==================== sc_lifelevel_tracker_flat
sc_lifelevel_tracker_flat, M3 wires:
Drawn at 4 px/um. Cells faint in the background.
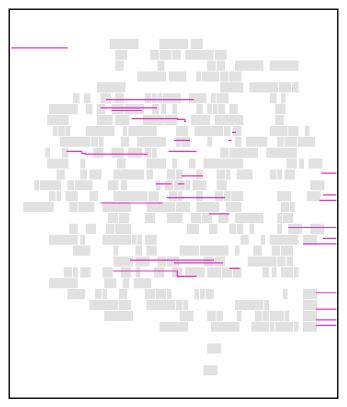

$ cat src/rtl/sc_lifelevel_tracker_if.sv
// Strobe/status bundle between the Frogger game FSM (master) and the lives/level tracker (slave).
// Signal names follow the legacy top-level port names so existing netlists map one-to-one.
interface sc_lifelevel_tracker_if;
    logic       SC_LIFELEVELTRACKER_StartGame_InLow;
    logic       SC_LIFELEVELTRACKER_LoseLife_InLow;
    logic       SC_LIFELEVELTRACKER_NextLevel_InLow;
    logic       SC_LIFELEVELTRACKER_LifesCounterComparator_OutLow;
    logic       SC_LIFELEVELTRACKER_LevelCounterComparator_OutLow;
    logic       SC_LIFELEVELTRACKER_Hold_OutLow;
    logic [2:0] SC_LIFELEVELTRACKER_Lives_OutBUS;
    logic [2:0] SC_LIFELEVELTRACKER_Level_OutBUS;

    modport master (
        output SC_LIFELEVELTRACKER_StartGame_InLow,
        output SC_LIFELEVELTRACKER_LoseLife_InLow,
        output SC_LIFELEVELTRACKER_NextLevel_InLow,
        input  SC_LIFELEVELTRACKER_LifesCounterComparator_OutLow,
        input  SC_LIFELEVELTRACKER_LevelCounterComparator_OutLow,
        input  SC_LIFELEVELTRACKER_Hold_OutLow,
        input  SC_LIFELEVELTRACKER_Lives_OutBUS,
        input  SC_LIFELEVELTRACKER_Level_OutBUS
    );

    modport slave (
        input  SC_LIFELEVELTRACKER_StartGame_InLow,
        input  SC_LIFELEVELTRACKER_LoseLife_InLow,
        input  SC_LIFELEVELTRACKER_NextLevel_InLow,
        output SC_LIFELEVELTRACKER_LifesCounterComparator_OutLow,
        output SC_LIFELEVELTRACKER_LevelCounterComparator_OutLow,
        output SC_LIFELEVELTRACKER_Hold_OutLow,
        output SC_LIFELEVELTRACKER_Lives_OutBUS,
        output SC_LIFELEVELTRACKER_Level_OutBUS
    );
endinterface

$ cat src/rtl/sc_lifelevel_tracker.sv
// Lives/level bookkeeping with a post-event hold window for the Frogger game FSM.
// Optional feature: define SC_LIFELEVELTRACKER_BONUSLIFE_EN to award a life on each non-final level advance.
module sc_lifelevel_tracker #(
    parameter int unsigned LIVES_INIT = 3,
    parameter int unsigned LIVES_MAX  = 7,
    parameter int unsigned LEVEL_MAX  = 5,
    parameter int unsigned HOLD_TICKS = 25000000,
    parameter int unsigned HOLD_WIDTH = 25
) (
    input  logic                         SC_LIFELEVELTRACKER_CLOCK_50,
    input  logic                         SC_LIFELEVELTRACKER_RESET_InHigh,
    sc_lifelevel_tracker_if.slave        bus
);

    localparam logic [1:0] ST_IDLE = 2'd0;
    localparam logic [1:0] ST_PLAY = 2'd1;
    localparam logic [1:0] ST_HOLD = 2'd2;
    localparam logic [1:0] ST_OVER = 2'd3;

    // Initial lives are clamped to the ceiling so a mis-set LIVES_INIT cannot exceed it.
    localparam logic [2:0] LIVES_LOAD = (LIVES_INIT > LIVES_MAX) ? 3'(LIVES_MAX) : 3'(LIVES_INIT);
    localparam logic [2:0] LIVES_TOP  = 3'(LIVES_MAX);
    localparam logic [2:0] LEVEL_TOP  = 3'(LEVEL_MAX);
    localparam logic [HOLD_WIDTH-1:0] HOLD_LOAD = HOLD_WIDTH'(HOLD_TICKS - 1);

    logic [1:0]            state;
    logic [2:0]            lives;
    logic [2:0]            level;
    logic [HOLD_WIDTH-1:0] timer;

    logic       start;
    logic       lose;
    logic       next;
    logic [2:0] lives_dec;
    logic [2:0] level_inc;
    logic [2:0] lives_bonus;

    assign start = ~bus.SC_LIFELEVELTRACKER_StartGame_InLow;
    assign lose  = ~bus.SC_LIFELEVELTRACKER_LoseLife_InLow;
    assign next  = ~bus.SC_LIFELEVELTRACKER_NextLevel_InLow;

    assign lives_dec = (lives == '0) ? '0 : lives - 3'd1;
    assign level_inc = (level >= LEVEL_TOP) ? LEVEL_TOP : level + 3'd1;

`ifdef SC_LIFELEVELTRACKER_BONUSLIFE_EN
    assign lives_bonus = (level_inc == LEVEL_TOP) ? lives :
                         ((lives >= LIVES_TOP) ? LIVES_TOP : lives + 3'd1);
`else
    assign lives_bonus = lives;
`endif

    always_ff @(posedge SC_LIFELEVELTRACKER_CLOCK_50) begin
        if (SC_LIFELEVELTRACKER_RESET_InHigh) begin
            state <= ST_IDLE;
            lives <= LIVES_LOAD;
            level <= '0;
            timer <= '0;
        end else if (start) begin
            state <= ST_PLAY;
            lives <= LIVES_LOAD;
            level <= '0;
            timer <= '0;
        end else begin
            case (state)
                ST_PLAY: begin
                    if (lose) begin
                        lives <= lives_dec;
                        if (lives_dec == '0) begin
                            state <= ST_OVER;
                        end else begin
                            timer <= HOLD_LOAD;
                            state <= ST_HOLD;
                        end
                    end else if (next) begin
                        level <= level_inc;
                        lives <= lives_bonus;
                        if (level_inc == LEVEL_TOP) begin
                            state <= ST_OVER;
                        end else begin
                            timer <= HOLD_LOAD;
                            state <= ST_HOLD;
                        end
                    end
                end
                ST_HOLD: begin
                    if (timer == '0) begin
                        state <= ST_PLAY;
                    end else begin
                        timer <= timer - 1'b1;
                    end
                end
                default: begin
                    // IDLE and OVER hold everything until StartGame or reset.
                    state <= state;
                end
            endcase
        end
    end

    assign bus.SC_LIFELEVELTRACKER_LifesCounterComparator_OutLow = (lives != '0);
    assign bus.SC_LIFELEVELTRACKER_LevelCounterComparator_OutLow = (level != LEVEL_TOP);
    assign bus.SC_LIFELEVELTRACKER_Hold_OutLow                   = (state != ST_HOLD);
    assign bus.SC_LIFELEVELTRACKER_Lives_OutBUS                  = lives;
    assign bus.SC_LIFELEVELTRACKER_Level_OutBUS                  = level;

endmodule

$ cat src/flat_wrapper.sv
// flat-port wrapper written by rule: the top's interface ports become plain ports
module sc_lifelevel_tracker_flat 
#(
    parameter int unsigned LIVES_INIT = 3,
    parameter int unsigned LIVES_MAX  = 7,
    parameter int unsigned LEVEL_MAX  = 5,
    parameter int unsigned HOLD_TICKS = 25000000,
    parameter int unsigned HOLD_WIDTH = 25
)
  (SC_LIFELEVELTRACKER_CLOCK_50, SC_LIFELEVELTRACKER_RESET_InHigh, bus_SC_LIFELEVELTRACKER_StartGame_InLow, bus_SC_LIFELEVELTRACKER_LoseLife_InLow, bus_SC_LIFELEVELTRACKER_NextLevel_InLow, bus_SC_LIFELEVELTRACKER_LifesCounterComparator_OutLow, bus_SC_LIFELEVELTRACKER_LevelCounterComparator_OutLow, bus_SC_LIFELEVELTRACKER_Hold_OutLow, bus_SC_LIFELEVELTRACKER_Lives_OutBUS, bus_SC_LIFELEVELTRACKER_Level_OutBUS);
  sc_lifelevel_tracker_if bus_i ();
  input  logic SC_LIFELEVELTRACKER_CLOCK_50;
  input  logic SC_LIFELEVELTRACKER_RESET_InHigh;
  input wire logic [$bits(bus_i.SC_LIFELEVELTRACKER_StartGame_InLow)-1:0] bus_SC_LIFELEVELTRACKER_StartGame_InLow;
  input wire logic [$bits(bus_i.SC_LIFELEVELTRACKER_LoseLife_InLow)-1:0] bus_SC_LIFELEVELTRACKER_LoseLife_InLow;
  input wire logic [$bits(bus_i.SC_LIFELEVELTRACKER_NextLevel_InLow)-1:0] bus_SC_LIFELEVELTRACKER_NextLevel_InLow;
  output wire logic [$bits(bus_i.SC_LIFELEVELTRACKER_LifesCounterComparator_OutLow)-1:0] bus_SC_LIFELEVELTRACKER_LifesCounterComparator_OutLow;
  output wire logic [$bits(bus_i.SC_LIFELEVELTRACKER_LevelCounterComparator_OutLow)-1:0] bus_SC_LIFELEVELTRACKER_LevelCounterComparator_OutLow;
  output wire logic [$bits(bus_i.SC_LIFELEVELTRACKER_Hold_OutLow)-1:0] bus_SC_LIFELEVELTRACKER_Hold_OutLow;
  output wire logic [$bits(bus_i.SC_LIFELEVELTRACKER_Lives_OutBUS)-1:0] bus_SC_LIFELEVELTRACKER_Lives_OutBUS;
  output wire logic [$bits(bus_i.SC_LIFELEVELTRACKER_Level_OutBUS)-1:0] bus_SC_LIFELEVELTRACKER_Level_OutBUS;
  assign bus_i.SC_LIFELEVELTRACKER_StartGame_InLow = bus_SC_LIFELEVELTRACKER_StartGame_InLow;
  assign bus_i.SC_LIFELEVELTRACKER_LoseLife_InLow = bus_SC_LIFELEVELTRACKER_LoseLife_InLow;
  assign bus_i.SC_LIFELEVELTRACKER_NextLevel_InLow = bus_SC_LIFELEVELTRACKER_NextLevel_InLow;
  assign bus_SC_LIFELEVELTRACKER_LifesCounterComparator_OutLow = bus_i.SC_LIFELEVELTRACKER_LifesCounterComparator_OutLow;
  assign bus_SC_LIFELEVELTRACKER_LevelCounterComparator_OutLow = bus_i.SC_LIFELEVELTRACKER_LevelCounterComparator_OutLow;
  assign bus_SC_LIFELEVELTRACKER_Hold_OutLow = bus_i.SC_LIFELEVELTRACKER_Hold_OutLow;
  assign bus_SC_LIFELEVELTRACKER_Lives_OutBUS = bus_i.SC_LIFELEVELTRACKER_Lives_OutBUS;
  assign bus_SC_LIFELEVELTRACKER_Level_OutBUS = bus_i.SC_LIFELEVELTRACKER_Level_OutBUS;
  sc_lifelevel_tracker #(.LIVES_INIT(LIVES_INIT), .LIVES_MAX(LIVES_MAX), .LEVEL_MAX(LEVEL_MAX), .HOLD_TICKS(HOLD_TICKS), .HOLD_WIDTH(HOLD_WIDTH)) u_core (.SC_LIFELEVELTRACKER_CLOCK_50(SC_LIFELEVELTRACKER_CLOCK_50), .SC_LIFELEVELTRACKER_RESET_InHigh(SC_LIFELEVELTRACKER_RESET_InHigh), .bus(bus_i));
endmodule
$ cat config.mk
export PLATFORM = sky130hd
export DESIGN_NAME = sc_lifelevel_tracker_flat
export DESIGN_NICKNAME = d
export VERILOG_FILES = /design/src/rtl/sc_lifelevel_tracker_if.sv /design/src/rtl/sc_lifelevel_tracker.sv /design/src/flat_wrapper.sv
export SDC_FILE = /design/constraint.sdc
export NUM_CORES = 1
export LEC_CHECK = 0
export CAP_MARGIN = 20
export CORE_ASPECT_RATIO = 1.2
export CORE_MARGIN = 3
export CORE_UTILIZATION = 29
export DETAILED_ROUTE_END_ITERATION = 12
export GPL_TIMING_DRIVEN = 0
export PLACE_DENSITY = 0.49
export SLEW_MARGIN = 30
export SYNTH_ARGS = -nofsm -noshare
export SYNTH_HDL_FRONTEND = slang
export SYNTH_SLANG_ARGS = --single-unit
export TNS_END_PERCENT = 5
$ cat constraint.sdc
create_clock -name SC_LIFELEVELTRACKER_CLOCK_50 -period 2.2 [get_ports SC_LIFELEVELTRACKER_CLOCK_50]
set_input_delay 0.22 -clock SC_LIFELEVELTRACKER_CLOCK_50 [delete_from_list [all_inputs] [get_ports SC_LIFELEVELTRACKER_CLOCK_50]]
set_output_delay 0.22 -clock SC_LIFELEVELTRACKER_CLOCK_50 [all_outputs]
set_load 0.05 [all_outputs]
==================== port_out_fifo
===== src/rtl/port_out_fifo.sv =====
// Output-side FIFO between the processor OUT path and an external valid/ready sink.
// Optional almost_full output is enabled by defining PORT_OUT_FIFO_AF_EN.
module port_out_fifo #(
    parameter int unsigned DATA_W   = 16,
    parameter int unsigned DEPTH    = 8,
    parameter int unsigned ADDR_W   = 3,
    parameter int unsigned AF_LEVEL = 6
) (
    input  logic              clk,
    input  logic              reset,
    input  logic              wr_en,
    input  logic [DATA_W-1:0] wr_data,
    output logic              m_valid,
    output logic [DATA_W-1:0] m_data,
    input  logic              m_ready,
    output logic [ADDR_W:0]   count,
    output logic              full,
    output logic              empty,
    output logic              overflow,
    input  logic              ovf_clr
`ifdef PORT_OUT_FIFO_AF_EN
    ,
    output logic              almost_full
`endif
);

    localparam logic [ADDR_W:0] FullCount = (ADDR_W + 1)'(DEPTH);

    if ((DEPTH < 2) || ((DEPTH & (DEPTH - 1)) != 0) || (ADDR_W != $clog2(DEPTH)) ||
        (AF_LEVEL > DEPTH)) begin : g_param_check
        $error("port_out_fifo: invalid parameter combination");
    end

    logic [DATA_W-1:0] mem_q [DEPTH];
    logic [ADDR_W-1:0] wr_ptr_q, wr_ptr_d;
    logic [ADDR_W-1:0] rd_ptr_q, rd_ptr_d;
    logic [ADDR_W:0]   count_q, count_d;
    logic              overflow_q, overflow_d;
    logic              push, pop, drop;

    always_comb begin
        full     = (count_q == FullCount);
        empty    = (count_q == '0);
        count    = count_q;
        overflow = overflow_q;
        m_valid  = !empty;
        m_data   = m_valid ? mem_q[rd_ptr_q] : '0;
    end

`ifdef PORT_OUT_FIFO_AF_EN
    always_comb begin
        almost_full = (count_q >= (ADDR_W + 1)'(AF_LEVEL));
    end
`endif

    // A full FIFO still accepts a word when the head leaves in the same cycle.
    always_comb begin
        pop  = m_valid && m_ready;
        push = !reset && wr_en && (!full || pop);
        drop = !reset && wr_en && full && !pop;
    end

    always_comb begin
        wr_ptr_d   = wr_ptr_q;
        rd_ptr_d   = rd_ptr_q;
        count_d    = count_q;
        overflow_d = overflow_q;
        if (push) begin
            wr_ptr_d = wr_ptr_q + ADDR_W'(1);
        end
        if (pop) begin
            rd_ptr_d = rd_ptr_q + ADDR_W'(1);
        end
        if (push && !pop) begin
            count_d = count_q + (ADDR_W + 1)'(1);
        end else if (pop && !push) begin
            count_d = count_q - (ADDR_W + 1)'(1);
        end
        // Set has priority over clear so a simultaneous drop is never lost.
        if (drop) begin
            overflow_d = 1'b1;
        end else if (ovf_clr) begin
            overflow_d = 1'b0;
        end
    end

    always_ff @(posedge clk) begin
        if (reset) begin
            wr_ptr_q   <= '0;
            rd_ptr_q   <= '0;
            count_q    <= '0;
            overflow_q <= 1'b0;
        end else begin
            wr_ptr_q   <= wr_ptr_d;
            rd_ptr_q   <= rd_ptr_d;
            count_q    <= count_d;
            overflow_q <= overflow_d;
        end
    end

    always_ff @(posedge clk) begin
        if (push) begin
            mem_q[wr_ptr_q] <= wr_data;
        end
    end

endmodule


===== config.mk =====
export PLATFORM = sky130hd
export DESIGN_NAME = port_out_fifo
export DESIGN_NICKNAME = d
export VERILOG_FILES = /design/src/rtl/port_out_fifo.sv
export SDC_FILE = /design/constraint.sdc
export NUM_CORES = 1
export LEC_CHECK = 0
export CORE_MARGIN = 2
export CORE_UTILIZATION = 35
export DETAILED_ROUTE_END_ITERATION = 10
export SYNTH_ARGS = -nofsm -noshare
export SYNTH_HDL_FRONTEND = slang
export SYNTH_SLANG_ARGS = --single-unit

===== constraint.sdc =====
create_clock -name clk -period 7.51 [get_ports clk]
set_input_delay 1.1265 -clock clk [delete_from_list [all_inputs] [get_ports clk]]
set_output_delay 1.1265 -clock clk [all_outputs]
set_load 0.01 [all_outputs]

sc_lifelevel_tracker_flat, congestion heat map:
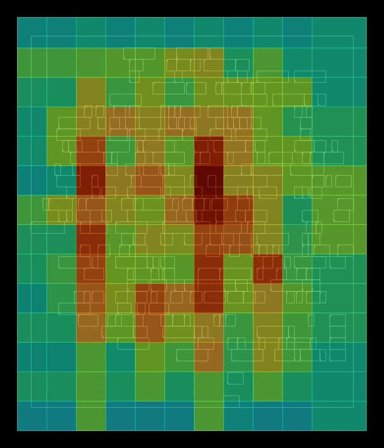
met2 GRT Util: 23.8%
met1 Use GR: 18.7%
wire per inst: 16.6 um
GR Util met3: 2.79%
GR peak layer: met2

sc_lifelevel_tracker_flat, pin placement:
Drawn at 4 px/um. Pins as bars across the die edge, other pins in grey.
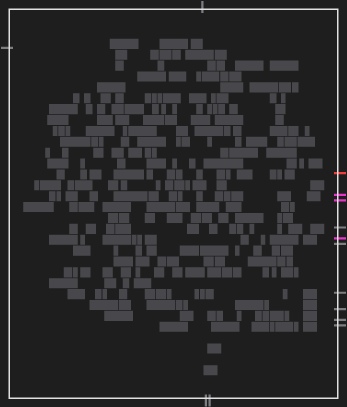
| port | colour | pins | direction | edge |
|---|---|---|---|---|
| bus_SC_LIFELEVELTRACKER_LevelCounterComparator_OutLow | red | 1 | output | right |
| bus_SC_LIFELEVELTRACKER_Level_OutBUS | magenta | 3 | output | right |
all pins by edge: 10 right, 2 bottom, 1 left, 1 top

About 'M3 wires' of sc_lifelevel_tracker_flat:
main direction: horizontal
wire length on this layer: 256 um
share of all routed wire: 4.4%
nets with wire on the layer: 22
longest straight run: 21.6 um

==> Changelog: implementation, sc_lifelevel_tracker_flat <==
## Implementation

* Top layer in use: met4
* Fraction of area in registers at around a quarter
* Flops at 33
* Yosys stat cell total at 240
* Syn nets at roughly 250
* Sw Ratio at 34.5%
* Die H at 96.9 um
* Final worst setup slack at a little over 0.08 ns
* Worst-path clk slew at 0.07 ns
* Vias per cell at roughly 5.6
* Met2 wire length at ~2.9 mm
* Worst setup EP type: register
* Worst setup path end: u_core.timer[1]
* CTS tree: built
* Crit path DAT at ~2.3 ns
* Yosys warning total at 0
* Status: complete, no violations
* Root buf cell: clkbuf_8
* Dominant flop cell: dfxtp_1
* Max-Cap Viols at 0
port_out_fifo, signal metal coverage by tile:
Drawn at 3 px/um. 26 x 26 tiles, from dark blue (low) to red (high), scaled to the fullest tile. Values are wire area over tile area, all layers added.
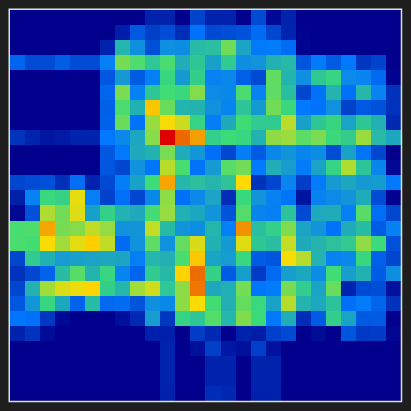
tiles over half the peak: 14%
fullest tile: 0.38
nearly empty tiles: 28%
emptiest ninth of the die: upper left
mean over tiles: 0.095
densest ninth of the die: centre

==> Changelog: implementation, port_out_fifo <==
## Implementation

* Yosys cell types at 34
* Max-Cap Viols at 0
* Post-cts resize count at 0
* Clk. pwr at approximately 0.87 mW
* Die X at 130 um
* MUX area fraction at between 10% and 20%
* Post-Synthesis Cells at ~280
* CTS tree: built
* Buffering overhead at 7.23%
* Delay-heaviest family, CP: buffers and inverters
* Final worst setup slack at 3.71 ns
* Area grow syn2layout at 24.2%
* Comb area leader: multiplexers
* GR Util met3 at about 4.4%
* Logic pwr share at between 20% and 30%
* Core Util, Final at between 40% and 50%
* Total die size at 17,000 sq um
* Worst-Margin Slew at 1.18 ns
* Clock Path Buffers at 2
* Initial DRT Pass Iterations at 4
* Sequential logic power at about 0.94 mW
* Latency at later pin at 0.41 ns
* Max reg flops at between 100 and 150
* Core Region at roughly 16,000 sq um
* Crit path largest cell delay at approximately 0.61 ns
* Worst reg2reg startpoint: count[1]
* Worst path required time at ~6.4 ns
* Gate Area at ~1400 sq um
* Hold_sp: rd_ptr_q[1]
* Post-synth area hogs: edfxtp_1, mux4_2, dfxtp_1, mux2i_1, nor2_1
* Int Pwr at between 1.5 and 2 mW
* Wire per inst at 18.2 um
* Max-slew headroom at between 20 and 25%
* Total power at about 2.4 mW
* Setup TNS at 0 ns
* Met1 Use GR at ~17%
* Most area-hungry cell class in the final design: flip-flops and latches
* Post-Place Setup Slack at roughly 3.7 ns
* GR peak layer: met2
* Status: complete, no violations
* DR DRC count at 0
* Vias per cell at roughly 4.8
* Root buf cell: clkbuf_16
* Max Fclk at 263 MHz
* Multi-input gates at around 130
* Met2 wire length at around 5.2 mm
* # diodes at 0
* Crit path max fanout at 32
* Met2 GRT Util at between 20% and 30%
* Most flops, register: mem_q
* Sequential fraction of design power at between 30% and 40%
* Placed inst area at roughly 6300 sq um
* Largest net degree at the start of global routing at 33
* Setup Buffers After CTS at 0
* GPL Wtd Cong at approximately 0.71
* Worst hold stages at 2
* Buffers & Inverters on Critical Path at 2
* Die H at about 130 um
* Pwr top: sequential cells
* Sw Ratio at between 20% and 30%

==================== neuron_layer_sched
neuron_layer_sched, pin placement:
Drawn at 2 px/um. Pins as bars across the die edge, other pins in grey.
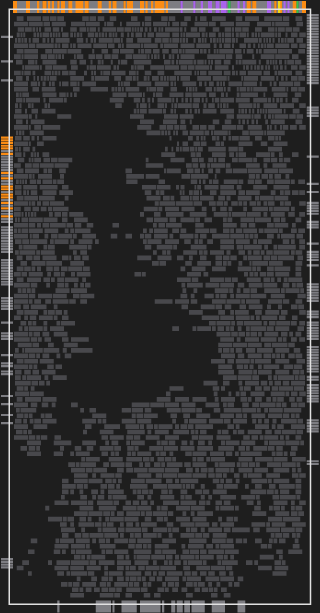

$ cat config.mk
export PLATFORM = sky130hd
export DESIGN_NAME = neuron_layer_sched
export DESIGN_NICKNAME = d
export VERILOG_FILES = /design/src/rtl/nn_pkg.sv /design/src/rtl/neuron_weight_bank.sv /design/src/rtl/neuron_layer_sched.sv
export SDC_FILE = /design/constraint.sdc
export NUM_CORES = 1
export LEC_CHECK = 0
export CAP_MARGIN = 40
export CORE_ASPECT_RATIO = 2
export CORE_MARGIN = 1.5
export CORE_UTILIZATION = 45
export DETAILED_ROUTE_END_ITERATION = 8
export PLACE_DENSITY = 0.83
export SYNTH_ARGS = -nofsm -noshare
export SYNTH_HDL_FRONTEND = slang
export SYNTH_SLANG_ARGS = --single-unit
$ cat constraint.sdc
create_clock -name clk -period 2.7 [get_ports clk]
set_input_delay 0.405 -clock clk [delete_from_list [all_inputs] [get_ports clk]]
set_output_delay 0.405 -clock clk [all_outputs]
set_load 0.02 [all_outputs]
$ cat src/rtl/nn_pkg.sv
// Shared types and default widths for the layer scheduler and the MAC it drives.
package nn_pkg;
    localparam int NUM_INPUTS_DEF = 8;
    localparam int X_W_DEF        = 8;
    localparam int W_W_DEF        = 8;
    localparam int B_W_DEF        = 16;
    localparam int OUT_W_DEF      = 16;

    typedef enum logic [1:0] {IDLE, ISSUE, WAIT, DONE} layer_state_t;

    // Index width, floored at one bit so a single-neuron layer still has a counter.
    function automatic int clog2_min1(input int value);
        int w;
        w = 0;
        for (int v = value - 1; v > 0; v = v >> 1) w++;
        return (w < 1) ? 1 : w;
    endfunction
endpackage

$ cat src/rtl/neuron_weight_bank.sv
// Per-neuron weight rows and biases: synchronous write, asynchronous read, cleared on reset.
module neuron_weight_bank
    import nn_pkg::*;
#(
    parameter int NUM_NEURONS = 4,
    parameter int NUM_INPUTS  = NUM_INPUTS_DEF,
    parameter int W_W         = W_W_DEF,
    parameter int B_W         = B_W_DEF,
    parameter int NIDX_W      = clog2_min1(NUM_NEURONS)
) (
    input  logic                      clk,
    input  logic                      rst,
    input  logic                      we,
    input  logic [NIDX_W-1:0]         waddr,
    input  logic [NUM_INPUTS*W_W-1:0] wrow,
    input  logic [B_W-1:0]            wbias,
    input  logic [NIDX_W-1:0]         raddr,
    output logic [NUM_INPUTS*W_W-1:0] rrow,
    output logic [B_W-1:0]            rbias
);
    logic [NUM_NEURONS-1:0][NUM_INPUTS*W_W-1:0] rows;
    logic [NUM_NEURONS-1:0][B_W-1:0]            biases;

    always_ff @(posedge clk) begin
        if (rst) begin
            rows   <= '0;
            biases <= '0;
        end else begin
            for (int i = 0; i < NUM_NEURONS; i++) begin
                if (we && waddr == NIDX_W'(i)) begin
                    rows[i]   <= wrow;
                    biases[i] <= wbias;
                end
            end
        end
    end

    assign rrow  = rows[raddr];
    assign rbias = biases[raddr];
endmodule

$ cat src/rtl/neuron_layer_sched.sv
// Time-shares one MAC across all neurons of a fully-connected layer, one job per neuron in index order.
module neuron_layer_sched
    import nn_pkg::*;
#(
    parameter int NUM_NEURONS = 4,
    parameter int NUM_INPUTS  = NUM_INPUTS_DEF,
    parameter int X_W         = X_W_DEF,
    parameter int W_W         = W_W_DEF,
    parameter int B_W         = B_W_DEF,
    parameter int OUT_W       = OUT_W_DEF
) (
    input  logic                                clk,
    input  logic                                rst,
    input  logic                                cfg_we,
    input  logic [clog2_min1(NUM_NEURONS)-1:0]  cfg_addr,
    input  logic [NUM_INPUTS*W_W-1:0]           cfg_w_row,
    input  logic [B_W-1:0]                      cfg_bias,
    output logic                                cfg_err,
    input  logic                                in_valid,
    output logic                                in_ready,
    input  logic [NUM_INPUTS*X_W-1:0]           x_flat,
    output logic                                mac_in_valid,
    input  logic                                mac_in_ready,
    output logic [B_W-1:0]                      mac_bias,
    output logic [NUM_INPUTS*X_W-1:0]           mac_x_flat,
    output logic [NUM_INPUTS*W_W-1:0]           mac_w_flat,
    input  logic                                mac_out_valid,
    input  logic [OUT_W-1:0]                    mac_out_data,
    output logic                                out_valid,
    input  logic                                out_ready,
    output logic [NUM_NEURONS*OUT_W-1:0]        y_flat,
    output logic                                busy
);
    localparam int NIDX_W = clog2_min1(NUM_NEURONS);
    localparam logic [NIDX_W-1:0] LAST = NIDX_W'(NUM_NEURONS - 1);

    layer_state_t                         state;
    logic [NIDX_W-1:0]                    n;
    logic [NUM_INPUTS*X_W-1:0]            x_cap;
    logic [NUM_NEURONS-1:0][OUT_W-1:0]    y_reg;
    logic                                 addr_ok;
    logic                                 bank_we;

    assign addr_ok = int'(cfg_addr) < NUM_NEURONS;
    // Writes only land while idle, so a running job never sees its row change underneath it.
    assign bank_we = cfg_we && addr_ok && (state == IDLE);

    neuron_weight_bank #(
        .NUM_NEURONS(NUM_NEURONS),
        .NUM_INPUTS (NUM_INPUTS),
        .W_W        (W_W),
        .B_W        (B_W),
        .NIDX_W     (NIDX_W)
    ) u_bank (
        .clk  (clk),
        .rst  (rst),
        .we   (bank_we),
        .waddr(cfg_addr),
        .wrow (cfg_w_row),
        .wbias(cfg_bias),
        .raddr(n),
        .rrow (mac_w_flat),
        .rbias(mac_bias)
    );

    assign mac_x_flat = x_cap;
    assign y_flat     = y_reg;

    always_ff @(posedge clk) begin
        if (rst) begin
            state        <= IDLE;
            n            <= '0;
            x_cap        <= '0;
            y_reg        <= '0;
            in_ready     <= 1'b1;
            mac_in_valid <= 1'b0;
            out_valid    <= 1'b0;
            busy         <= 1'b0;
            cfg_err      <= 1'b0;
        end else begin
            cfg_err <= cfg_we && ((state != IDLE) || !addr_ok);
            case (state)
                IDLE: if (in_valid) begin
                    x_cap        <= x_flat;
                    n            <= '0;
                    state        <= ISSUE;
                    in_ready     <= 1'b0;
                    mac_in_valid <= 1'b1;
                    busy         <= 1'b1;
                end
                ISSUE: if (mac_in_ready) begin
                    state        <= WAIT;
                    mac_in_valid <= 1'b0;
                end
                WAIT: if (mac_out_valid) begin
                    y_reg[n] <= mac_out_data;
                    if (n == LAST) begin
                        state     <= DONE;
                        out_valid <= 1'b1;
                    end else begin
                        n            <= n + NIDX_W'(1);
                        state        <= ISSUE;
                        mac_in_valid <= 1'b1;
                    end
                end
                DONE: if (out_ready) begin
                    state     <= IDLE;
                    out_valid <= 1'b0;
                    in_ready  <= 1'b1;
                    busy      <= 1'b0;
                end
                default: state <= IDLE;
            endcase
        end
    end
endmodule
==================== bash_hash_axil_master
### src/rtl/bash_hash_axil_master.sv
// Single-outstanding AXI4-Lite initiator for the Bash-Hash register file.
// Turns a command/response handshake into one AW+W/B or AR/R transaction.
module bash_hash_axil_master #(
  parameter int unsigned XLEN    = 32,
  parameter int unsigned ADDRLEN = 6
) (
  input  logic                 aclk,
  input  logic                 aresetn,
  input  logic                 cmd_valid,
  output logic                 cmd_ready,
  input  logic                 cmd_write,
  input  logic [ADDRLEN-1:0]   cmd_addr,
  input  logic [XLEN-1:0]      cmd_wdata,
  input  logic [XLEN/8-1:0]    cmd_wstrb,
  output logic                 rsp_valid,
  input  logic                 rsp_ready,
  output logic [XLEN-1:0]      rsp_rdata,
  output logic                 rsp_err,
  output logic                 m_awvalid,
  input  logic                 m_awready,
  output logic [ADDRLEN-1:0]   m_awaddr,
  output logic [2:0]           m_awprot,
  output logic                 m_wvalid,
  input  logic                 m_wready,
  output logic [XLEN-1:0]      m_wdata,
  output logic [XLEN/8-1:0]    m_wstrb,
  input  logic                 m_bvalid,
  output logic                 m_bready,
  input  logic [1:0]           m_bresp,
  output logic                 m_arvalid,
  input  logic                 m_arready,
  output logic [ADDRLEN-1:0]   m_araddr,
  output logic [2:0]           m_arprot,
  input  logic                 m_rvalid,
  output logic                 m_rready,
  input  logic [XLEN-1:0]      m_rdata,
  input  logic [1:0]           m_rresp
);

  typedef enum logic [2:0] {
    IDLE,
    WR_ADDR_DATA,
    WR_RESP,
    RD_ADDR,
    RD_DATA,
    RSP
  } state_e;

  state_e               state_q, state_d;
  logic                 cmd_ready_q, cmd_ready_d;
  logic                 awvalid_q, awvalid_d;
  logic                 wvalid_q, wvalid_d;
  logic                 arvalid_q, arvalid_d;
  logic [ADDRLEN-1:0]   addr_q, addr_d;
  logic [XLEN-1:0]      wdata_q, wdata_d;
  logic [XLEN/8-1:0]    wstrb_q, wstrb_d;
  logic [XLEN-1:0]      rdata_q, rdata_d;
  logic                 err_q, err_d;

  always_comb begin
    state_d   = state_q;
    awvalid_d = awvalid_q;
    wvalid_d  = wvalid_q;
    arvalid_d = arvalid_q;
    addr_d    = addr_q;
    wdata_d   = wdata_q;
    wstrb_d   = wstrb_q;
    rdata_d   = rdata_q;
    err_d     = err_q;
    unique case (state_q)
      IDLE: begin
        if (cmd_valid && cmd_ready_q) begin
          addr_d  = {cmd_addr[ADDRLEN-1:2], 2'b00};
          wdata_d = cmd_wdata;
          wstrb_d = cmd_wstrb;
          if (cmd_write) begin
            awvalid_d = 1'b1;
            wvalid_d  = 1'b1;
            state_d   = WR_ADDR_DATA;
          end else begin
            arvalid_d = 1'b1;
            state_d   = RD_ADDR;
          end
        end
      end
      WR_ADDR_DATA: begin
        // AW and W retire independently; move on once both have handshaken
        awvalid_d = awvalid_q && !m_awready;
        wvalid_d  = wvalid_q && !m_wready;
        if (!awvalid_d && !wvalid_d) state_d = WR_RESP;
      end
      WR_RESP: begin
        if (m_bvalid) begin
          err_d   = m_bresp[1];
          rdata_d = '0;
          state_d = RSP;
        end
      end
      RD_ADDR: begin
        if (m_arready) begin
          arvalid_d = 1'b0;
          state_d   = RD_DATA;
        end
      end
      RD_DATA: begin
        if (m_rvalid) begin
          rdata_d = m_rdata;
          err_d   = m_rresp[1];
          state_d = RSP;
        end
      end
      RSP: begin
        if (rsp_ready) state_d = IDLE;
      end
      default: state_d = IDLE;
    endcase
    // Registered so cmd_ready stays low through reset and rises on the first edge after
    cmd_ready_d = (state_d == IDLE);
  end

  always_ff @(posedge aclk or negedge aresetn) begin
    if (!aresetn) begin
      state_q     <= IDLE;
      cmd_ready_q <= 1'b0;
      awvalid_q   <= 1'b0;
      wvalid_q    <= 1'b0;
      arvalid_q   <= 1'b0;
      addr_q      <= '0;
      wdata_q     <= '0;
      wstrb_q     <= '0;
      rdata_q     <= '0;
      err_q       <= 1'b0;
    end else begin
      state_q     <= state_d;
      cmd_ready_q <= cmd_ready_d;
      awvalid_q   <= awvalid_d;
      wvalid_q    <= wvalid_d;
      arvalid_q   <= arvalid_d;
      addr_q      <= addr_d;
      wdata_q     <= wdata_d;
      wstrb_q     <= wstrb_d;
      rdata_q     <= rdata_d;
      err_q       <= err_d;
    end
  end

  assign cmd_ready = cmd_ready_q;
  assign rsp_valid = (state_q == RSP);
  assign rsp_rdata = rdata_q;
  assign rsp_err   = err_q;
  assign m_awvalid = awvalid_q;
  assign m_awaddr  = addr_q;
  assign m_awprot  = 3'b000;
  assign m_wvalid  = wvalid_q;
  assign m_wdata   = wdata_q;
  assign m_wstrb   = wstrb_q;
  assign m_bready  = (state_q == WR_RESP);
  assign m_arvalid = arvalid_q;
  assign m_araddr  = addr_q;
  assign m_arprot  = 3'b000;
  assign m_rready  = (state_q == RD_DATA);

  logic unused_bits;
  assign unused_bits = ^{cmd_addr[1:0], m_bresp[0], m_rresp[0]};

endmodule

### config.mk
export PLATFORM = sky130hd
export DESIGN_NAME = bash_hash_axil_master
export DESIGN_NICKNAME = d
export VERILOG_FILES = /design/src/rtl/bash_hash_axil_master.sv
export SDC_FILE = /design/constraint.sdc
export NUM_CORES = 1
export LEC_CHECK = 0
export CAP_MARGIN = 20
export CORE_ASPECT_RATIO = 0.5
export CORE_MARGIN = 5
export CORE_UTILIZATION = 42
export DETAILED_ROUTE_END_ITERATION = 10
export GPL_ROUTABILITY_DRIVEN = 1
export GPL_TIMING_DRIVEN = 0
export PLACE_DENSITY = 0.86
export SLEW_MARGIN = 0
export SYNTH_ARGS = -nofsm -noshare
export SYNTH_HDL_FRONTEND = slang
export SYNTH_SLANG_ARGS = --single-unit
### constraint.sdc
create_clock -name aclk -period 2.8 [get_ports aclk]
set_input_delay 0.42 -clock aclk [delete_from_list [all_inputs] [get_ports aclk]]
set_output_delay 0.42 -clock aclk [all_outputs]
set_load 0.02 [all_outputs]
==================== run_monitor
<file path="config.mk">
export PLATFORM = sky130hd
export DESIGN_NAME = run_monitor
export DESIGN_NICKNAME = d
export VERILOG_FILES = /design/src/rtl/run_mon_pkg.sv /design/src/rtl/bp_match.sv /design/src/rtl/run_monitor.sv
export SDC_FILE = /design/constraint.sdc
export NUM_CORES = 1
export LEC_CHECK = 0
export ABC_CLOCK_PERIOD_IN_PS = 7900
export CORE_MARGIN = 5
export CORE_UTILIZATION = 54
export CTS_BUF_LIST = sky130_fd_sc_hd__clkbuf_4 sky130_fd_sc_hd__clkbuf_8 sky130_fd_sc_hd__clkbuf_16
export DETAILED_ROUTE_END_ITERATION = 7
export GPL_ROUTABILITY_DRIVEN = 0
export GPL_TIMING_DRIVEN = 0
export HOLD_SLACK_MARGIN = 0.08
export PLACE_DENSITY = 0.89
export SYNTH_ARGS = -nofsm -noshare
export SYNTH_HDL_FRONTEND = slang
export SYNTH_HIERARCHICAL = 1
export SYNTH_SLANG_ARGS = --single-unit
</file>
<file path="constraint.sdc">
create_clock -name clk -period 7.9 [get_ports clk]
set_clock_uncertainty 0.05 [all_clocks]
set_input_delay 1.58 -clock clk [delete_from_list [all_inputs] [get_ports clk]]
set_output_delay 1.58 -clock clk [all_outputs]
set_load 0.02 [all_outputs]
</file>
<file path="src/rtl/run_mon_pkg.sv">
// run_mon_pkg: shared types for the run_monitor block.
//   run_state_t   - run-control FSM states
//   stop_reason_t - reason code reported when a run pauses or ends
//   idx_width()   - width of a slot index, never narrower than one bit
package run_mon_pkg;

    typedef enum logic [1:0] {
        StIdle  = 2'd0,
        StRun   = 2'd1,
        StBreak = 2'd2,
        StDone  = 2'd3
    } run_state_t;

    typedef enum logic [1:0] {
        ReasonNone    = 2'd0,
        ReasonBreak   = 2'd1,
        ReasonTimeout = 2'd2,
        ReasonStall   = 2'd3
    } stop_reason_t;

    function automatic int unsigned idx_width(input int unsigned n);
        return (n > 1) ? $clog2(n) : 1;
    endfunction

endpackage

</file>
<file path="src/rtl/bp_match.sv">
// bp_match: combinational breakpoint comparator bank.
//   pc      in  observed PC
//   bp_addr in  packed slot addresses, slot i at [i*PC_WIDTH +: PC_WIDTH]
//   bp_en   in  per-slot enable
//   hit     out some enabled slot equals pc
//   idx     out lowest matching slot index (0 when no hit)
module bp_match
    import run_mon_pkg::*;
#(
    parameter int unsigned PC_WIDTH = 16,
    parameter int unsigned NUM_BP   = 4,
    localparam int unsigned IDX_W   = idx_width(NUM_BP)
) (
    input  logic [PC_WIDTH-1:0]        pc,
    input  logic [NUM_BP*PC_WIDTH-1:0] bp_addr,
    input  logic [NUM_BP-1:0]          bp_en,
    output logic                       hit,
    output logic [IDX_W-1:0]           idx
);

    // Scan from the top slot down so the lowest matching index is written last.
    always_comb begin
        hit = 1'b0;
        idx = '0;
        for (int i = int'(NUM_BP) - 1; i >= 0; i--) begin
            if (bp_en[i] && (bp_addr[i*PC_WIDTH +: PC_WIDTH] == pc)) begin
                hit = 1'b1;
                idx = IDX_W'(i);
            end
        end
    end

endmodule

</file>
<file path="src/rtl/run_monitor.sv">
// run_monitor: run-control and watchdog beside the CPU.
//   clk, rst      clock, asynchronous active-high reset
//   start         pulse: clear counters and enter RUN from any state
//   pc, retire    observed stage-1 next-PC and retire strobe
//   bp_addr/bp_en programmable breakpoints (lowest index wins)
//   cycle_limit   timeout threshold, 0 disables
//   resume        pulse: leave BREAK back to RUN
//   halt, done    freeze request / run terminated
//   reason        0 none, 1 break, 2 timeout, 3 stall
//   bp_hit_idx    slot that caused the last break
//   cycle_count   RUN cycles, retire_count retires during RUN (both saturate)
module run_monitor
    import run_mon_pkg::*;
#(
    parameter int unsigned PC_WIDTH    = 16,
    parameter int unsigned NUM_BP      = 4,
    parameter int unsigned CNT_WIDTH   = 32,
    parameter int unsigned STALL_LIMIT = 16,
    localparam int unsigned IDX_W      = idx_width(NUM_BP)
) (
    input  logic                       clk,
    input  logic                       rst,
    input  logic                       start,
    input  logic [PC_WIDTH-1:0]        pc,
    input  logic                       retire,
    input  logic [NUM_BP*PC_WIDTH-1:0] bp_addr,
    input  logic [NUM_BP-1:0]          bp_en,
    input  logic [CNT_WIDTH-1:0]       cycle_limit,
    input  logic                       resume,
    output logic                       halt,
    output logic                       done,
    output logic [1:0]                 reason,
    output logic [IDX_W-1:0]           bp_hit_idx,
    output logic [CNT_WIDTH-1:0]       cycle_count,
    output logic [CNT_WIDTH-1:0]       retire_count
);

    // One extra bit so the counter can step past STALL_LIMIT-1 without wrapping.
    localparam int unsigned STALL_W = $clog2(STALL_LIMIT + 1);

    run_state_t           state_q;
    stop_reason_t         reason_q;
    logic                 halt_q;
    logic                 done_q;
    logic [IDX_W-1:0]     idx_q;
    logic [CNT_WIDTH-1:0] cycle_q;
    logic [CNT_WIDTH-1:0] retire_q;
    logic [STALL_W-1:0]   stall_q;
    logic                 suppress_q;
    logic [PC_WIDTH-1:0]  sup_pc_q;
    logic [PC_WIDTH-1:0]  pc_prev_q;

    logic                 bp_hit;
    logic [IDX_W-1:0]     bp_idx;
    logic [CNT_WIDTH-1:0] cycle_d;
    logic [CNT_WIDTH-1:0] retire_d;
    logic [STALL_W-1:0]   stall_d;
    logic                 pc_same;
    logic                 timeout_evt;
    logic                 stall_evt;
    logic                 break_evt;

    bp_match #(
        .PC_WIDTH (PC_WIDTH),
        .NUM_BP   (NUM_BP)
    ) u_bp_match (
        .pc      (pc),
        .bp_addr (bp_addr),
        .bp_en   (bp_en),
        .hit     (bp_hit),
        .idx     (bp_idx)
    );

    always_comb begin
        cycle_d     = (&cycle_q) ? cycle_q : cycle_q + CNT_WIDTH'(1);
        retire_d    = (retire && !(&retire_q)) ? retire_q + CNT_WIDTH'(1) : retire_q;
        pc_same     = (pc == pc_prev_q);
        stall_d     = pc_same ? stall_q + STALL_W'(1) : '0;
        timeout_evt = (cycle_limit != '0) && (cycle_d == cycle_limit);
        stall_evt   = pc_same && (stall_q == STALL_W'(STALL_LIMIT - 1));
        // After a resume the PC we stopped on must not re-trigger until it moves.
        break_evt   = bp_hit && !(suppress_q && (pc == sup_pc_q));
    end

    always_ff @(posedge clk or posedge rst) begin
        if (rst) begin
            state_q    <= StIdle;
            reason_q   <= ReasonNone;
            halt_q     <= 1'b1;
            done_q     <= 1'b0;
            idx_q      <= '0;
            cycle_q    <= '0;
            retire_q   <= '0;
            stall_q    <= '0;
            suppress_q <= 1'b0;
            sup_pc_q   <= '0;
            pc_prev_q  <= '0;
        end else begin
            pc_prev_q <= pc;
            if (start) begin
                state_q    <= StRun;
                reason_q   <= ReasonNone;
                halt_q     <= 1'b0;
                done_q     <= 1'b0;
                idx_q      <= '0;
                cycle_q    <= '0;
                retire_q   <= '0;
                stall_q    <= '0;
                suppress_q <= 1'b0;
            end else begin
                unique case (state_q)
                    StIdle: ;
                    StRun: begin
                        cycle_q  <= cycle_d;
                        retire_q <= retire_d;
                        stall_q  <= stall_d;
                        if (suppress_q && (pc != sup_pc_q)) begin
                            suppress_q <= 1'b0;
                        end
                        if (timeout_evt) begin
                            state_q  <= StDone;
                            reason_q <= ReasonTimeout;
                            halt_q   <= 1'b1;
                            done_q   <= 1'b1;
                        end else if (stall_evt) begin
                            state_q  <= StDone;
                            reason_q <= ReasonStall;
                            halt_q   <= 1'b1;
                            done_q   <= 1'b1;
                        end else if (break_evt) begin
                            state_q  <= StBreak;
                            reason_q <= ReasonBreak;
                            halt_q   <= 1'b1;
                            idx_q    <= bp_idx;
                            sup_pc_q <= pc;
                        end
                    end
                    StBreak: begin
                        if (resume) begin
                            state_q    <= StRun;
                            halt_q     <= 1'b0;
                            suppress_q <= 1'b1;
                        end
                    end
                    StDone: ;
                    default: ;
                endcase
            end
        end
    end

    assign halt         = halt_q;
    assign done         = done_q;
    assign reason       = reason_q;
    assign bp_hit_idx   = idx_q;
    assign cycle_count  = cycle_q;
    assign retire_count = retire_q;

endmodule
</file>
neuron_layer_sched, signal metal coverage by tile:
Drawn at 1.5 px/um. 15 x 30 tiles, from dark blue (low) to red (high), scaled to the fullest tile. Values are wire area over tile area, all layers added.
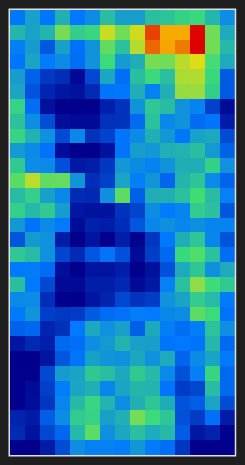
densest ninth of the die: upper right
emptiest ninth of the die: centre
nearly empty tiles: 5.6%
mean over tiles: 0.20
tiles over half the peak: 8.2%
fullest tile: 0.71

About 'pin placement' of neuron_layer_sched:
| port | colour | pins | direction | edge |
|---|---|---|---|---|
| cfg_addr | green | 2 | input | top |
| mac_out_data | purple | 16 | input | top |
| out_valid | yellow | 1 | output | top |
| mac_x_flat | orange | 64 | output | 49 top, 15 left |
all pins by edge: 159 top, 90 right, 77 left, 56 bottom

==> Changelog: implementation, neuron_layer_sched <==
## Implementation

* Post-Synth Adder-Cell Area at less than 1%
* Syn_area_per_cell at between 10 and 15 sq um
* Buffering overhead at about 17%
* Hpwl dp at ~37 mm
* Flop area at between 9000 and 10,000 sq um
* Max-slew headroom at 52.0%
* Max Fclk at around 380 MHz
* Layout Cells excl Fill at roughly 2,800
* Starting density of the core at a little under half
* Ys flops at 457
* DR DRC count at 0
* Met1 Wirelength at just under 20 mm
* N_taps at 545
* Synth cell count leaders: dfxtp_1, nand2b_1, mux2i_1, nand2_1, a21oi_1
* Comb/total area at 37.9%
* Pwr top: sequential cells
* PwrDens at between 500 and 600 nW/um^2
* Post-cts resize count at 78
* Most area-hungry cell class in the final design: multi-input combinational cells
* Critical path type: reg2out
* Die X at 150 um
* DRT iter0 DRCs at approximately 710
* Post-Synthesis Cells at between 1,500 and 2,000
* Buffers & Inverters on Critical Path at 3
* Worst Skew at 0.0199 ns
* Worst-path clk slew at 0.07 ns
* Dominant logic cell types in the final layout: dfxtp_1, nand2b_1, mux2i_1, clkdlybuf4s50_1, nand2_1
* Status: complete, no violations
* Worst hold stages at 3
Run_monitor, pin placement:
Drawn at 4 px/um. Pins as bars across the die edge, other pins in grey.
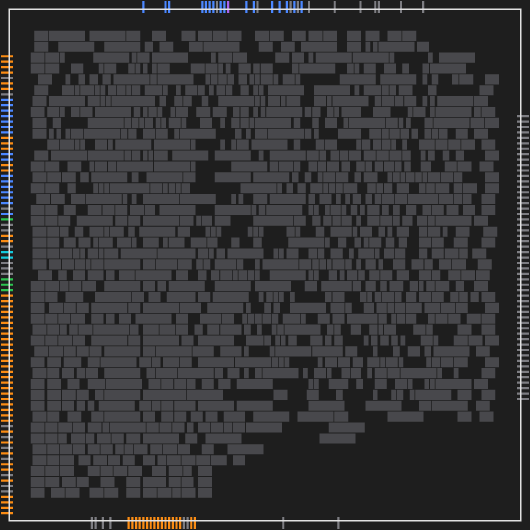
| port | colour | pins | direction | edge |
|---|---|---|---|---|
| bp_en | green | 4 | input | left |
| retire_count | blue | 32 | output | 16 top, 16 left |
| bp_hit_idx | cyan | 2 | output | left |
| bp_addr | orange | 64 | input | 47 left, 17 bottom |
| start | purple | 1 | input | top |
all pins by edge: 85 left, 53 right, 28 top, 25 bottom

==> Changelog: implementation, run_monitor <==
## Implementation

* Grt ovf at 0
* Status: complete, no violations
* Highest-delay cell along the critical path: clkdlybuf4s50_1
* Post-Synthesis Cells at slightly above 800
* Latency at later pin at 0.35 ns
* Clock sink total at approximately 110
* Buffers, non-clock at roughly 220
* # placed instances at approximately 1,200
* DR DRC count at 0
* Commonest Layout Cell: clkdlybuf4s50_1
* Port Buf Inserts at roughly 190
* Post-synthesis xor/xnor area fraction at between 20% and 30%
* Max Fclk at between 200 and 250 MHz
* Max-slew violations at 0
* Initial DRT Pass Iterations at 6
* Clk pwr share at 39.4%
* Register share after synthesis at around 37%
* Worst reg2reg startpoint: cycle_count[0]
* Final setup fails at 0
* Cycle use final at about three fifths
* Startpoint Class: input port
* Crit path cell chain: clkdlybuf4s50_1 > xnor2_1 > nand4_1 > nor4_1 > a32o_2 > or2_1 > and2_1 > nand2_1 > nor2_1 > nand2_4 > buf_12 > mux2_4
* Dominant flop cell: dfrtp_1
* Tool warnings at 26
* Starting density of the core at 54.3%
* Area share of the largest cell type after synthesis at 36.6%
* Setup Buffers After CTS at 0
* Comb pwr at between 0.15 and 0.2 mW
* Clock Path Buffers at 2
* Synth cell count leaders: xnor2_1, dfrtp_1, nor2_1, xor2_1, nand2_1
* Dominant logic cell types in the final layout: clkdlybuf4s50_1, xnor2_1, dfrtp_1, nor2_1, xor2_1
* TritonCTS Buffers at 9
* Critical path type: in2reg
* Flop area at ~2800 sq um
* Antenna violations before repair at 0
* Pwr top: sequential cells
* Vias per cell at 5.94
* Final Hold Fails at 0
* Post-synth EDFFs at 0
* Buffers & Inverters on Critical Path at 2
* First-pass GRT wire length at 35.7 mm
* # IOs at roughly 190
* Fill cells at 1,031
* Root buf cell: clkbuf_16
* Share of cells above drive strength 1 at about 7%
* Crit path DAT at roughly 4.9 ns
* Fraction of area in registers at between 20 and 30%
* Hpwl dp at around 17 mm
* Syn_area_per_cell at ~9 sq um
* Area grow syn2layout at 33.4%
* Total power at 1.28 mW
* Worst setup EP type: register
bash_hash_axil_master, pin placement:
Drawn at 4 px/um. Pins as bars across the die edge, other pins in grey.
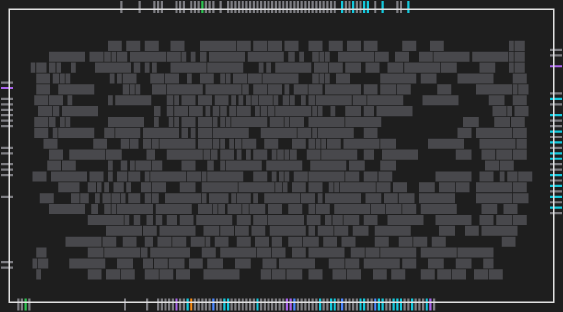
| port | colour | pins | direction | edge |
|---|---|---|---|---|
| m_wdata | cyan | 32 | output | 16 bottom, 10 right, 6 top |
| m_awaddr | purple | 6 | output | 4 bottom, 1 left, 1 right |
| m_awvalid | orange | 1 | output | bottom |
| m_bresp | green | 2 | input | 1 bottom, 1 top |
| cmd_wstrb | blue | 4 | input | bottom |
all pins by edge: 82 bottom, 59 top, 25 right, 16 left

==> Changelog: implementation, bash_hash_axil_master <==
## Implementation

* Status: complete, no violations
* Flops at 80
* Clock Path Buffers at 2
* CTS tree: built
* CP startpoint: state_q[2]
* Die H at approximately 73 um
* Total die size at 9900 sq um
* Post-Synthesis Cells at ~290
* Vias at about 2,800
* Crit path max fanout at 16
* Hold WC Path Type: reg2reg
* RSZ-0062 raised after global routing: false
* Int Pwr at a little under 4 mW
* # placed instances at about 570
* Buffers, non-clock at 199
* Core Util, Final at between 70 and 80%
* Hpwl dp at around 7.3 mm
* Flop area at approximately 2000 sq um
* Worst-Margin Slew at around 0.61 ns
* Hold_sp: rsp_rdata[12]
* Worst setup EP type: output port
* Worst hold stages at 2
* Ys async rst share at 100%
* Met1 Use GR at 21.9%
* Worst-path clk slew at 0.05 ns
* Wire per inst at roughly 16 um
* Post-cts resize count at 0
* Crit Reg-Reg Endpoint: m_wdata[25]
* Pwr top: combinational cells
* Ys flops at roughly 80
* Clock buffers at 13
* Post-synth EDFFs at 0
* Setup TNS at 0 ns
* Total power at between 6 and 7 mW

==> notes/layouts.md <==
Pictures saved along the way, in no particular order.

M3 wires.
picture 1
Drawn at 4 px/um. Cells faint in the background.
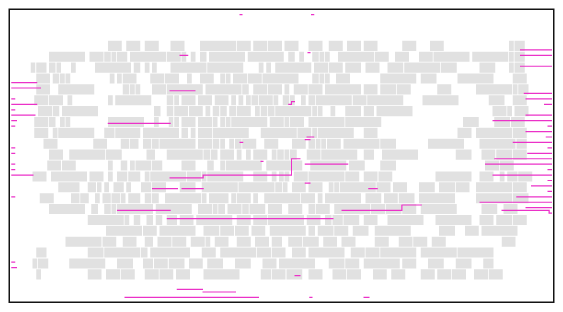
picture 2
Drawn at 2 px/um. Cells faint in the background.
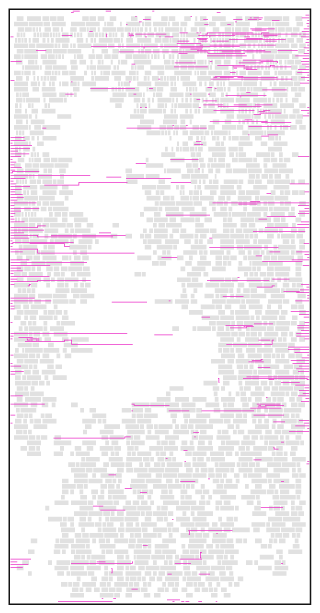
picture 3
Drawn at 4 px/um. Cells faint in the background.
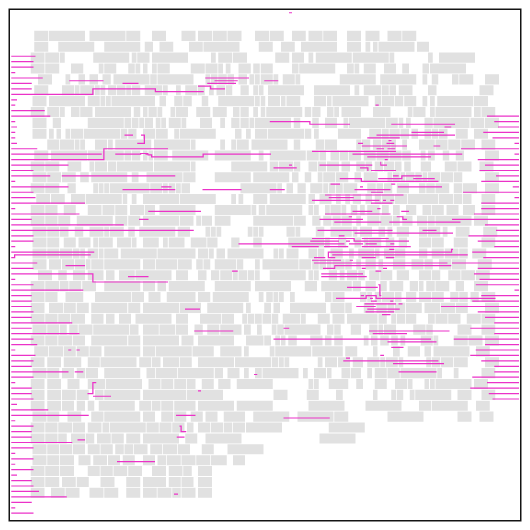
| picture | from |
|---|---|
| picture 3 | run_monitor |
| picture 2 | neuron_layer_sched |
| picture 1 | bash_hash_axil_master |

Key to picture 3:
main direction: horizontal
longest straight run: 45.3 um
share of all routed wire: 10%


==================== svm_seq_linear_core
<file path="config.mk">
export PLATFORM = sky130hd
export DESIGN_NAME = svm_seq_linear_core
export DESIGN_NICKNAME = d
export VERILOG_FILES = /design/src/rtl/svm_pkg.sv /design/src/rtl/svm_mac_unit.sv /design/src/rtl/svm_seq_linear_core.sv
export SDC_FILE = /design/constraint.sdc
export NUM_CORES = 1
export LEC_CHECK = 0
export CAP_MARGIN = 20
export CORE_MARGIN = 2
export CORE_UTILIZATION = 30
export CTS_BUF_LIST = sky130_fd_sc_hd__clkbuf_8
export DETAILED_ROUTE_END_ITERATION = 10
export SYNTH_ARGS = -nofsm -noshare
export SYNTH_HDL_FRONTEND = slang
export SYNTH_SLANG_ARGS = --single-unit
</file>
<file path="constraint.sdc">
create_clock -name clk -period 13.19 [get_ports clk]
set_input_delay 3.2975 -clock clk [delete_from_list [all_inputs] [get_ports clk]]
set_output_delay 3.2975 -clock clk [all_outputs]
set_load 0.005 [all_outputs]
</file>
<file path="src/rtl/svm_pkg.sv">
// Shared types and width helpers for the printed-ML SVM scorers.
package svm_pkg;

  // Scorer control states.
  typedef enum logic [1:0] {
    IDLE = 2'd0,
    RUN  = 2'd1,
    DONE = 2'd2
  } state_e;

  // Ceiling log2; returns 0 for n <= 1.
  function automatic int unsigned clog2_f(input int unsigned n);
    int unsigned r;
    r = 0;
    for (int unsigned i = 0; i < 32; i++) begin
      if ((33'd1 << i) < 33'(n)) r = i + 1;
    end
    return r;
  endfunction

  // Index width that is never narrower than one bit.
  function automatic int unsigned cls_w_f(input int unsigned n);
    return (clog2_f(n) < 1) ? 1 : clog2_f(n);
  endfunction

endpackage

</file>
<file path="src/rtl/svm_mac_unit.sv">
// Combinational signed MAC: acc + (zero-extended feature * signed weight),
// product formed at IN_W+W_W+1 bits and sign-extended into the accumulator.
module svm_mac_unit #(
  parameter int unsigned IN_W  = 4,
  parameter int unsigned W_W   = 8,
  parameter int unsigned ACC_W = 14
) (
  input  logic        [IN_W-1:0]  x_i,
  input  logic signed [W_W-1:0]   w_i,
  input  logic signed [ACC_W-1:0] acc_i,
  output logic signed [ACC_W-1:0] sum_c
);

  localparam int unsigned PROD_W = IN_W + W_W + 1;

  logic signed [PROD_W-1:0] x_ext;
  logic signed [PROD_W-1:0] w_ext;
  logic signed [PROD_W-1:0] prod;

  // Feature is unsigned, so it gets a zero MSB before entering signed math.
  assign x_ext = $signed(PROD_W'({1'b0, x_i}));
  assign w_ext = PROD_W'(w_i);
  assign prod  = x_ext * w_ext;
  // Wraps modulo 2^ACC_W; no saturation.
  assign sum_c = acc_i + ACC_W'(prod);

endmodule

</file>
<file path="src/rtl/svm_seq_linear_core.sv">
// Time-multiplexed linear SVM scorer: one MAC walks every feature of every
// output channel, adds the channel intercept and optionally picks a class.
module svm_seq_linear_core
  import svm_pkg::*;
#(
  parameter int unsigned                          NUM_FEAT   = 11,
  parameter int unsigned                          IN_W       = 4,
  parameter int unsigned                          W_W        = 8,
  parameter int unsigned                          ACC_W      = 14,
  parameter int unsigned                          NUM_OUT    = 1,
  parameter logic [NUM_OUT*NUM_FEAT*W_W-1:0]      WEIGHTS    = 88'h4127_FDF1_E908_E70D_FAD4_11,
  parameter logic [NUM_OUT*ACC_W-1:0]             INTERCEPTS = 14'd2763,
  parameter bit                                   CLASSIFY   = 1'b0
) (
  input  logic                              clk,
  input  logic                              rst_n,
  input  logic                              in_valid,
  output logic                              in_ready,
  input  logic [NUM_FEAT*IN_W-1:0]          inp,
  output logic                              out_valid,
  input  logic                              out_ready,
  output logic [NUM_OUT*ACC_W-1:0]          out,
  output logic [cls_w_f(NUM_OUT)-1:0]       class_out
);

  localparam int unsigned CLS_W  = cls_w_f(NUM_OUT);
  localparam int unsigned FEAT_W = cls_w_f(NUM_FEAT);
  localparam int unsigned CH_W   = cls_w_f(NUM_OUT);
  localparam int unsigned X_W    = NUM_FEAT * IN_W;
  localparam int unsigned OUT_W  = NUM_OUT * ACC_W;
  localparam logic [ACC_W-1:0] ACC_ONES = '1;

  state_e                    state_q, state_d;
  logic                      in_ready_q, in_ready_d;
  logic                      out_valid_q, out_valid_d;
  logic [X_W-1:0]            x_q, x_d;
  logic signed [ACC_W-1:0]   acc_q, acc_d;
  logic [FEAT_W-1:0]         feat_q, feat_d;
  logic [CH_W-1:0]           ch_q, ch_d;
  logic [OUT_W-1:0]          out_q, out_d;
  logic [CLS_W-1:0]          cls_q, cls_d;

  logic [IN_W-1:0]           x_sel;
  logic signed [W_W-1:0]     w_sel;
  logic signed [ACC_W-1:0]   icpt_first;
  logic signed [ACC_W-1:0]   icpt_next;
  logic signed [ACC_W-1:0]   sum_c;
  logic [OUT_W-1:0]          out_wr_c;
  logic [CLS_W-1:0]          cls_c;
  logic [31:0]               x_base;
  logic [31:0]               w_base;
  logic [31:0]               o_base;
  logic [31:0]               i_base;
  logic                      last_feat;
  logic                      last_ch;

  // Operand selection for the current feature/channel.
  assign x_base     = 32'(feat_q) * IN_W;
  assign w_base     = (32'(ch_q) * NUM_FEAT + 32'(feat_q)) * W_W;
  assign o_base     = 32'(ch_q) * ACC_W;
  assign i_base     = (32'(ch_q) + 32'd1) * ACC_W;
  assign x_sel      = IN_W'(x_q >> x_base);
  assign w_sel      = $signed(W_W'(WEIGHTS >> w_base));
  assign icpt_first = $signed(INTERCEPTS[ACC_W-1:0]);
  assign icpt_next  = $signed(ACC_W'(INTERCEPTS >> i_base));
  assign last_feat  = (feat_q == FEAT_W'(NUM_FEAT - 1));
  assign last_ch    = (ch_q == CH_W'(NUM_OUT - 1));

  svm_mac_unit #(
    .IN_W  (IN_W),
    .W_W   (W_W),
    .ACC_W (ACC_W)
  ) u_mac (
    .x_i   (x_sel),
    .w_i   (w_sel),
    .acc_i (acc_q),
    .sum_c (sum_c)
  );

  // Score vector with the current channel's running sum written in.
  always_comb begin
    out_wr_c = (out_q & ~(OUT_W'(ACC_ONES) << o_base))
             | (OUT_W'($unsigned(sum_c)) << o_base);
  end

  // Decision on the final score vector: sign for one channel, else argmax
  // with ties resolved toward the lowest index.
  always_comb begin
    logic signed [ACC_W-1:0] best;
    logic signed [ACC_W-1:0] cand;
    cls_c = '0;
    best  = $signed(out_wr_c[ACC_W-1:0]);
    cand  = best;
    if (NUM_OUT == 1) begin
      cls_c = CLS_W'(~out_wr_c[ACC_W-1]);
    end else begin
      for (int unsigned c = 1; c < NUM_OUT; c++) begin
        cand = $signed(ACC_W'(out_wr_c >> (c * ACC_W)));
        if (cand > best) begin
          best  = cand;
          cls_c = CLS_W'(c);
        end
      end
    end
  end

  // Next-state and datapath control.
  always_comb begin
    state_d     = state_q;
    in_ready_d  = in_ready_q;
    out_valid_d = out_valid_q;
    x_d         = x_q;
    acc_d       = acc_q;
    feat_d      = feat_q;
    ch_d        = ch_q;
    out_d       = out_q;
    cls_d       = cls_q;
    unique case (state_q)
      IDLE: begin
        if (in_valid && in_ready_q) begin
          x_d        = inp;
          acc_d      = icpt_first;
          feat_d     = '0;
          ch_d       = '0;
          in_ready_d = 1'b0;
          state_d    = RUN;
        end
      end
      RUN: begin
        acc_d  = sum_c;
        feat_d = feat_q + FEAT_W'(1);
        if (last_feat) begin
          out_d = out_wr_c;
          if (last_ch) begin
            out_valid_d = 1'b1;
            if (CLASSIFY) cls_d = cls_c;
            state_d = DONE;
          end else begin
            ch_d   = ch_q + CH_W'(1);
            feat_d = '0;
            acc_d  = icpt_next;
          end
        end
      end
      DONE: begin
        if (out_ready) begin
          out_valid_d = 1'b0;
          in_ready_d  = 1'b1;
          state_d     = IDLE;
        end
      end
      default: begin
        out_valid_d = 1'b0;
        in_ready_d  = 1'b1;
        state_d     = IDLE;
      end
    endcase
  end

  // State and output registers; reset aborts any computation in flight.
  always_ff @(posedge clk or negedge rst_n) begin
    if (!rst_n) begin
      state_q     <= IDLE;
      in_ready_q  <= 1'b1;
      out_valid_q <= 1'b0;
      x_q         <= '0;
      acc_q       <= '0;
      feat_q      <= '0;
      ch_q        <= '0;
      out_q       <= '0;
      cls_q       <= '0;
    end else begin
      state_q     <= state_d;
      in_ready_q  <= in_ready_d;
      out_valid_q <= out_valid_d;
      x_q         <= x_d;
      acc_q       <= acc_d;
      feat_q      <= feat_d;
      ch_q        <= ch_d;
      out_q       <= out_d;
      cls_q       <= cls_d;
    end
  end

  assign in_ready  = in_ready_q;
  assign out_valid = out_valid_q;
  assign out       = out_q;
  assign class_out = cls_q;

endmodule

</file>
==================== match_controller_flat
==> config.mk <==
export PLATFORM = sky130hd
export DESIGN_NAME = match_controller_flat
export DESIGN_NICKNAME = d
export VERILOG_FILES = /design/src/rtl/match_controller_if.sv /design/src/rtl/match_controller.sv /design/src/flat_wrapper.sv
export SDC_FILE = /design/constraint.sdc
export NUM_CORES = 1
export LEC_CHECK = 0
export CORE_MARGIN = 2
export CORE_UTILIZATION = 56
export DETAILED_ROUTE_END_ITERATION = 8
export PLACE_DENSITY = 0.79
export SYNTH_ARGS = -nofsm -noshare
export SYNTH_HDL_FRONTEND = slang
export SYNTH_SLANG_ARGS = --single-unit
export TNS_END_PERCENT = 100
==> constraint.sdc <==
create_clock -name clock -period 5 [get_ports clock]
set_input_delay 1 -clock clock [delete_from_list [all_inputs] [get_ports clock]]
set_output_delay 1 -clock clock [all_outputs]
set_load 0.01 [all_outputs]
==> src/rtl/match_controller_if.sv <==
// Bundles the frame/control inputs and the ball/score outputs of the pong match sequencer.
// The slave modport belongs to the controller; the master modport drives it.
interface match_controller_if;
  logic       frame_tick;
  logic       start;
  logic       pause;
  logic [1:0] ponto;
  logic       ball_load;
  logic       ball_run;
  logic       serve_dir;
  logic [3:0] score_l;
  logic [3:0] score_r;
  logic       game_over;
  logic       winner;
  logic [2:0] state_dbg;

  modport master (
    output frame_tick, start, pause, ponto,
    input  ball_load, ball_run, serve_dir, score_l, score_r, game_over, winner, state_dbg
  );

  modport slave (
    input  frame_tick, start, pause, ponto,
    output ball_load, ball_run, serve_dir, score_l, score_r, game_over, winner, state_dbg
  );
endinterface

==> src/rtl/match_controller.sv <==
// Rally/match sequencer: scores point codes once per occurrence, holds the ball for the
// serve delay, gates ball motion during live play and declares the winner at the target score.
module match_controller #(
  parameter int         SERVE_FRAMES = 60,
  parameter int         MAX_SCORE    = 9,
  parameter logic [1:0] CODE_MISS_L  = 2'b01,
  parameter logic [1:0] CODE_MISS_R  = 2'b11
) (
  input  logic               clock,
  input  logic               reset,
  match_controller_if.slave  bus
);
  typedef enum logic [2:0] {
    IDLE   = 3'd0,
    SERVE  = 3'd1,
    PLAY   = 3'd2,
    SCORED = 3'd3,
    OVER   = 3'd4
  } state_t;

  localparam logic [7:0] SERVE_LAST = 8'(SERVE_FRAMES - 1);
  localparam logic [3:0] MAX_S      = 4'(MAX_SCORE);

  state_t     state_q, state_d;
  logic [7:0] cnt_q, cnt_d;
  logic [3:0] score_l_q, score_l_d;
  logic [3:0] score_r_q, score_r_d;
  logic       serve_dir_q, serve_dir_d;
  logic       winner_q, winner_d;
  logic       ball_load_q, ball_load_d;
  logic       ball_run_q, ball_run_d;
  logic       game_over_q, game_over_d;
  logic       start_q;
  logic [1:0] ponto_q;

  logic start_evt, miss_l_evt, miss_r_evt;

  assign start_evt  = bus.start & ~start_q;
  assign miss_l_evt = (bus.ponto == CODE_MISS_L) && (ponto_q != CODE_MISS_L);
  assign miss_r_evt = (bus.ponto == CODE_MISS_R) && (ponto_q != CODE_MISS_R);

  always_comb begin
    state_d     = state_q;
    cnt_d       = cnt_q;
    score_l_d   = score_l_q;
    score_r_d   = score_r_q;
    serve_dir_d = serve_dir_q;
    winner_d    = winner_q;

    case (state_q)
      IDLE, OVER: begin
        if (start_evt) begin
          state_d     = SERVE;
          cnt_d       = 8'd0;
          score_l_d   = 4'd0;
          score_r_d   = 4'd0;
          serve_dir_d = 1'b0;
          winner_d    = 1'b0;
        end
      end
      SERVE: begin
        // Paused ticks are dropped entirely so the serve delay restarts nothing, it just waits.
        if (bus.frame_tick && !bus.pause) begin
          if (cnt_q == SERVE_LAST) begin
            state_d = PLAY;
            cnt_d   = 8'd0;
          end else begin
            cnt_d = cnt_q + 8'd1;
          end
        end
      end
      PLAY: begin
        if (miss_l_evt) begin
          score_r_d   = (score_r_q == 4'd15) ? score_r_q : score_r_q + 4'd1;
          serve_dir_d = 1'b0;
          state_d     = SCORED;
        end else if (miss_r_evt) begin
          score_l_d   = (score_l_q == 4'd15) ? score_l_q : score_l_q + 4'd1;
          serve_dir_d = 1'b1;
          state_d     = SCORED;
        end
      end
      SCORED: begin
        if (score_l_q == MAX_S || score_r_q == MAX_S) begin
          state_d  = OVER;
          winner_d = (score_r_q == MAX_S);
        end else begin
          state_d = SERVE;
          cnt_d   = 8'd0;
        end
      end
      default: state_d = IDLE;
    endcase

    // Outputs are derived from the next state so they line up with the state register.
    ball_load_d = (state_d != PLAY);
    ball_run_d  = (state_d == PLAY) && !bus.pause;
    game_over_d = (state_d == OVER);
  end

  always_ff @(posedge clock) begin
    if (!reset) begin
      state_q     <= IDLE;
      cnt_q       <= 8'd0;
      score_l_q   <= 4'd0;
      score_r_q   <= 4'd0;
      serve_dir_q <= 1'b0;
      winner_q    <= 1'b0;
      ball_load_q <= 1'b1;
      ball_run_q  <= 1'b0;
      game_over_q <= 1'b0;
      start_q     <= 1'b0;
      ponto_q     <= 2'b00;
    end else begin
      state_q     <= state_d;
      cnt_q       <= cnt_d;
      score_l_q   <= score_l_d;
      score_r_q   <= score_r_d;
      serve_dir_q <= serve_dir_d;
      winner_q    <= winner_d;
      ball_load_q <= ball_load_d;
      ball_run_q  <= ball_run_d;
      game_over_q <= game_over_d;
      start_q     <= bus.start;
      ponto_q     <= bus.ponto;
    end
  end

  assign bus.ball_load = ball_load_q;
  assign bus.ball_run  = ball_run_q;
  assign bus.serve_dir = serve_dir_q;
  assign bus.score_l   = score_l_q;
  assign bus.score_r   = score_r_q;
  assign bus.game_over = game_over_q;
  assign bus.winner    = winner_q;
  assign bus.state_dbg = state_q;
endmodule

==> src/flat_wrapper.sv <==
// flat-port wrapper written by rule: the top's interface ports become plain ports
module match_controller_flat 
#(
  parameter int         SERVE_FRAMES = 60,
  parameter int         MAX_SCORE    = 9,
  parameter logic [1:0] CODE_MISS_L  = 2'b01,
  parameter logic [1:0] CODE_MISS_R  = 2'b11
)
  (clock, reset, bus_frame_tick, bus_start, bus_pause, bus_ponto, bus_ball_load, bus_ball_run, bus_serve_dir, bus_score_l, bus_score_r, bus_game_over, bus_winner, bus_state_dbg);
  match_controller_if bus_i ();
  input  logic clock;
  input  logic reset;
  input wire logic [$bits(bus_i.frame_tick)-1:0] bus_frame_tick;
  input wire logic [$bits(bus_i.start)-1:0] bus_start;
  input wire logic [$bits(bus_i.pause)-1:0] bus_pause;
  input wire logic [$bits(bus_i.ponto)-1:0] bus_ponto;
  output wire logic [$bits(bus_i.ball_load)-1:0] bus_ball_load;
  output wire logic [$bits(bus_i.ball_run)-1:0] bus_ball_run;
  output wire logic [$bits(bus_i.serve_dir)-1:0] bus_serve_dir;
  output wire logic [$bits(bus_i.score_l)-1:0] bus_score_l;
  output wire logic [$bits(bus_i.score_r)-1:0] bus_score_r;
  output wire logic [$bits(bus_i.game_over)-1:0] bus_game_over;
  output wire logic [$bits(bus_i.winner)-1:0] bus_winner;
  output wire logic [$bits(bus_i.state_dbg)-1:0] bus_state_dbg;
  assign bus_i.frame_tick = bus_frame_tick;
  assign bus_i.start = bus_start;
  assign bus_i.pause = bus_pause;
  assign bus_i.ponto = bus_ponto;
  assign bus_ball_load = bus_i.ball_load;
  assign bus_ball_run = bus_i.ball_run;
  assign bus_serve_dir = bus_i.serve_dir;
  assign bus_score_l = bus_i.score_l;
  assign bus_score_r = bus_i.score_r;
  assign bus_game_over = bus_i.game_over;
  assign bus_winner = bus_i.winner;
  assign bus_state_dbg = bus_i.state_dbg;
  match_controller #(.SERVE_FRAMES(SERVE_FRAMES), .MAX_SCORE(MAX_SCORE), .CODE_MISS_L(CODE_MISS_L), .CODE_MISS_R(CODE_MISS_R)) u_core (.clock(clock), .reset(reset), .bus(bus_i));
endmodule
==================== mgt_01_i_wb_arbiter_flat
==> config.mk <==
export PLATFORM = sky130hd
export DESIGN_NAME = mgt_01_i_wb_arbiter_flat
export DESIGN_NICKNAME = d
export VERILOG_FILES = /design/src/rtl/mgt_01_i_wb_arbiter_pkg.sv /design/src/rtl/mgt_01_i_wb_arbiter_if.sv /design/src/rtl/mgt_01_i_wb_arbiter_rr_pick.sv /design/src/rtl/mgt_01_i_wb_arbiter.sv /design/src/flat_wrapper.sv
export SDC_FILE = /design/constraint.sdc
export NUM_CORES = 1
export LEC_CHECK = 0
export CAP_MARGIN = 20
export CORE_UTILIZATION = 44
export DETAILED_ROUTE_END_ITERATION = 16
export PLACE_DENSITY = 0.85
export SLEW_MARGIN = 30
export SYNTH_ARGS = -nofsm -noshare
export SYNTH_HDL_FRONTEND = slang
export SYNTH_SLANG_ARGS = --single-unit
==> constraint.sdc <==
create_clock -name clk_i -period 9.6 [get_ports clk_i]
set_clock_uncertainty 0.1 [all_clocks]
set_input_delay 1.92 -clock clk_i [delete_from_list [all_inputs] [get_ports clk_i]]
set_output_delay 1.92 -clock clk_i [all_outputs]
set_load 0.05 [all_outputs]
==> src/rtl/mgt_01_i_wb_arbiter_pkg.sv <==
// Shared types and constants for the integer register-file writeback arbiter.
// Writeback source indices, default sizing, register names and the data bus type.
package mgt_01_i_wb_arbiter_pkg;

  localparam int REQUESTERS_DEF  = 4;
  localparam int WRITE_PORTS_DEF = 2;

  localparam int WB_ALU = 0;
  localparam int WB_MUL = 1;
  localparam int WB_DIV = 2;
  localparam int WB_LSU = 3;

  typedef logic [31:0] data_bus_t;

  typedef enum logic [4:0] {
    X0,  X1,  X2,  X3,  X4,  X5,  X6,  X7,
    X8,  X9,  X10, X11, X12, X13, X14, X15,
    X16, X17, X18, X19, X20, X21, X22, X23,
    X24, X25, X26, X27, X28, X29, X30, X31
  } i_register_e;

endpackage

==> src/rtl/mgt_01_i_wb_arbiter_if.sv <==
// Writeback request bus (sources -> arbiter) and register-file write ports.
// slave is the arbiter side, master is the requester / register-file side.
interface mgt_01_i_wb_arbiter_if #(
  parameter int REQUESTERS  = mgt_01_i_wb_arbiter_pkg::REQUESTERS_DEF,
  parameter int WRITE_PORTS = mgt_01_i_wb_arbiter_pkg::WRITE_PORTS_DEF
);
  import mgt_01_i_wb_arbiter_pkg::*;

  logic [REQUESTERS-1:0]  req_valid_i;
  i_register_e            req_addr_i [REQUESTERS];
  data_bus_t              req_data_i [REQUESTERS];
  logic [REQUESTERS-1:0]  req_ready_o;
  logic [WRITE_PORTS-1:0] we_o;
  i_register_e            wr_iaddr_o [WRITE_PORTS];
  data_bus_t              wr_idata_o [WRITE_PORTS];

  modport slave (
    input  req_valid_i, req_addr_i, req_data_i,
    output req_ready_o, we_o, wr_iaddr_o, wr_idata_o
  );

  modport master (
    output req_valid_i, req_addr_i, req_data_i,
    input  req_ready_o, we_o, wr_iaddr_o, wr_idata_o
  );

endinterface

==> src/rtl/mgt_01_i_wb_arbiter_rr_pick.sv <==
// Finds the first set bit of elig_i at or after start_i, wrapping modulo N.
// Purely combinational; found_o low when no bit is set.
module mgt_01_rr_pick #(
  parameter  int N  = 4,
  localparam int IW = $clog2(N)
) (
  input  logic [N-1:0]  elig_i,
  input  logic [IW-1:0] start_i,
  output logic [IW-1:0] idx_o,
  output logic          found_o
);

  int            j;
  logic [IW-1:0] pos;

  always_comb begin
    idx_o   = '0;
    found_o = 1'b0;
    j       = 0;
    pos     = '0;
    for (int k = 0; k < N; k++) begin
      j = int'(start_i) + k;
      if (j >= N) j = j - N;
      pos = IW'(j);
      if (!found_o && elig_i[pos]) begin
        found_o = 1'b1;
        idx_o   = pos;
      end
    end
  end

endmodule

==> src/rtl/mgt_01_i_wb_arbiter.sv <==
// Writeback arbiter: grants up to WRITE_PORTS sources per cycle, one registered stage to the regfile.
// ready is combinational (sources stall until granted); MGT_01_WB_ROUND_ROBIN_EN selects round-robin over fixed priority.
module mgt_01_i_wb_arbiter
  import mgt_01_i_wb_arbiter_pkg::*;
#(
  parameter int REQUESTERS  = REQUESTERS_DEF,
  parameter int WRITE_PORTS = WRITE_PORTS_DEF
) (
  input  logic                    clk_i,
  input  logic                    rst_n_i,
  input  logic                    clk_en_i,
  mgt_01_i_wb_arbiter_if.slave    wb
);

  localparam int IW = $clog2(REQUESTERS);

  logic [IW-1:0]                  start_idx;
  logic [REQUESTERS-1:0]          base_elig;
  logic [REQUESTERS-1:0]          grant;
  logic [REQUESTERS-1:0]          ready;
  logic [WRITE_PORTS-1:0]         found;
  logic [WRITE_PORTS-1:0][IW-1:0] pick_idx;

  logic [WRITE_PORTS-1:0]         we_d,    we_q;
  i_register_e                    waddr_d [WRITE_PORTS];
  i_register_e                    waddr_q [WRITE_PORTS];
  data_bus_t                      wdata_d [WRITE_PORTS];
  data_bus_t                      wdata_q [WRITE_PORTS];

`ifdef MGT_01_WB_ROUND_ROBIN_EN
  logic [IW-1:0] ptr_d, ptr_q;

  always_comb begin
    ptr_d = ptr_q;
    for (int n = 0; n < WRITE_PORTS; n++) begin
      if (found[n]) begin
        ptr_d = (pick_idx[n] == IW'(REQUESTERS - 1)) ? '0 : pick_idx[n] + 1'b1;
      end
    end
  end

  always_ff @(posedge clk_i or negedge rst_n_i) begin
    if (!rst_n_i) ptr_q <= '0;
    else          ptr_q <= ptr_d;
  end

  assign start_idx = ptr_q;
`else
  assign start_idx = '0;
`endif

  // X0 writes are acknowledged outside the port allocation, so they never enter the pick chain.
  always_comb begin
    base_elig = '0;
    for (int r = 0; r < REQUESTERS; r++) begin
      base_elig[r] = clk_en_i & wb.req_valid_i[r] & (wb.req_addr_i[r] != X0);
    end
  end

  for (genvar g = 0; g < WRITE_PORTS; g++) begin : g_port
    logic [REQUESTERS-1:0] elig_in;
    logic [REQUESTERS-1:0] elig_out;
    logic [IW-1:0]         idx;
    logic                  fnd;

    if (g == 0) begin : g_first
      assign elig_in = base_elig;
    end else begin : g_next
      assign elig_in = g_port[g-1].elig_out;
    end

    mgt_01_rr_pick #(.N(REQUESTERS)) u_pick (
      .elig_i  (elig_in),
      .start_i (start_idx),
      .idx_o   (idx),
      .found_o (fnd)
    );

    // Removes the winner and every later source aiming at the same register.
    always_comb begin
      elig_out = elig_in;
      for (int r = 0; r < REQUESTERS; r++) begin
        if (fnd && (wb.req_addr_i[r] == wb.req_addr_i[idx])) elig_out[r] = 1'b0;
      end
    end

    assign found[g]    = fnd;
    assign pick_idx[g] = idx;
  end

  always_comb begin
    grant = '0;
    for (int n = 0; n < WRITE_PORTS; n++) begin
      we_d[n]    = found[n];
      waddr_d[n] = X0;
      wdata_d[n] = '0;
      if (found[n]) begin
        grant[pick_idx[n]] = 1'b1;
        waddr_d[n]         = wb.req_addr_i[pick_idx[n]];
        wdata_d[n]         = wb.req_data_i[pick_idx[n]];
      end
    end
  end

  always_comb begin
    ready = '0;
    for (int r = 0; r < REQUESTERS; r++) begin
      ready[r] = rst_n_i & clk_en_i & wb.req_valid_i[r] &
                 ((wb.req_addr_i[r] == X0) | grant[r]);
    end
  end

  always_ff @(posedge clk_i or negedge rst_n_i) begin
    if (!rst_n_i) begin
      we_q <= '0;
      for (int n = 0; n < WRITE_PORTS; n++) begin
        waddr_q[n] <= X0;
        wdata_q[n] <= '0;
      end
    end else begin
      we_q <= we_d;
      for (int n = 0; n < WRITE_PORTS; n++) begin
        waddr_q[n] <= waddr_d[n];
        wdata_q[n] <= wdata_d[n];
      end
    end
  end

  assign wb.req_ready_o = ready;
  assign wb.we_o        = we_q;
  assign wb.wr_iaddr_o  = waddr_q;
  assign wb.wr_idata_o  = wdata_q;

endmodule

==> src/flat_wrapper.sv <==
// flat-port wrapper written by rule: the top's interface ports become plain ports
module mgt_01_i_wb_arbiter_flat import mgt_01_i_wb_arbiter_pkg::*;
#(
  parameter int REQUESTERS  = REQUESTERS_DEF,
  parameter int WRITE_PORTS = WRITE_PORTS_DEF
)
  (clk_i, rst_n_i, clk_en_i, wb_req_valid_i, wb_req_addr_i, wb_req_data_i, wb_req_ready_o, wb_we_o, wb_wr_iaddr_o, wb_wr_idata_o);
  mgt_01_i_wb_arbiter_if #(.REQUESTERS(REQUESTERS), .WRITE_PORTS(WRITE_PORTS)) wb_i ();
  input  logic clk_i;
  input  logic rst_n_i;
  input  logic clk_en_i;
  input wire logic [$bits(wb_i.req_valid_i)-1:0] wb_req_valid_i;
  input wire logic [$bits(wb_i.req_addr_i)-1:0] wb_req_addr_i;
  input wire logic [$bits(wb_i.req_data_i)-1:0] wb_req_data_i;
  output wire logic [$bits(wb_i.req_ready_o)-1:0] wb_req_ready_o;
  output wire logic [$bits(wb_i.we_o)-1:0] wb_we_o;
  output wire logic [$bits(wb_i.wr_iaddr_o)-1:0] wb_wr_iaddr_o;
  output wire logic [$bits(wb_i.wr_idata_o)-1:0] wb_wr_idata_o;
  assign wb_i.req_valid_i = wb_req_valid_i;
  assign wb_i.req_addr_i = {>>{wb_req_addr_i}};
  assign wb_i.req_data_i = {>>{wb_req_data_i}};
  assign wb_req_ready_o = wb_i.req_ready_o;
  assign wb_we_o = wb_i.we_o;
  assign wb_wr_iaddr_o = {>>{wb_i.wr_iaddr_o}};
  assign wb_wr_idata_o = {>>{wb_i.wr_idata_o}};
  mgt_01_i_wb_arbiter #(.REQUESTERS(REQUESTERS), .WRITE_PORTS(WRITE_PORTS)) u_core (.clk_i(clk_i), .rst_n_i(rst_n_i), .clk_en_i(clk_en_i), .wb(wb_i));
endmodule
==================== z16_mem_arbiter
File: src/rtl/z16_mem_arbiter.sv
// Two-master (CPU / loader) arbiter for a single-port data memory, with bounded bursts per grant.
// Build option: define Z16_ARB_ROUND_ROBIN_EN to break IDLE ties in favour of the master not served last.
module z16_mem_arbiter #(
  parameter int unsigned P_MAX_BURST = 8
) (
  input  logic        i_clk,
  input  logic        i_rst,
  input  logic        i_m0_req,
  input  logic        i_m0_wen,
  input  logic [15:0] i_m0_addr,
  input  logic [15:0] i_m0_wdata,
  input  logic        i_m1_req,
  input  logic        i_m1_wen,
  input  logic [15:0] i_m1_addr,
  input  logic [15:0] i_m1_wdata,
  output logic        o_m0_gnt,
  output logic        o_m1_gnt,
  output logic        o_m0_rvalid,
  output logic        o_m1_rvalid,
  output logic [15:0] o_m0_rdata,
  output logic [15:0] o_m1_rdata,
  output logic [15:0] o_mem_addr,
  output logic        o_mem_wen,
  output logic [15:0] o_mem_wdata,
  input  logic [15:0] i_mem_rdata
);

  localparam logic [3:0] MAX_BEATS = 4'(P_MAX_BURST);

  typedef enum logic [1:0] {
    IDLE = 2'd0,
    GNT0 = 2'd1,
    GNT1 = 2'd2
  } state_t;

  state_t      state;
  logic        gnt0_q;
  logic        gnt1_q;
  logic [3:0]  beat_cnt;
  logic        m0_rvalid_q;
  logic        m1_rvalid_q;
  logic [15:0] m0_rdata_q;
  logic [15:0] m1_rdata_q;

  logic        m0_beat;
  logic        m1_beat;
  logic [3:0]  cnt_next;
  logic        burst_done;
  logic        idle_pick_m1;

  // Reset masks every output immediately, so a read accepted just before reset never reports.
  assign o_m0_gnt    = gnt0_q & ~i_rst;
  assign o_m1_gnt    = gnt1_q & ~i_rst;
  assign o_m0_rvalid = m0_rvalid_q & ~i_rst;
  assign o_m1_rvalid = m1_rvalid_q & ~i_rst;
  assign o_m0_rdata  = i_rst ? '0 : m0_rdata_q;
  assign o_m1_rdata  = i_rst ? '0 : m1_rdata_q;

  assign m0_beat = i_m0_req & o_m0_gnt;
  assign m1_beat = i_m1_req & o_m1_gnt;

  // Beats served by the current owner including this cycle's, saturating at the burst limit.
  assign cnt_next   = ((m0_beat | m1_beat) && (beat_cnt < MAX_BEATS)) ? beat_cnt + 4'd1 : beat_cnt;
  assign burst_done = (cnt_next >= MAX_BEATS);

`ifdef Z16_ARB_ROUND_ROBIN_EN
  logic last_m1;
  assign idle_pick_m1 = i_m1_req & (~i_m0_req | ~last_m1);
`else
  assign idle_pick_m1 = i_m1_req & ~i_m0_req;
`endif

  always_comb begin
    // NOTE: every output gets a default before the branches; a missing default infers a latch.
    o_mem_addr  = '0;
    o_mem_wen   = 1'b0;
    o_mem_wdata = '0;
    if (m0_beat) begin
      o_mem_addr  = i_m0_addr;
      o_mem_wen   = i_m0_wen;
      o_mem_wdata = i_m0_wdata;
    end else if (m1_beat) begin
      o_mem_addr  = i_m1_addr;
      o_mem_wen   = i_m1_wen;
      o_mem_wdata = i_m1_wdata;
    end
  end

  always_ff @(posedge i_clk) begin
    // NOTE: sequential state uses non-blocking assignments so all registers update together.
    if (i_rst) begin
      state    <= IDLE;
      gnt0_q   <= 1'b0;
      gnt1_q   <= 1'b0;
      beat_cnt <= '0;
`ifdef Z16_ARB_ROUND_ROBIN_EN
      last_m1  <= 1'b1;
`endif
    end else begin
      case (state)
        IDLE: begin
          beat_cnt <= '0;
          if (idle_pick_m1) begin
            state  <= GNT1;
            gnt1_q <= 1'b1;
`ifdef Z16_ARB_ROUND_ROBIN_EN
            last_m1 <= 1'b1;
`endif
          end else if (i_m0_req) begin
            state  <= GNT0;
            gnt0_q <= 1'b1;
`ifdef Z16_ARB_ROUND_ROBIN_EN
            last_m1 <= 1'b0;
`endif
          end
        end
        GNT0: begin
          if (!i_m0_req || (burst_done && i_m1_req)) begin
            gnt0_q   <= 1'b0;
            beat_cnt <= '0;
            if (i_m1_req) begin
              state  <= GNT1;
              gnt1_q <= 1'b1;
`ifdef Z16_ARB_ROUND_ROBIN_EN
              last_m1 <= 1'b1;
`endif
            end else begin
              state <= IDLE;
            end
          end else begin
            beat_cnt <= cnt_next;
          end
        end
        GNT1: begin
          if (!i_m1_req || (burst_done && i_m0_req)) begin
            gnt1_q   <= 1'b0;
            beat_cnt <= '0;
            if (i_m0_req) begin
              state  <= GNT0;
              gnt0_q <= 1'b1;
`ifdef Z16_ARB_ROUND_ROBIN_EN
              last_m1 <= 1'b0;
`endif
            end else begin
              state <= IDLE;
            end
          end else begin
            beat_cnt <= cnt_next;
          end
        end
        default: begin
          state    <= IDLE;
          gnt0_q   <= 1'b0;
          gnt1_q   <= 1'b0;
          beat_cnt <= '0;
        end
      endcase
    end
  end

  // Read data returns one cycle after the accepted beat and is held until that master reads again.
  always_ff @(posedge i_clk) begin
    if (i_rst) begin
      m0_rvalid_q <= 1'b0;
      m1_rvalid_q <= 1'b0;
      m0_rdata_q  <= '0;
      m1_rdata_q  <= '0;
    end else begin
      m0_rvalid_q <= m0_beat & ~i_m0_wen;
      m1_rvalid_q <= m1_beat & ~i_m1_wen;
      if (m0_beat && !i_m0_wen) m0_rdata_q <= i_mem_rdata;
      if (m1_beat && !i_m1_wen) m1_rdata_q <= i_mem_rdata;
    end
  end

  grants_exclusive: assert property (@(posedge i_clk) !(o_m0_gnt && o_m1_gnt));

endmodule

File: config.mk
export PLATFORM = sky130hd
export DESIGN_NAME = z16_mem_arbiter
export DESIGN_NICKNAME = d
export VERILOG_FILES = /design/src/rtl/z16_mem_arbiter.sv
export SDC_FILE = /design/constraint.sdc
export NUM_CORES = 1
export LEC_CHECK = 0
export CORE_ASPECT_RATIO = 1.75
export CORE_MARGIN = 2
export CORE_UTILIZATION = 32
export CTS_CLUSTER_SIZE = 8
export DETAILED_ROUTE_END_ITERATION = 7
export PLACE_DENSITY = 0.81
export RECOVER_POWER = 100
export SLEW_MARGIN = 20
export SYNTH_ARGS = -nofsm -noshare
export SYNTH_HDL_FRONTEND = slang
export SYNTH_SLANG_ARGS = --single-unit
File: constraint.sdc
create_clock -name i_clk -period 1.65 [get_ports i_clk]
set_input_delay 0.165 -clock i_clk [delete_from_list [all_inputs] [get_ports i_clk]]
set_output_delay 0.165 -clock i_clk [all_outputs]
set_load 0.1 [all_outputs]

==> gallery <==
Congestion heat map.
image #1
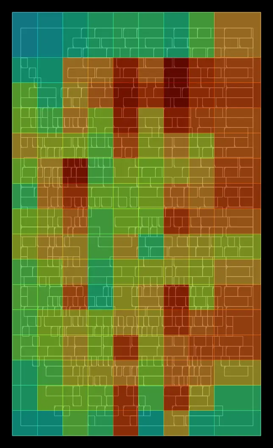
image #2
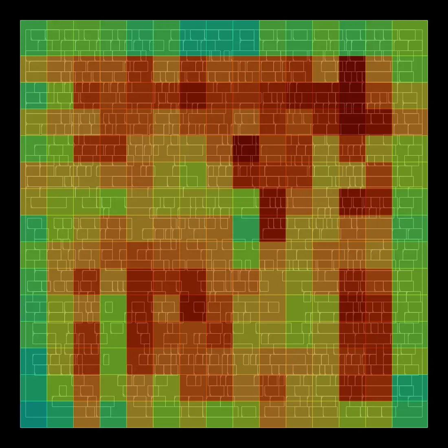
image #3
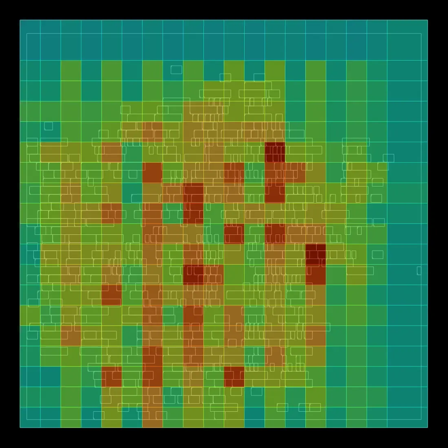
The one with the highest track usage is image #2.
z16_mem_arbiter is image #1.
mgt_01_i_wb_arbiter_flat is image #2.
svm_seq_linear_core is image #3.

svm_seq_linear_core, signal metal coverage by tile:
Drawn at 3 px/um. 28 x 28 tiles, from dark blue (low) to red (high), scaled to the fullest tile. Values are wire area over tile area, all layers added.
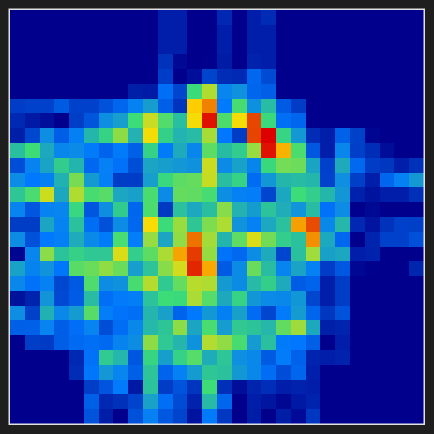
densest ninth of the die: centre
emptiest ninth of the die: upper right
mean over tiles: 0.095

svm_seq_linear_core, signal wires on met2:
Drawn at 3 px/um. Cells faint in the background.
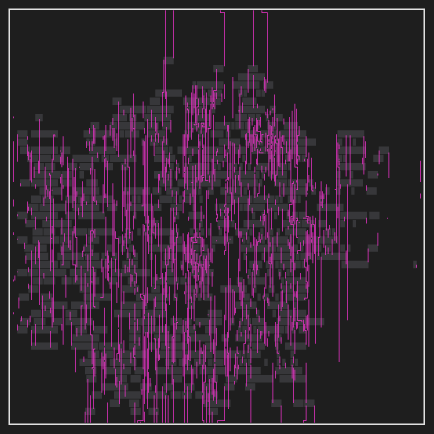
nets with wire on the layer: 586
wire length on this layer: 5,770 um
share of all routed wire: 50%
longest straight run: 64.9 um
main direction: vertical

==> Changelog: implementation, svm_seq_linear_core <==
## Implementation

* Final std cell area, no fill at around 6400 sq um
* Comb area leader: adder cells
* Clock Network Area Fraction at 3.18%
* Post-synth area hogs: dfrtp_1, fa_1, mux2_2, ha_1, inv_1
* Post-Synthesis Cells at about 520
* Met2 wire length at a little under 6 mm
* Dominant logic cell types in the final layout: dfrtp_1, clkdlybuf4s50_1, inv_1, nor2_1, mux2_2
* Port Buf Inserts at around 63
* Worst setup EP type: register
* DR DRC count at 0
* Worst-path clk slew at around 0.090 ns
* Post-route ant nets at 0
* Synth cell count leaders: dfrtp_1, inv_1, nor2_1, mux2_2, nand2_1
* Crit path time final at around 6 ns
* # placed instances at 787
* Highest-delay cell along the critical path: dfrtp_1
* Status: complete, no violations
* Max-Cap Viols at 0
* Max Fclk at 167 MHz
* Ys flops at approximately 80
* Buffering overhead at ~11%
* Buffers, non-clock at between 60 and 70
* Area share of the largest cell type after synthesis at a little under two fifths
* Commonest Layout Cell: dfrtp_1
* Yosys warning total at 1
* Max-slew violations at 0
* Flops at 80
* Wire per inst at roughly 14 um
* Levels on crit path at 21
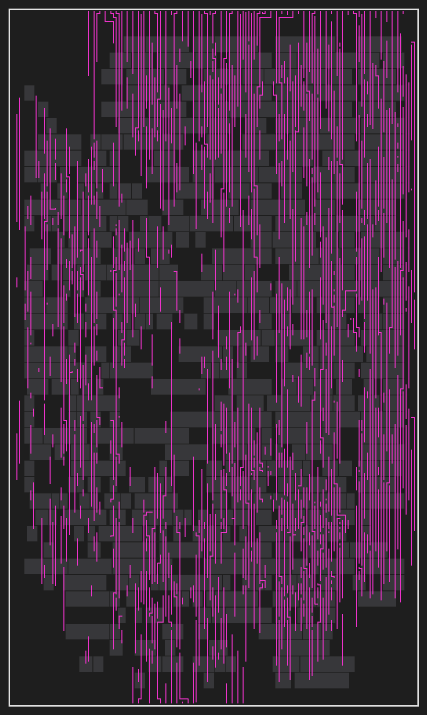
z16_mem_arbiter: signal wires on met2
Drawn at 6 px/um. Cells faint in the background.
wire length on this layer: 6,250 um
share of all routed wire: 58%
longest straight run: 50.7 um

==> Changelog: implementation, z16_mem_arbiter <==
## Implementation

* Largest net degree at the start of global routing at approximately 47
* Most common cell on crit path: buf_12
* Met2 GRT Util at 54.0%
* Final setup fails at 33
* Synth area leader: dfxtp_1
* # placed instances at around 540
* Setup TNS at -4.82 ns
* Grt ovf at 0
* Gate Area at ~1700 sq um
* Status: complete, but fails checks
* Flop area at 848 sq um
* Buffers, non-clock at between 150 and 200
* Max-Cap Viols at 0
* Post-synthesis xor/xnor area fraction at less than 1%
* Final worst setup slack at -0.175 ns
* Met3 routed wirelength at 840 um
* Commonest Layout Cell: clkdlybuf4s50_1
* Clock Path Buffers at 2
* Register share after synthesis at 36.8%
* Failing checks: negative setup slack
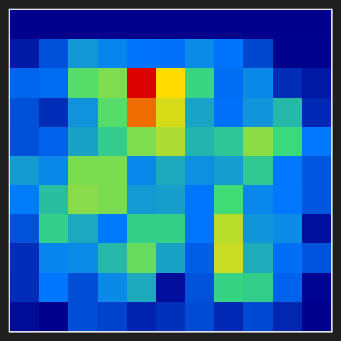
match_controller_flat: signal metal coverage by tile
Drawn at 6 px/um. 11 x 11 tiles, from dark blue (low) to red (high), scaled to the fullest tile. Values are wire area over tile area, all layers added.
densest ninth of the die: centre
emptiest ninth of the die: upper right
mean over tiles: 0.17
fullest tile: 0.59

match_controller_flat, pin placement:
Drawn at 10 px/um. Pins as bars across the die edge, other pins in grey.
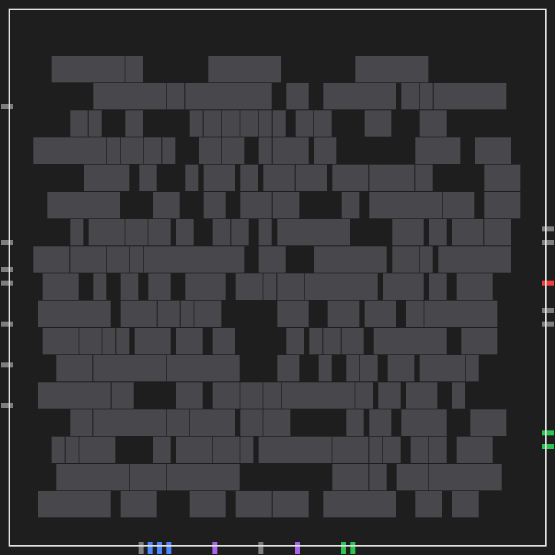
| port | colour | pins | direction | edge |
|---|---|---|---|---|
| bus_ponto | purple | 2 | input | bottom |
| bus_state_dbg | blue | 3 | output | bottom |
| bus_serve_dir | red | 1 | output | right |
| bus_score_l | green | 4 | output | 2 right, 2 bottom |

==> Changelog: implementation, match_controller_flat <==
## Implementation

* Flop area at around 540 sq um
* TritonCTS Buffers at 3
* DR DRC count at 0
* Status: complete, no violations
* Simple share at a little under a third
* # IOs at 23
* Max Fclk at 373 MHz
* Worst setup path end: u_core.cnt_q[6]
* Most area-hungry cell class in the final design: multi-input combinational cells
* Clock Network Area Fraction at 1.61%
* Comb area leader: simple AND/OR/NAND/NOR gates
* Fraction of area in registers at between 30% and 40%
* Post-synthesis xor/xnor area fraction at 1.28%
* Crit path cell chain: clkdlybuf4s50_1 > nand4bb_1 > a2111oi_4 > a41oi_1 > a31oi_1
* Dominant flop cell: dfxtp_1
* Fin Hold WS at 0.509 ns
* Crit path DAT at 2.93 ns
* Root buf cell: clkbuf_4
* GPL Wtd Cong at a little under 0.9
* Wire per inst at approximately 15 um
* Comb/total area at 47.9%
* Final WL at 2.99 mm
* Vias at ~1,200
* Worst setup EP type: register
* Highest-delay cell along the critical path: clkdlybuf4s50_1
* Most flops, register: u_core.cnt_q
* RSZ-0062 raised after global routing: false
* H-Tree Depth at 1
* Final Hold Fails at 0
* Ys async rst share at 0%
* Worst reg2reg startpoint: u_core.cnt_q[1]
* Hold_sp: u_core.cnt_q[1]
* Levels on crit path at 5
* Hold WC Path Type: reg2reg
* Post-synth EDFFs at 0
* Syn nets at about 170
* Fill cells at about 190
* # placed instances at roughly 200
* Commonest Layout Cell: dfxtp_1
* WHS Endpoint: u_core.cnt_q[1]
* Clock sink total at 27
* Area share of the largest cell type after synthesis at around two fifths
* Port Buf Inserts at 22
* Final worst setup slack at 2.32 ns
* GR Util met3 at 2.82%
* Latency at later pin at approximately 0.32 ns
* First-pass GRT wire length at 5.02 mm
* Reg2Reg Depth at 5
* Synth cell count leaders: dfxtp_1, nand3_1, nand2_1, a21oi_1, inv_1
* DRT iter0 DRCs at 31
* Post-route ant nets at 0
* Buffers, non-clock at 22
mgt_01_i_wb_arbiter_flat, signal metal coverage by tile:
Drawn at 4 px/um. 21 x 21 tiles, from dark blue (low) to red (high), scaled to the fullest tile. Values are wire area over tile area, all layers added.
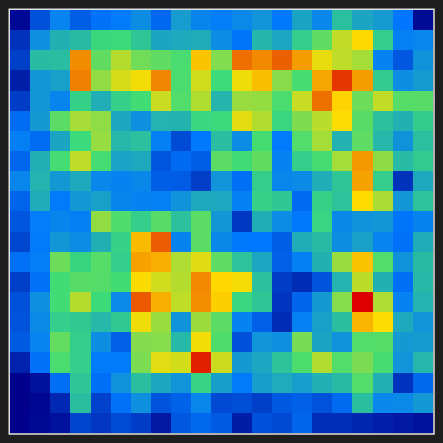
tiles over half the peak: 31%
emptiest ninth of the die: lower left
mean over tiles: 0.30
nearly empty tiles: 1.4%
fullest tile: 0.74

mgt_01_i_wb_arbiter_flat, M3 wires:
Drawn at 4 px/um. Cells faint in the background.
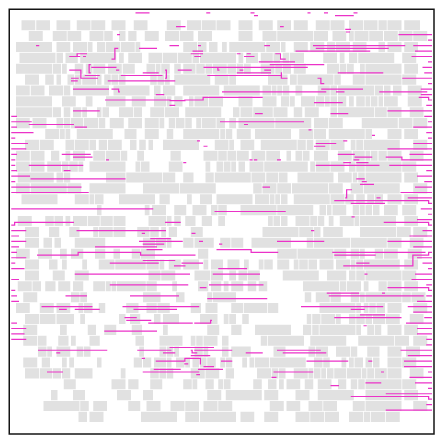
main direction: horizontal
wire length on this layer: 1,690 um
nets with wire on the layer: 214
longest straight run: 35.2 um
share of all routed wire: 8.5%

==> Changelog: implementation, mgt_01_i_wb_arbiter_flat <==
## Implementation

* GR peak layer: met2
* Final WL at 19.9 mm
* Synth area leader: dfrtp_1
* Fraction of area in registers at 25.8%
* Hpwl dp at ~14 mm
* Aoi share at between 30 and 40%
* Root buf cell: clkbuf_8
* Buffering overhead at around 33%
* Gate Area at 2620 sq um
* TritonCTS Buffers at 9
* Post-cts resize count at 0
* Die H at 106 um
* Levels on crit path at 12
* Clock Network Area Fraction at ~2.6%
* Worst setup EP type: output port
* Top layer in use: met4
* Initial DRT Pass Iterations at 5
* Vias at 5,786
* Simple share at a little over a fifth
* Cycle use final at between 80 and 90%
* First-pass GRT wire length at between 30 and 40 mm
* CTS tree: built
* Count leader, synth: dfrtp_1
* Area grow syn2layout at 55.5%
* Syn_area_per_cell at 8.44 sq um
* Post-synth area hogs: dfrtp_1, a21oi_1, a221oi_1, a31oi_1, and2_1
* Multi-input gates at approximately 430
* Yosys warning total at 0
* Flop area at 1900 sq um
* GR Util met3 at under 10%
* Final Hold Fails at 0
* Largest net degree at the start of global routing at between 80 and 90
* Standard-cell rows at 37
* N_taps at around 140
* Yosys stat cell total at roughly 560
* Startpoint Class: input port
* Met2 GRT Util at ~58%
* Max-slew headroom at between 40% and 50%
* Post-Place Setup Slack at between 1.5 and 2 ns
* Max Fclk at 123 MHz
* Layout Cells excl Fill at ~900
* Hold WC Path Type: in2async
* Worst-Margin Slew at between 0.8 and 0.9 ns
* Port Buf Inserts at between 200 and 250
* Flops at ~76
* Max-slew violations at 0
* Commonest Layout Cell: clkdlybuf4s50_1
* Grt ovf at 0
* Yosys cell types at slightly above 60
* Met1 Wirelength at 7.73 mm
* Clock buffers at 10
* Worst setup path end: wb_req_ready_o[3]
* Buffers, non-clock at ~250
* Final net count at 924
* Area share of the largest cell type after synthesis at between 40% and 50%
* Yosys stat area at 4740 sq um
* Worst path required time at approximately 7.6 ns
* DR DRC count at 0
* MUX area fraction at less than 1%
* Clock Path Buffers at 2
* Post-synth EDFFs at 0
* Critical path type: in2out
* Status: complete, no violations
* Post-route ant nets at 0
* Comb/total area at a little over a third


## Gallery

Signal wires on met2.
(a)
Drawn at 4 px/um. Cells faint in the background.
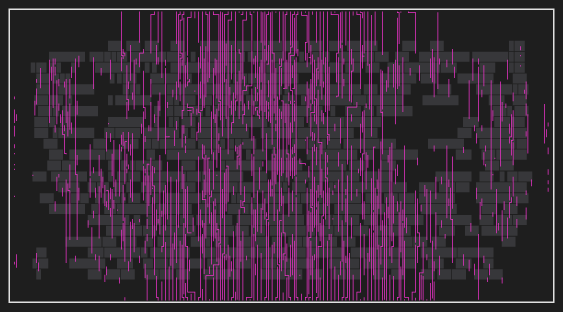
(b)
Drawn at 4 px/um. Cells faint in the background.
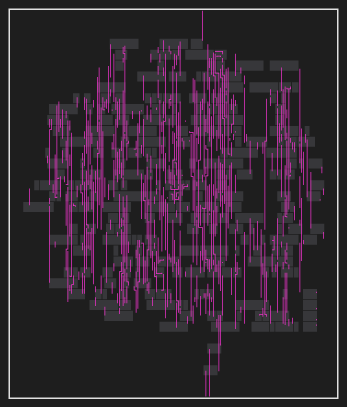
(c)
Drawn at 10 px/um. Cells faint in the background.
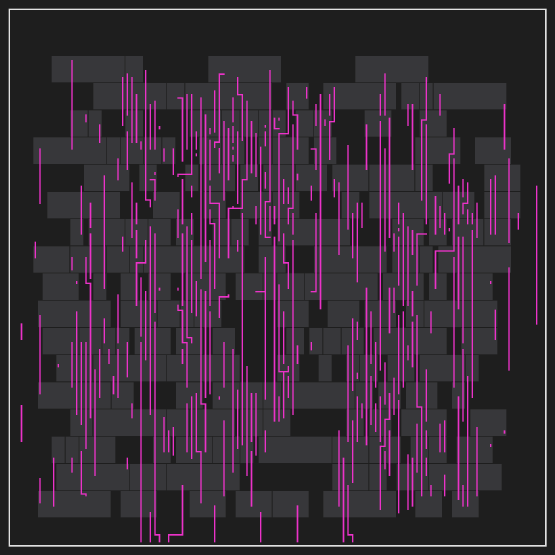
(d)
Drawn at 4 px/um. Cells faint in the background.
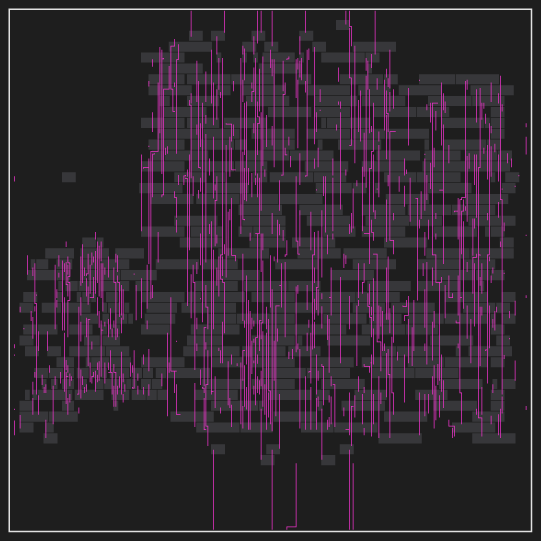
(e)
Drawn at 4 px/um. Cells faint in the background.
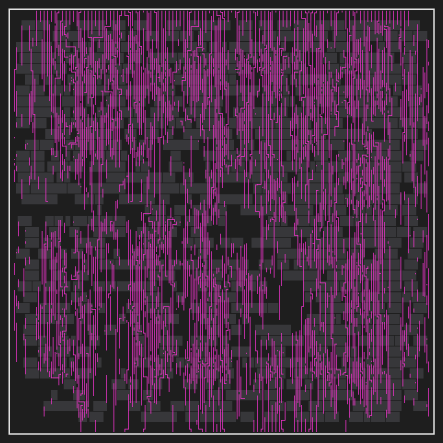
(f)
Drawn at 4 px/um. Cells faint in the background.
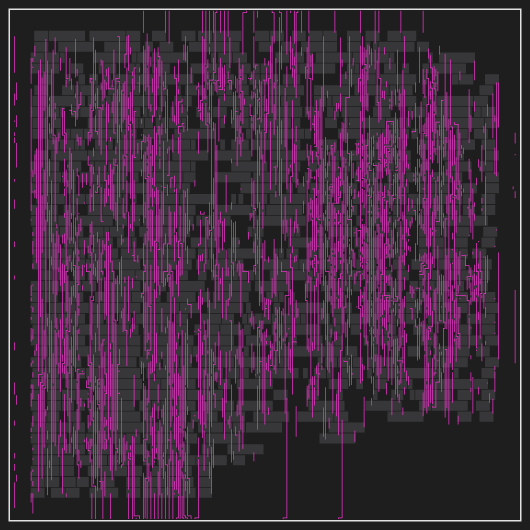
(b) comes from sc_lifelevel_tracker_flat.
(e) comes from mgt_01_i_wb_arbiter_flat.
(f) comes from run_monitor.
(d) comes from port_out_fifo.
(a) comes from bash_hash_axil_master.
(c) comes from match_controller_flat.


==> screenshots <==
M3 wires.
panel A
Drawn at 4 px/um. Cells faint in the background.
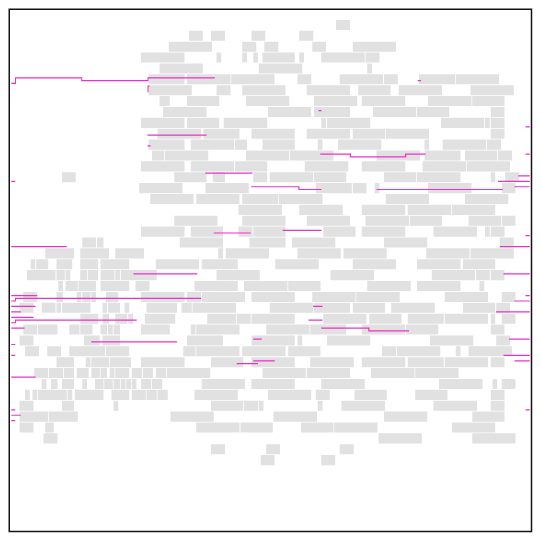
panel B
Drawn at 10 px/um. Cells faint in the background.
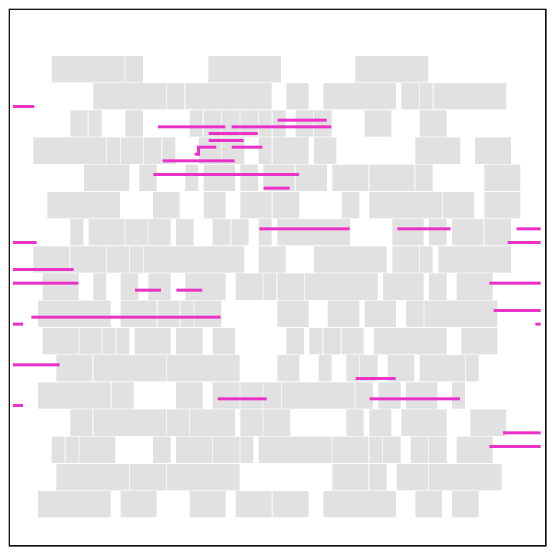
panel C
Drawn at 3 px/um. Cells faint in the background.
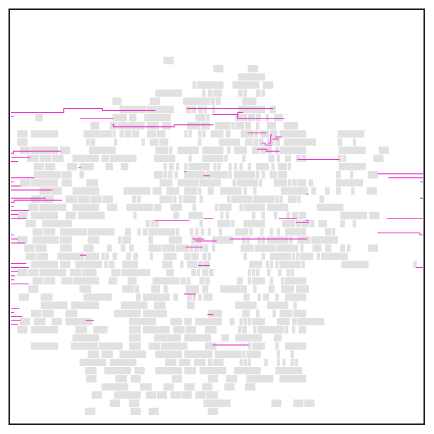
panel D
Drawn at 6 px/um. Cells faint in the background.
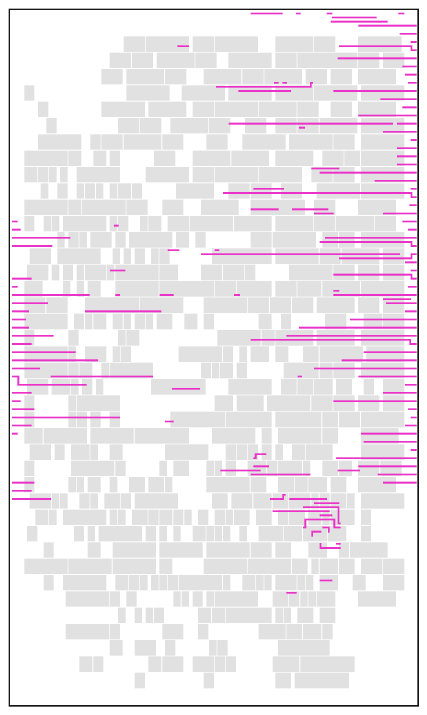
- port_out_fifo = panel A
- match_controller_flat = panel B
- svm_seq_linear_core = panel C
- z16_mem_arbiter = panel D

Key to panel D:
longest straight run: 32.9 um
wire length on this layer: 841 um
share of all routed wire: 7.8%
main direction: horizontal

Power is estimated from default activity; no workload was simulated.
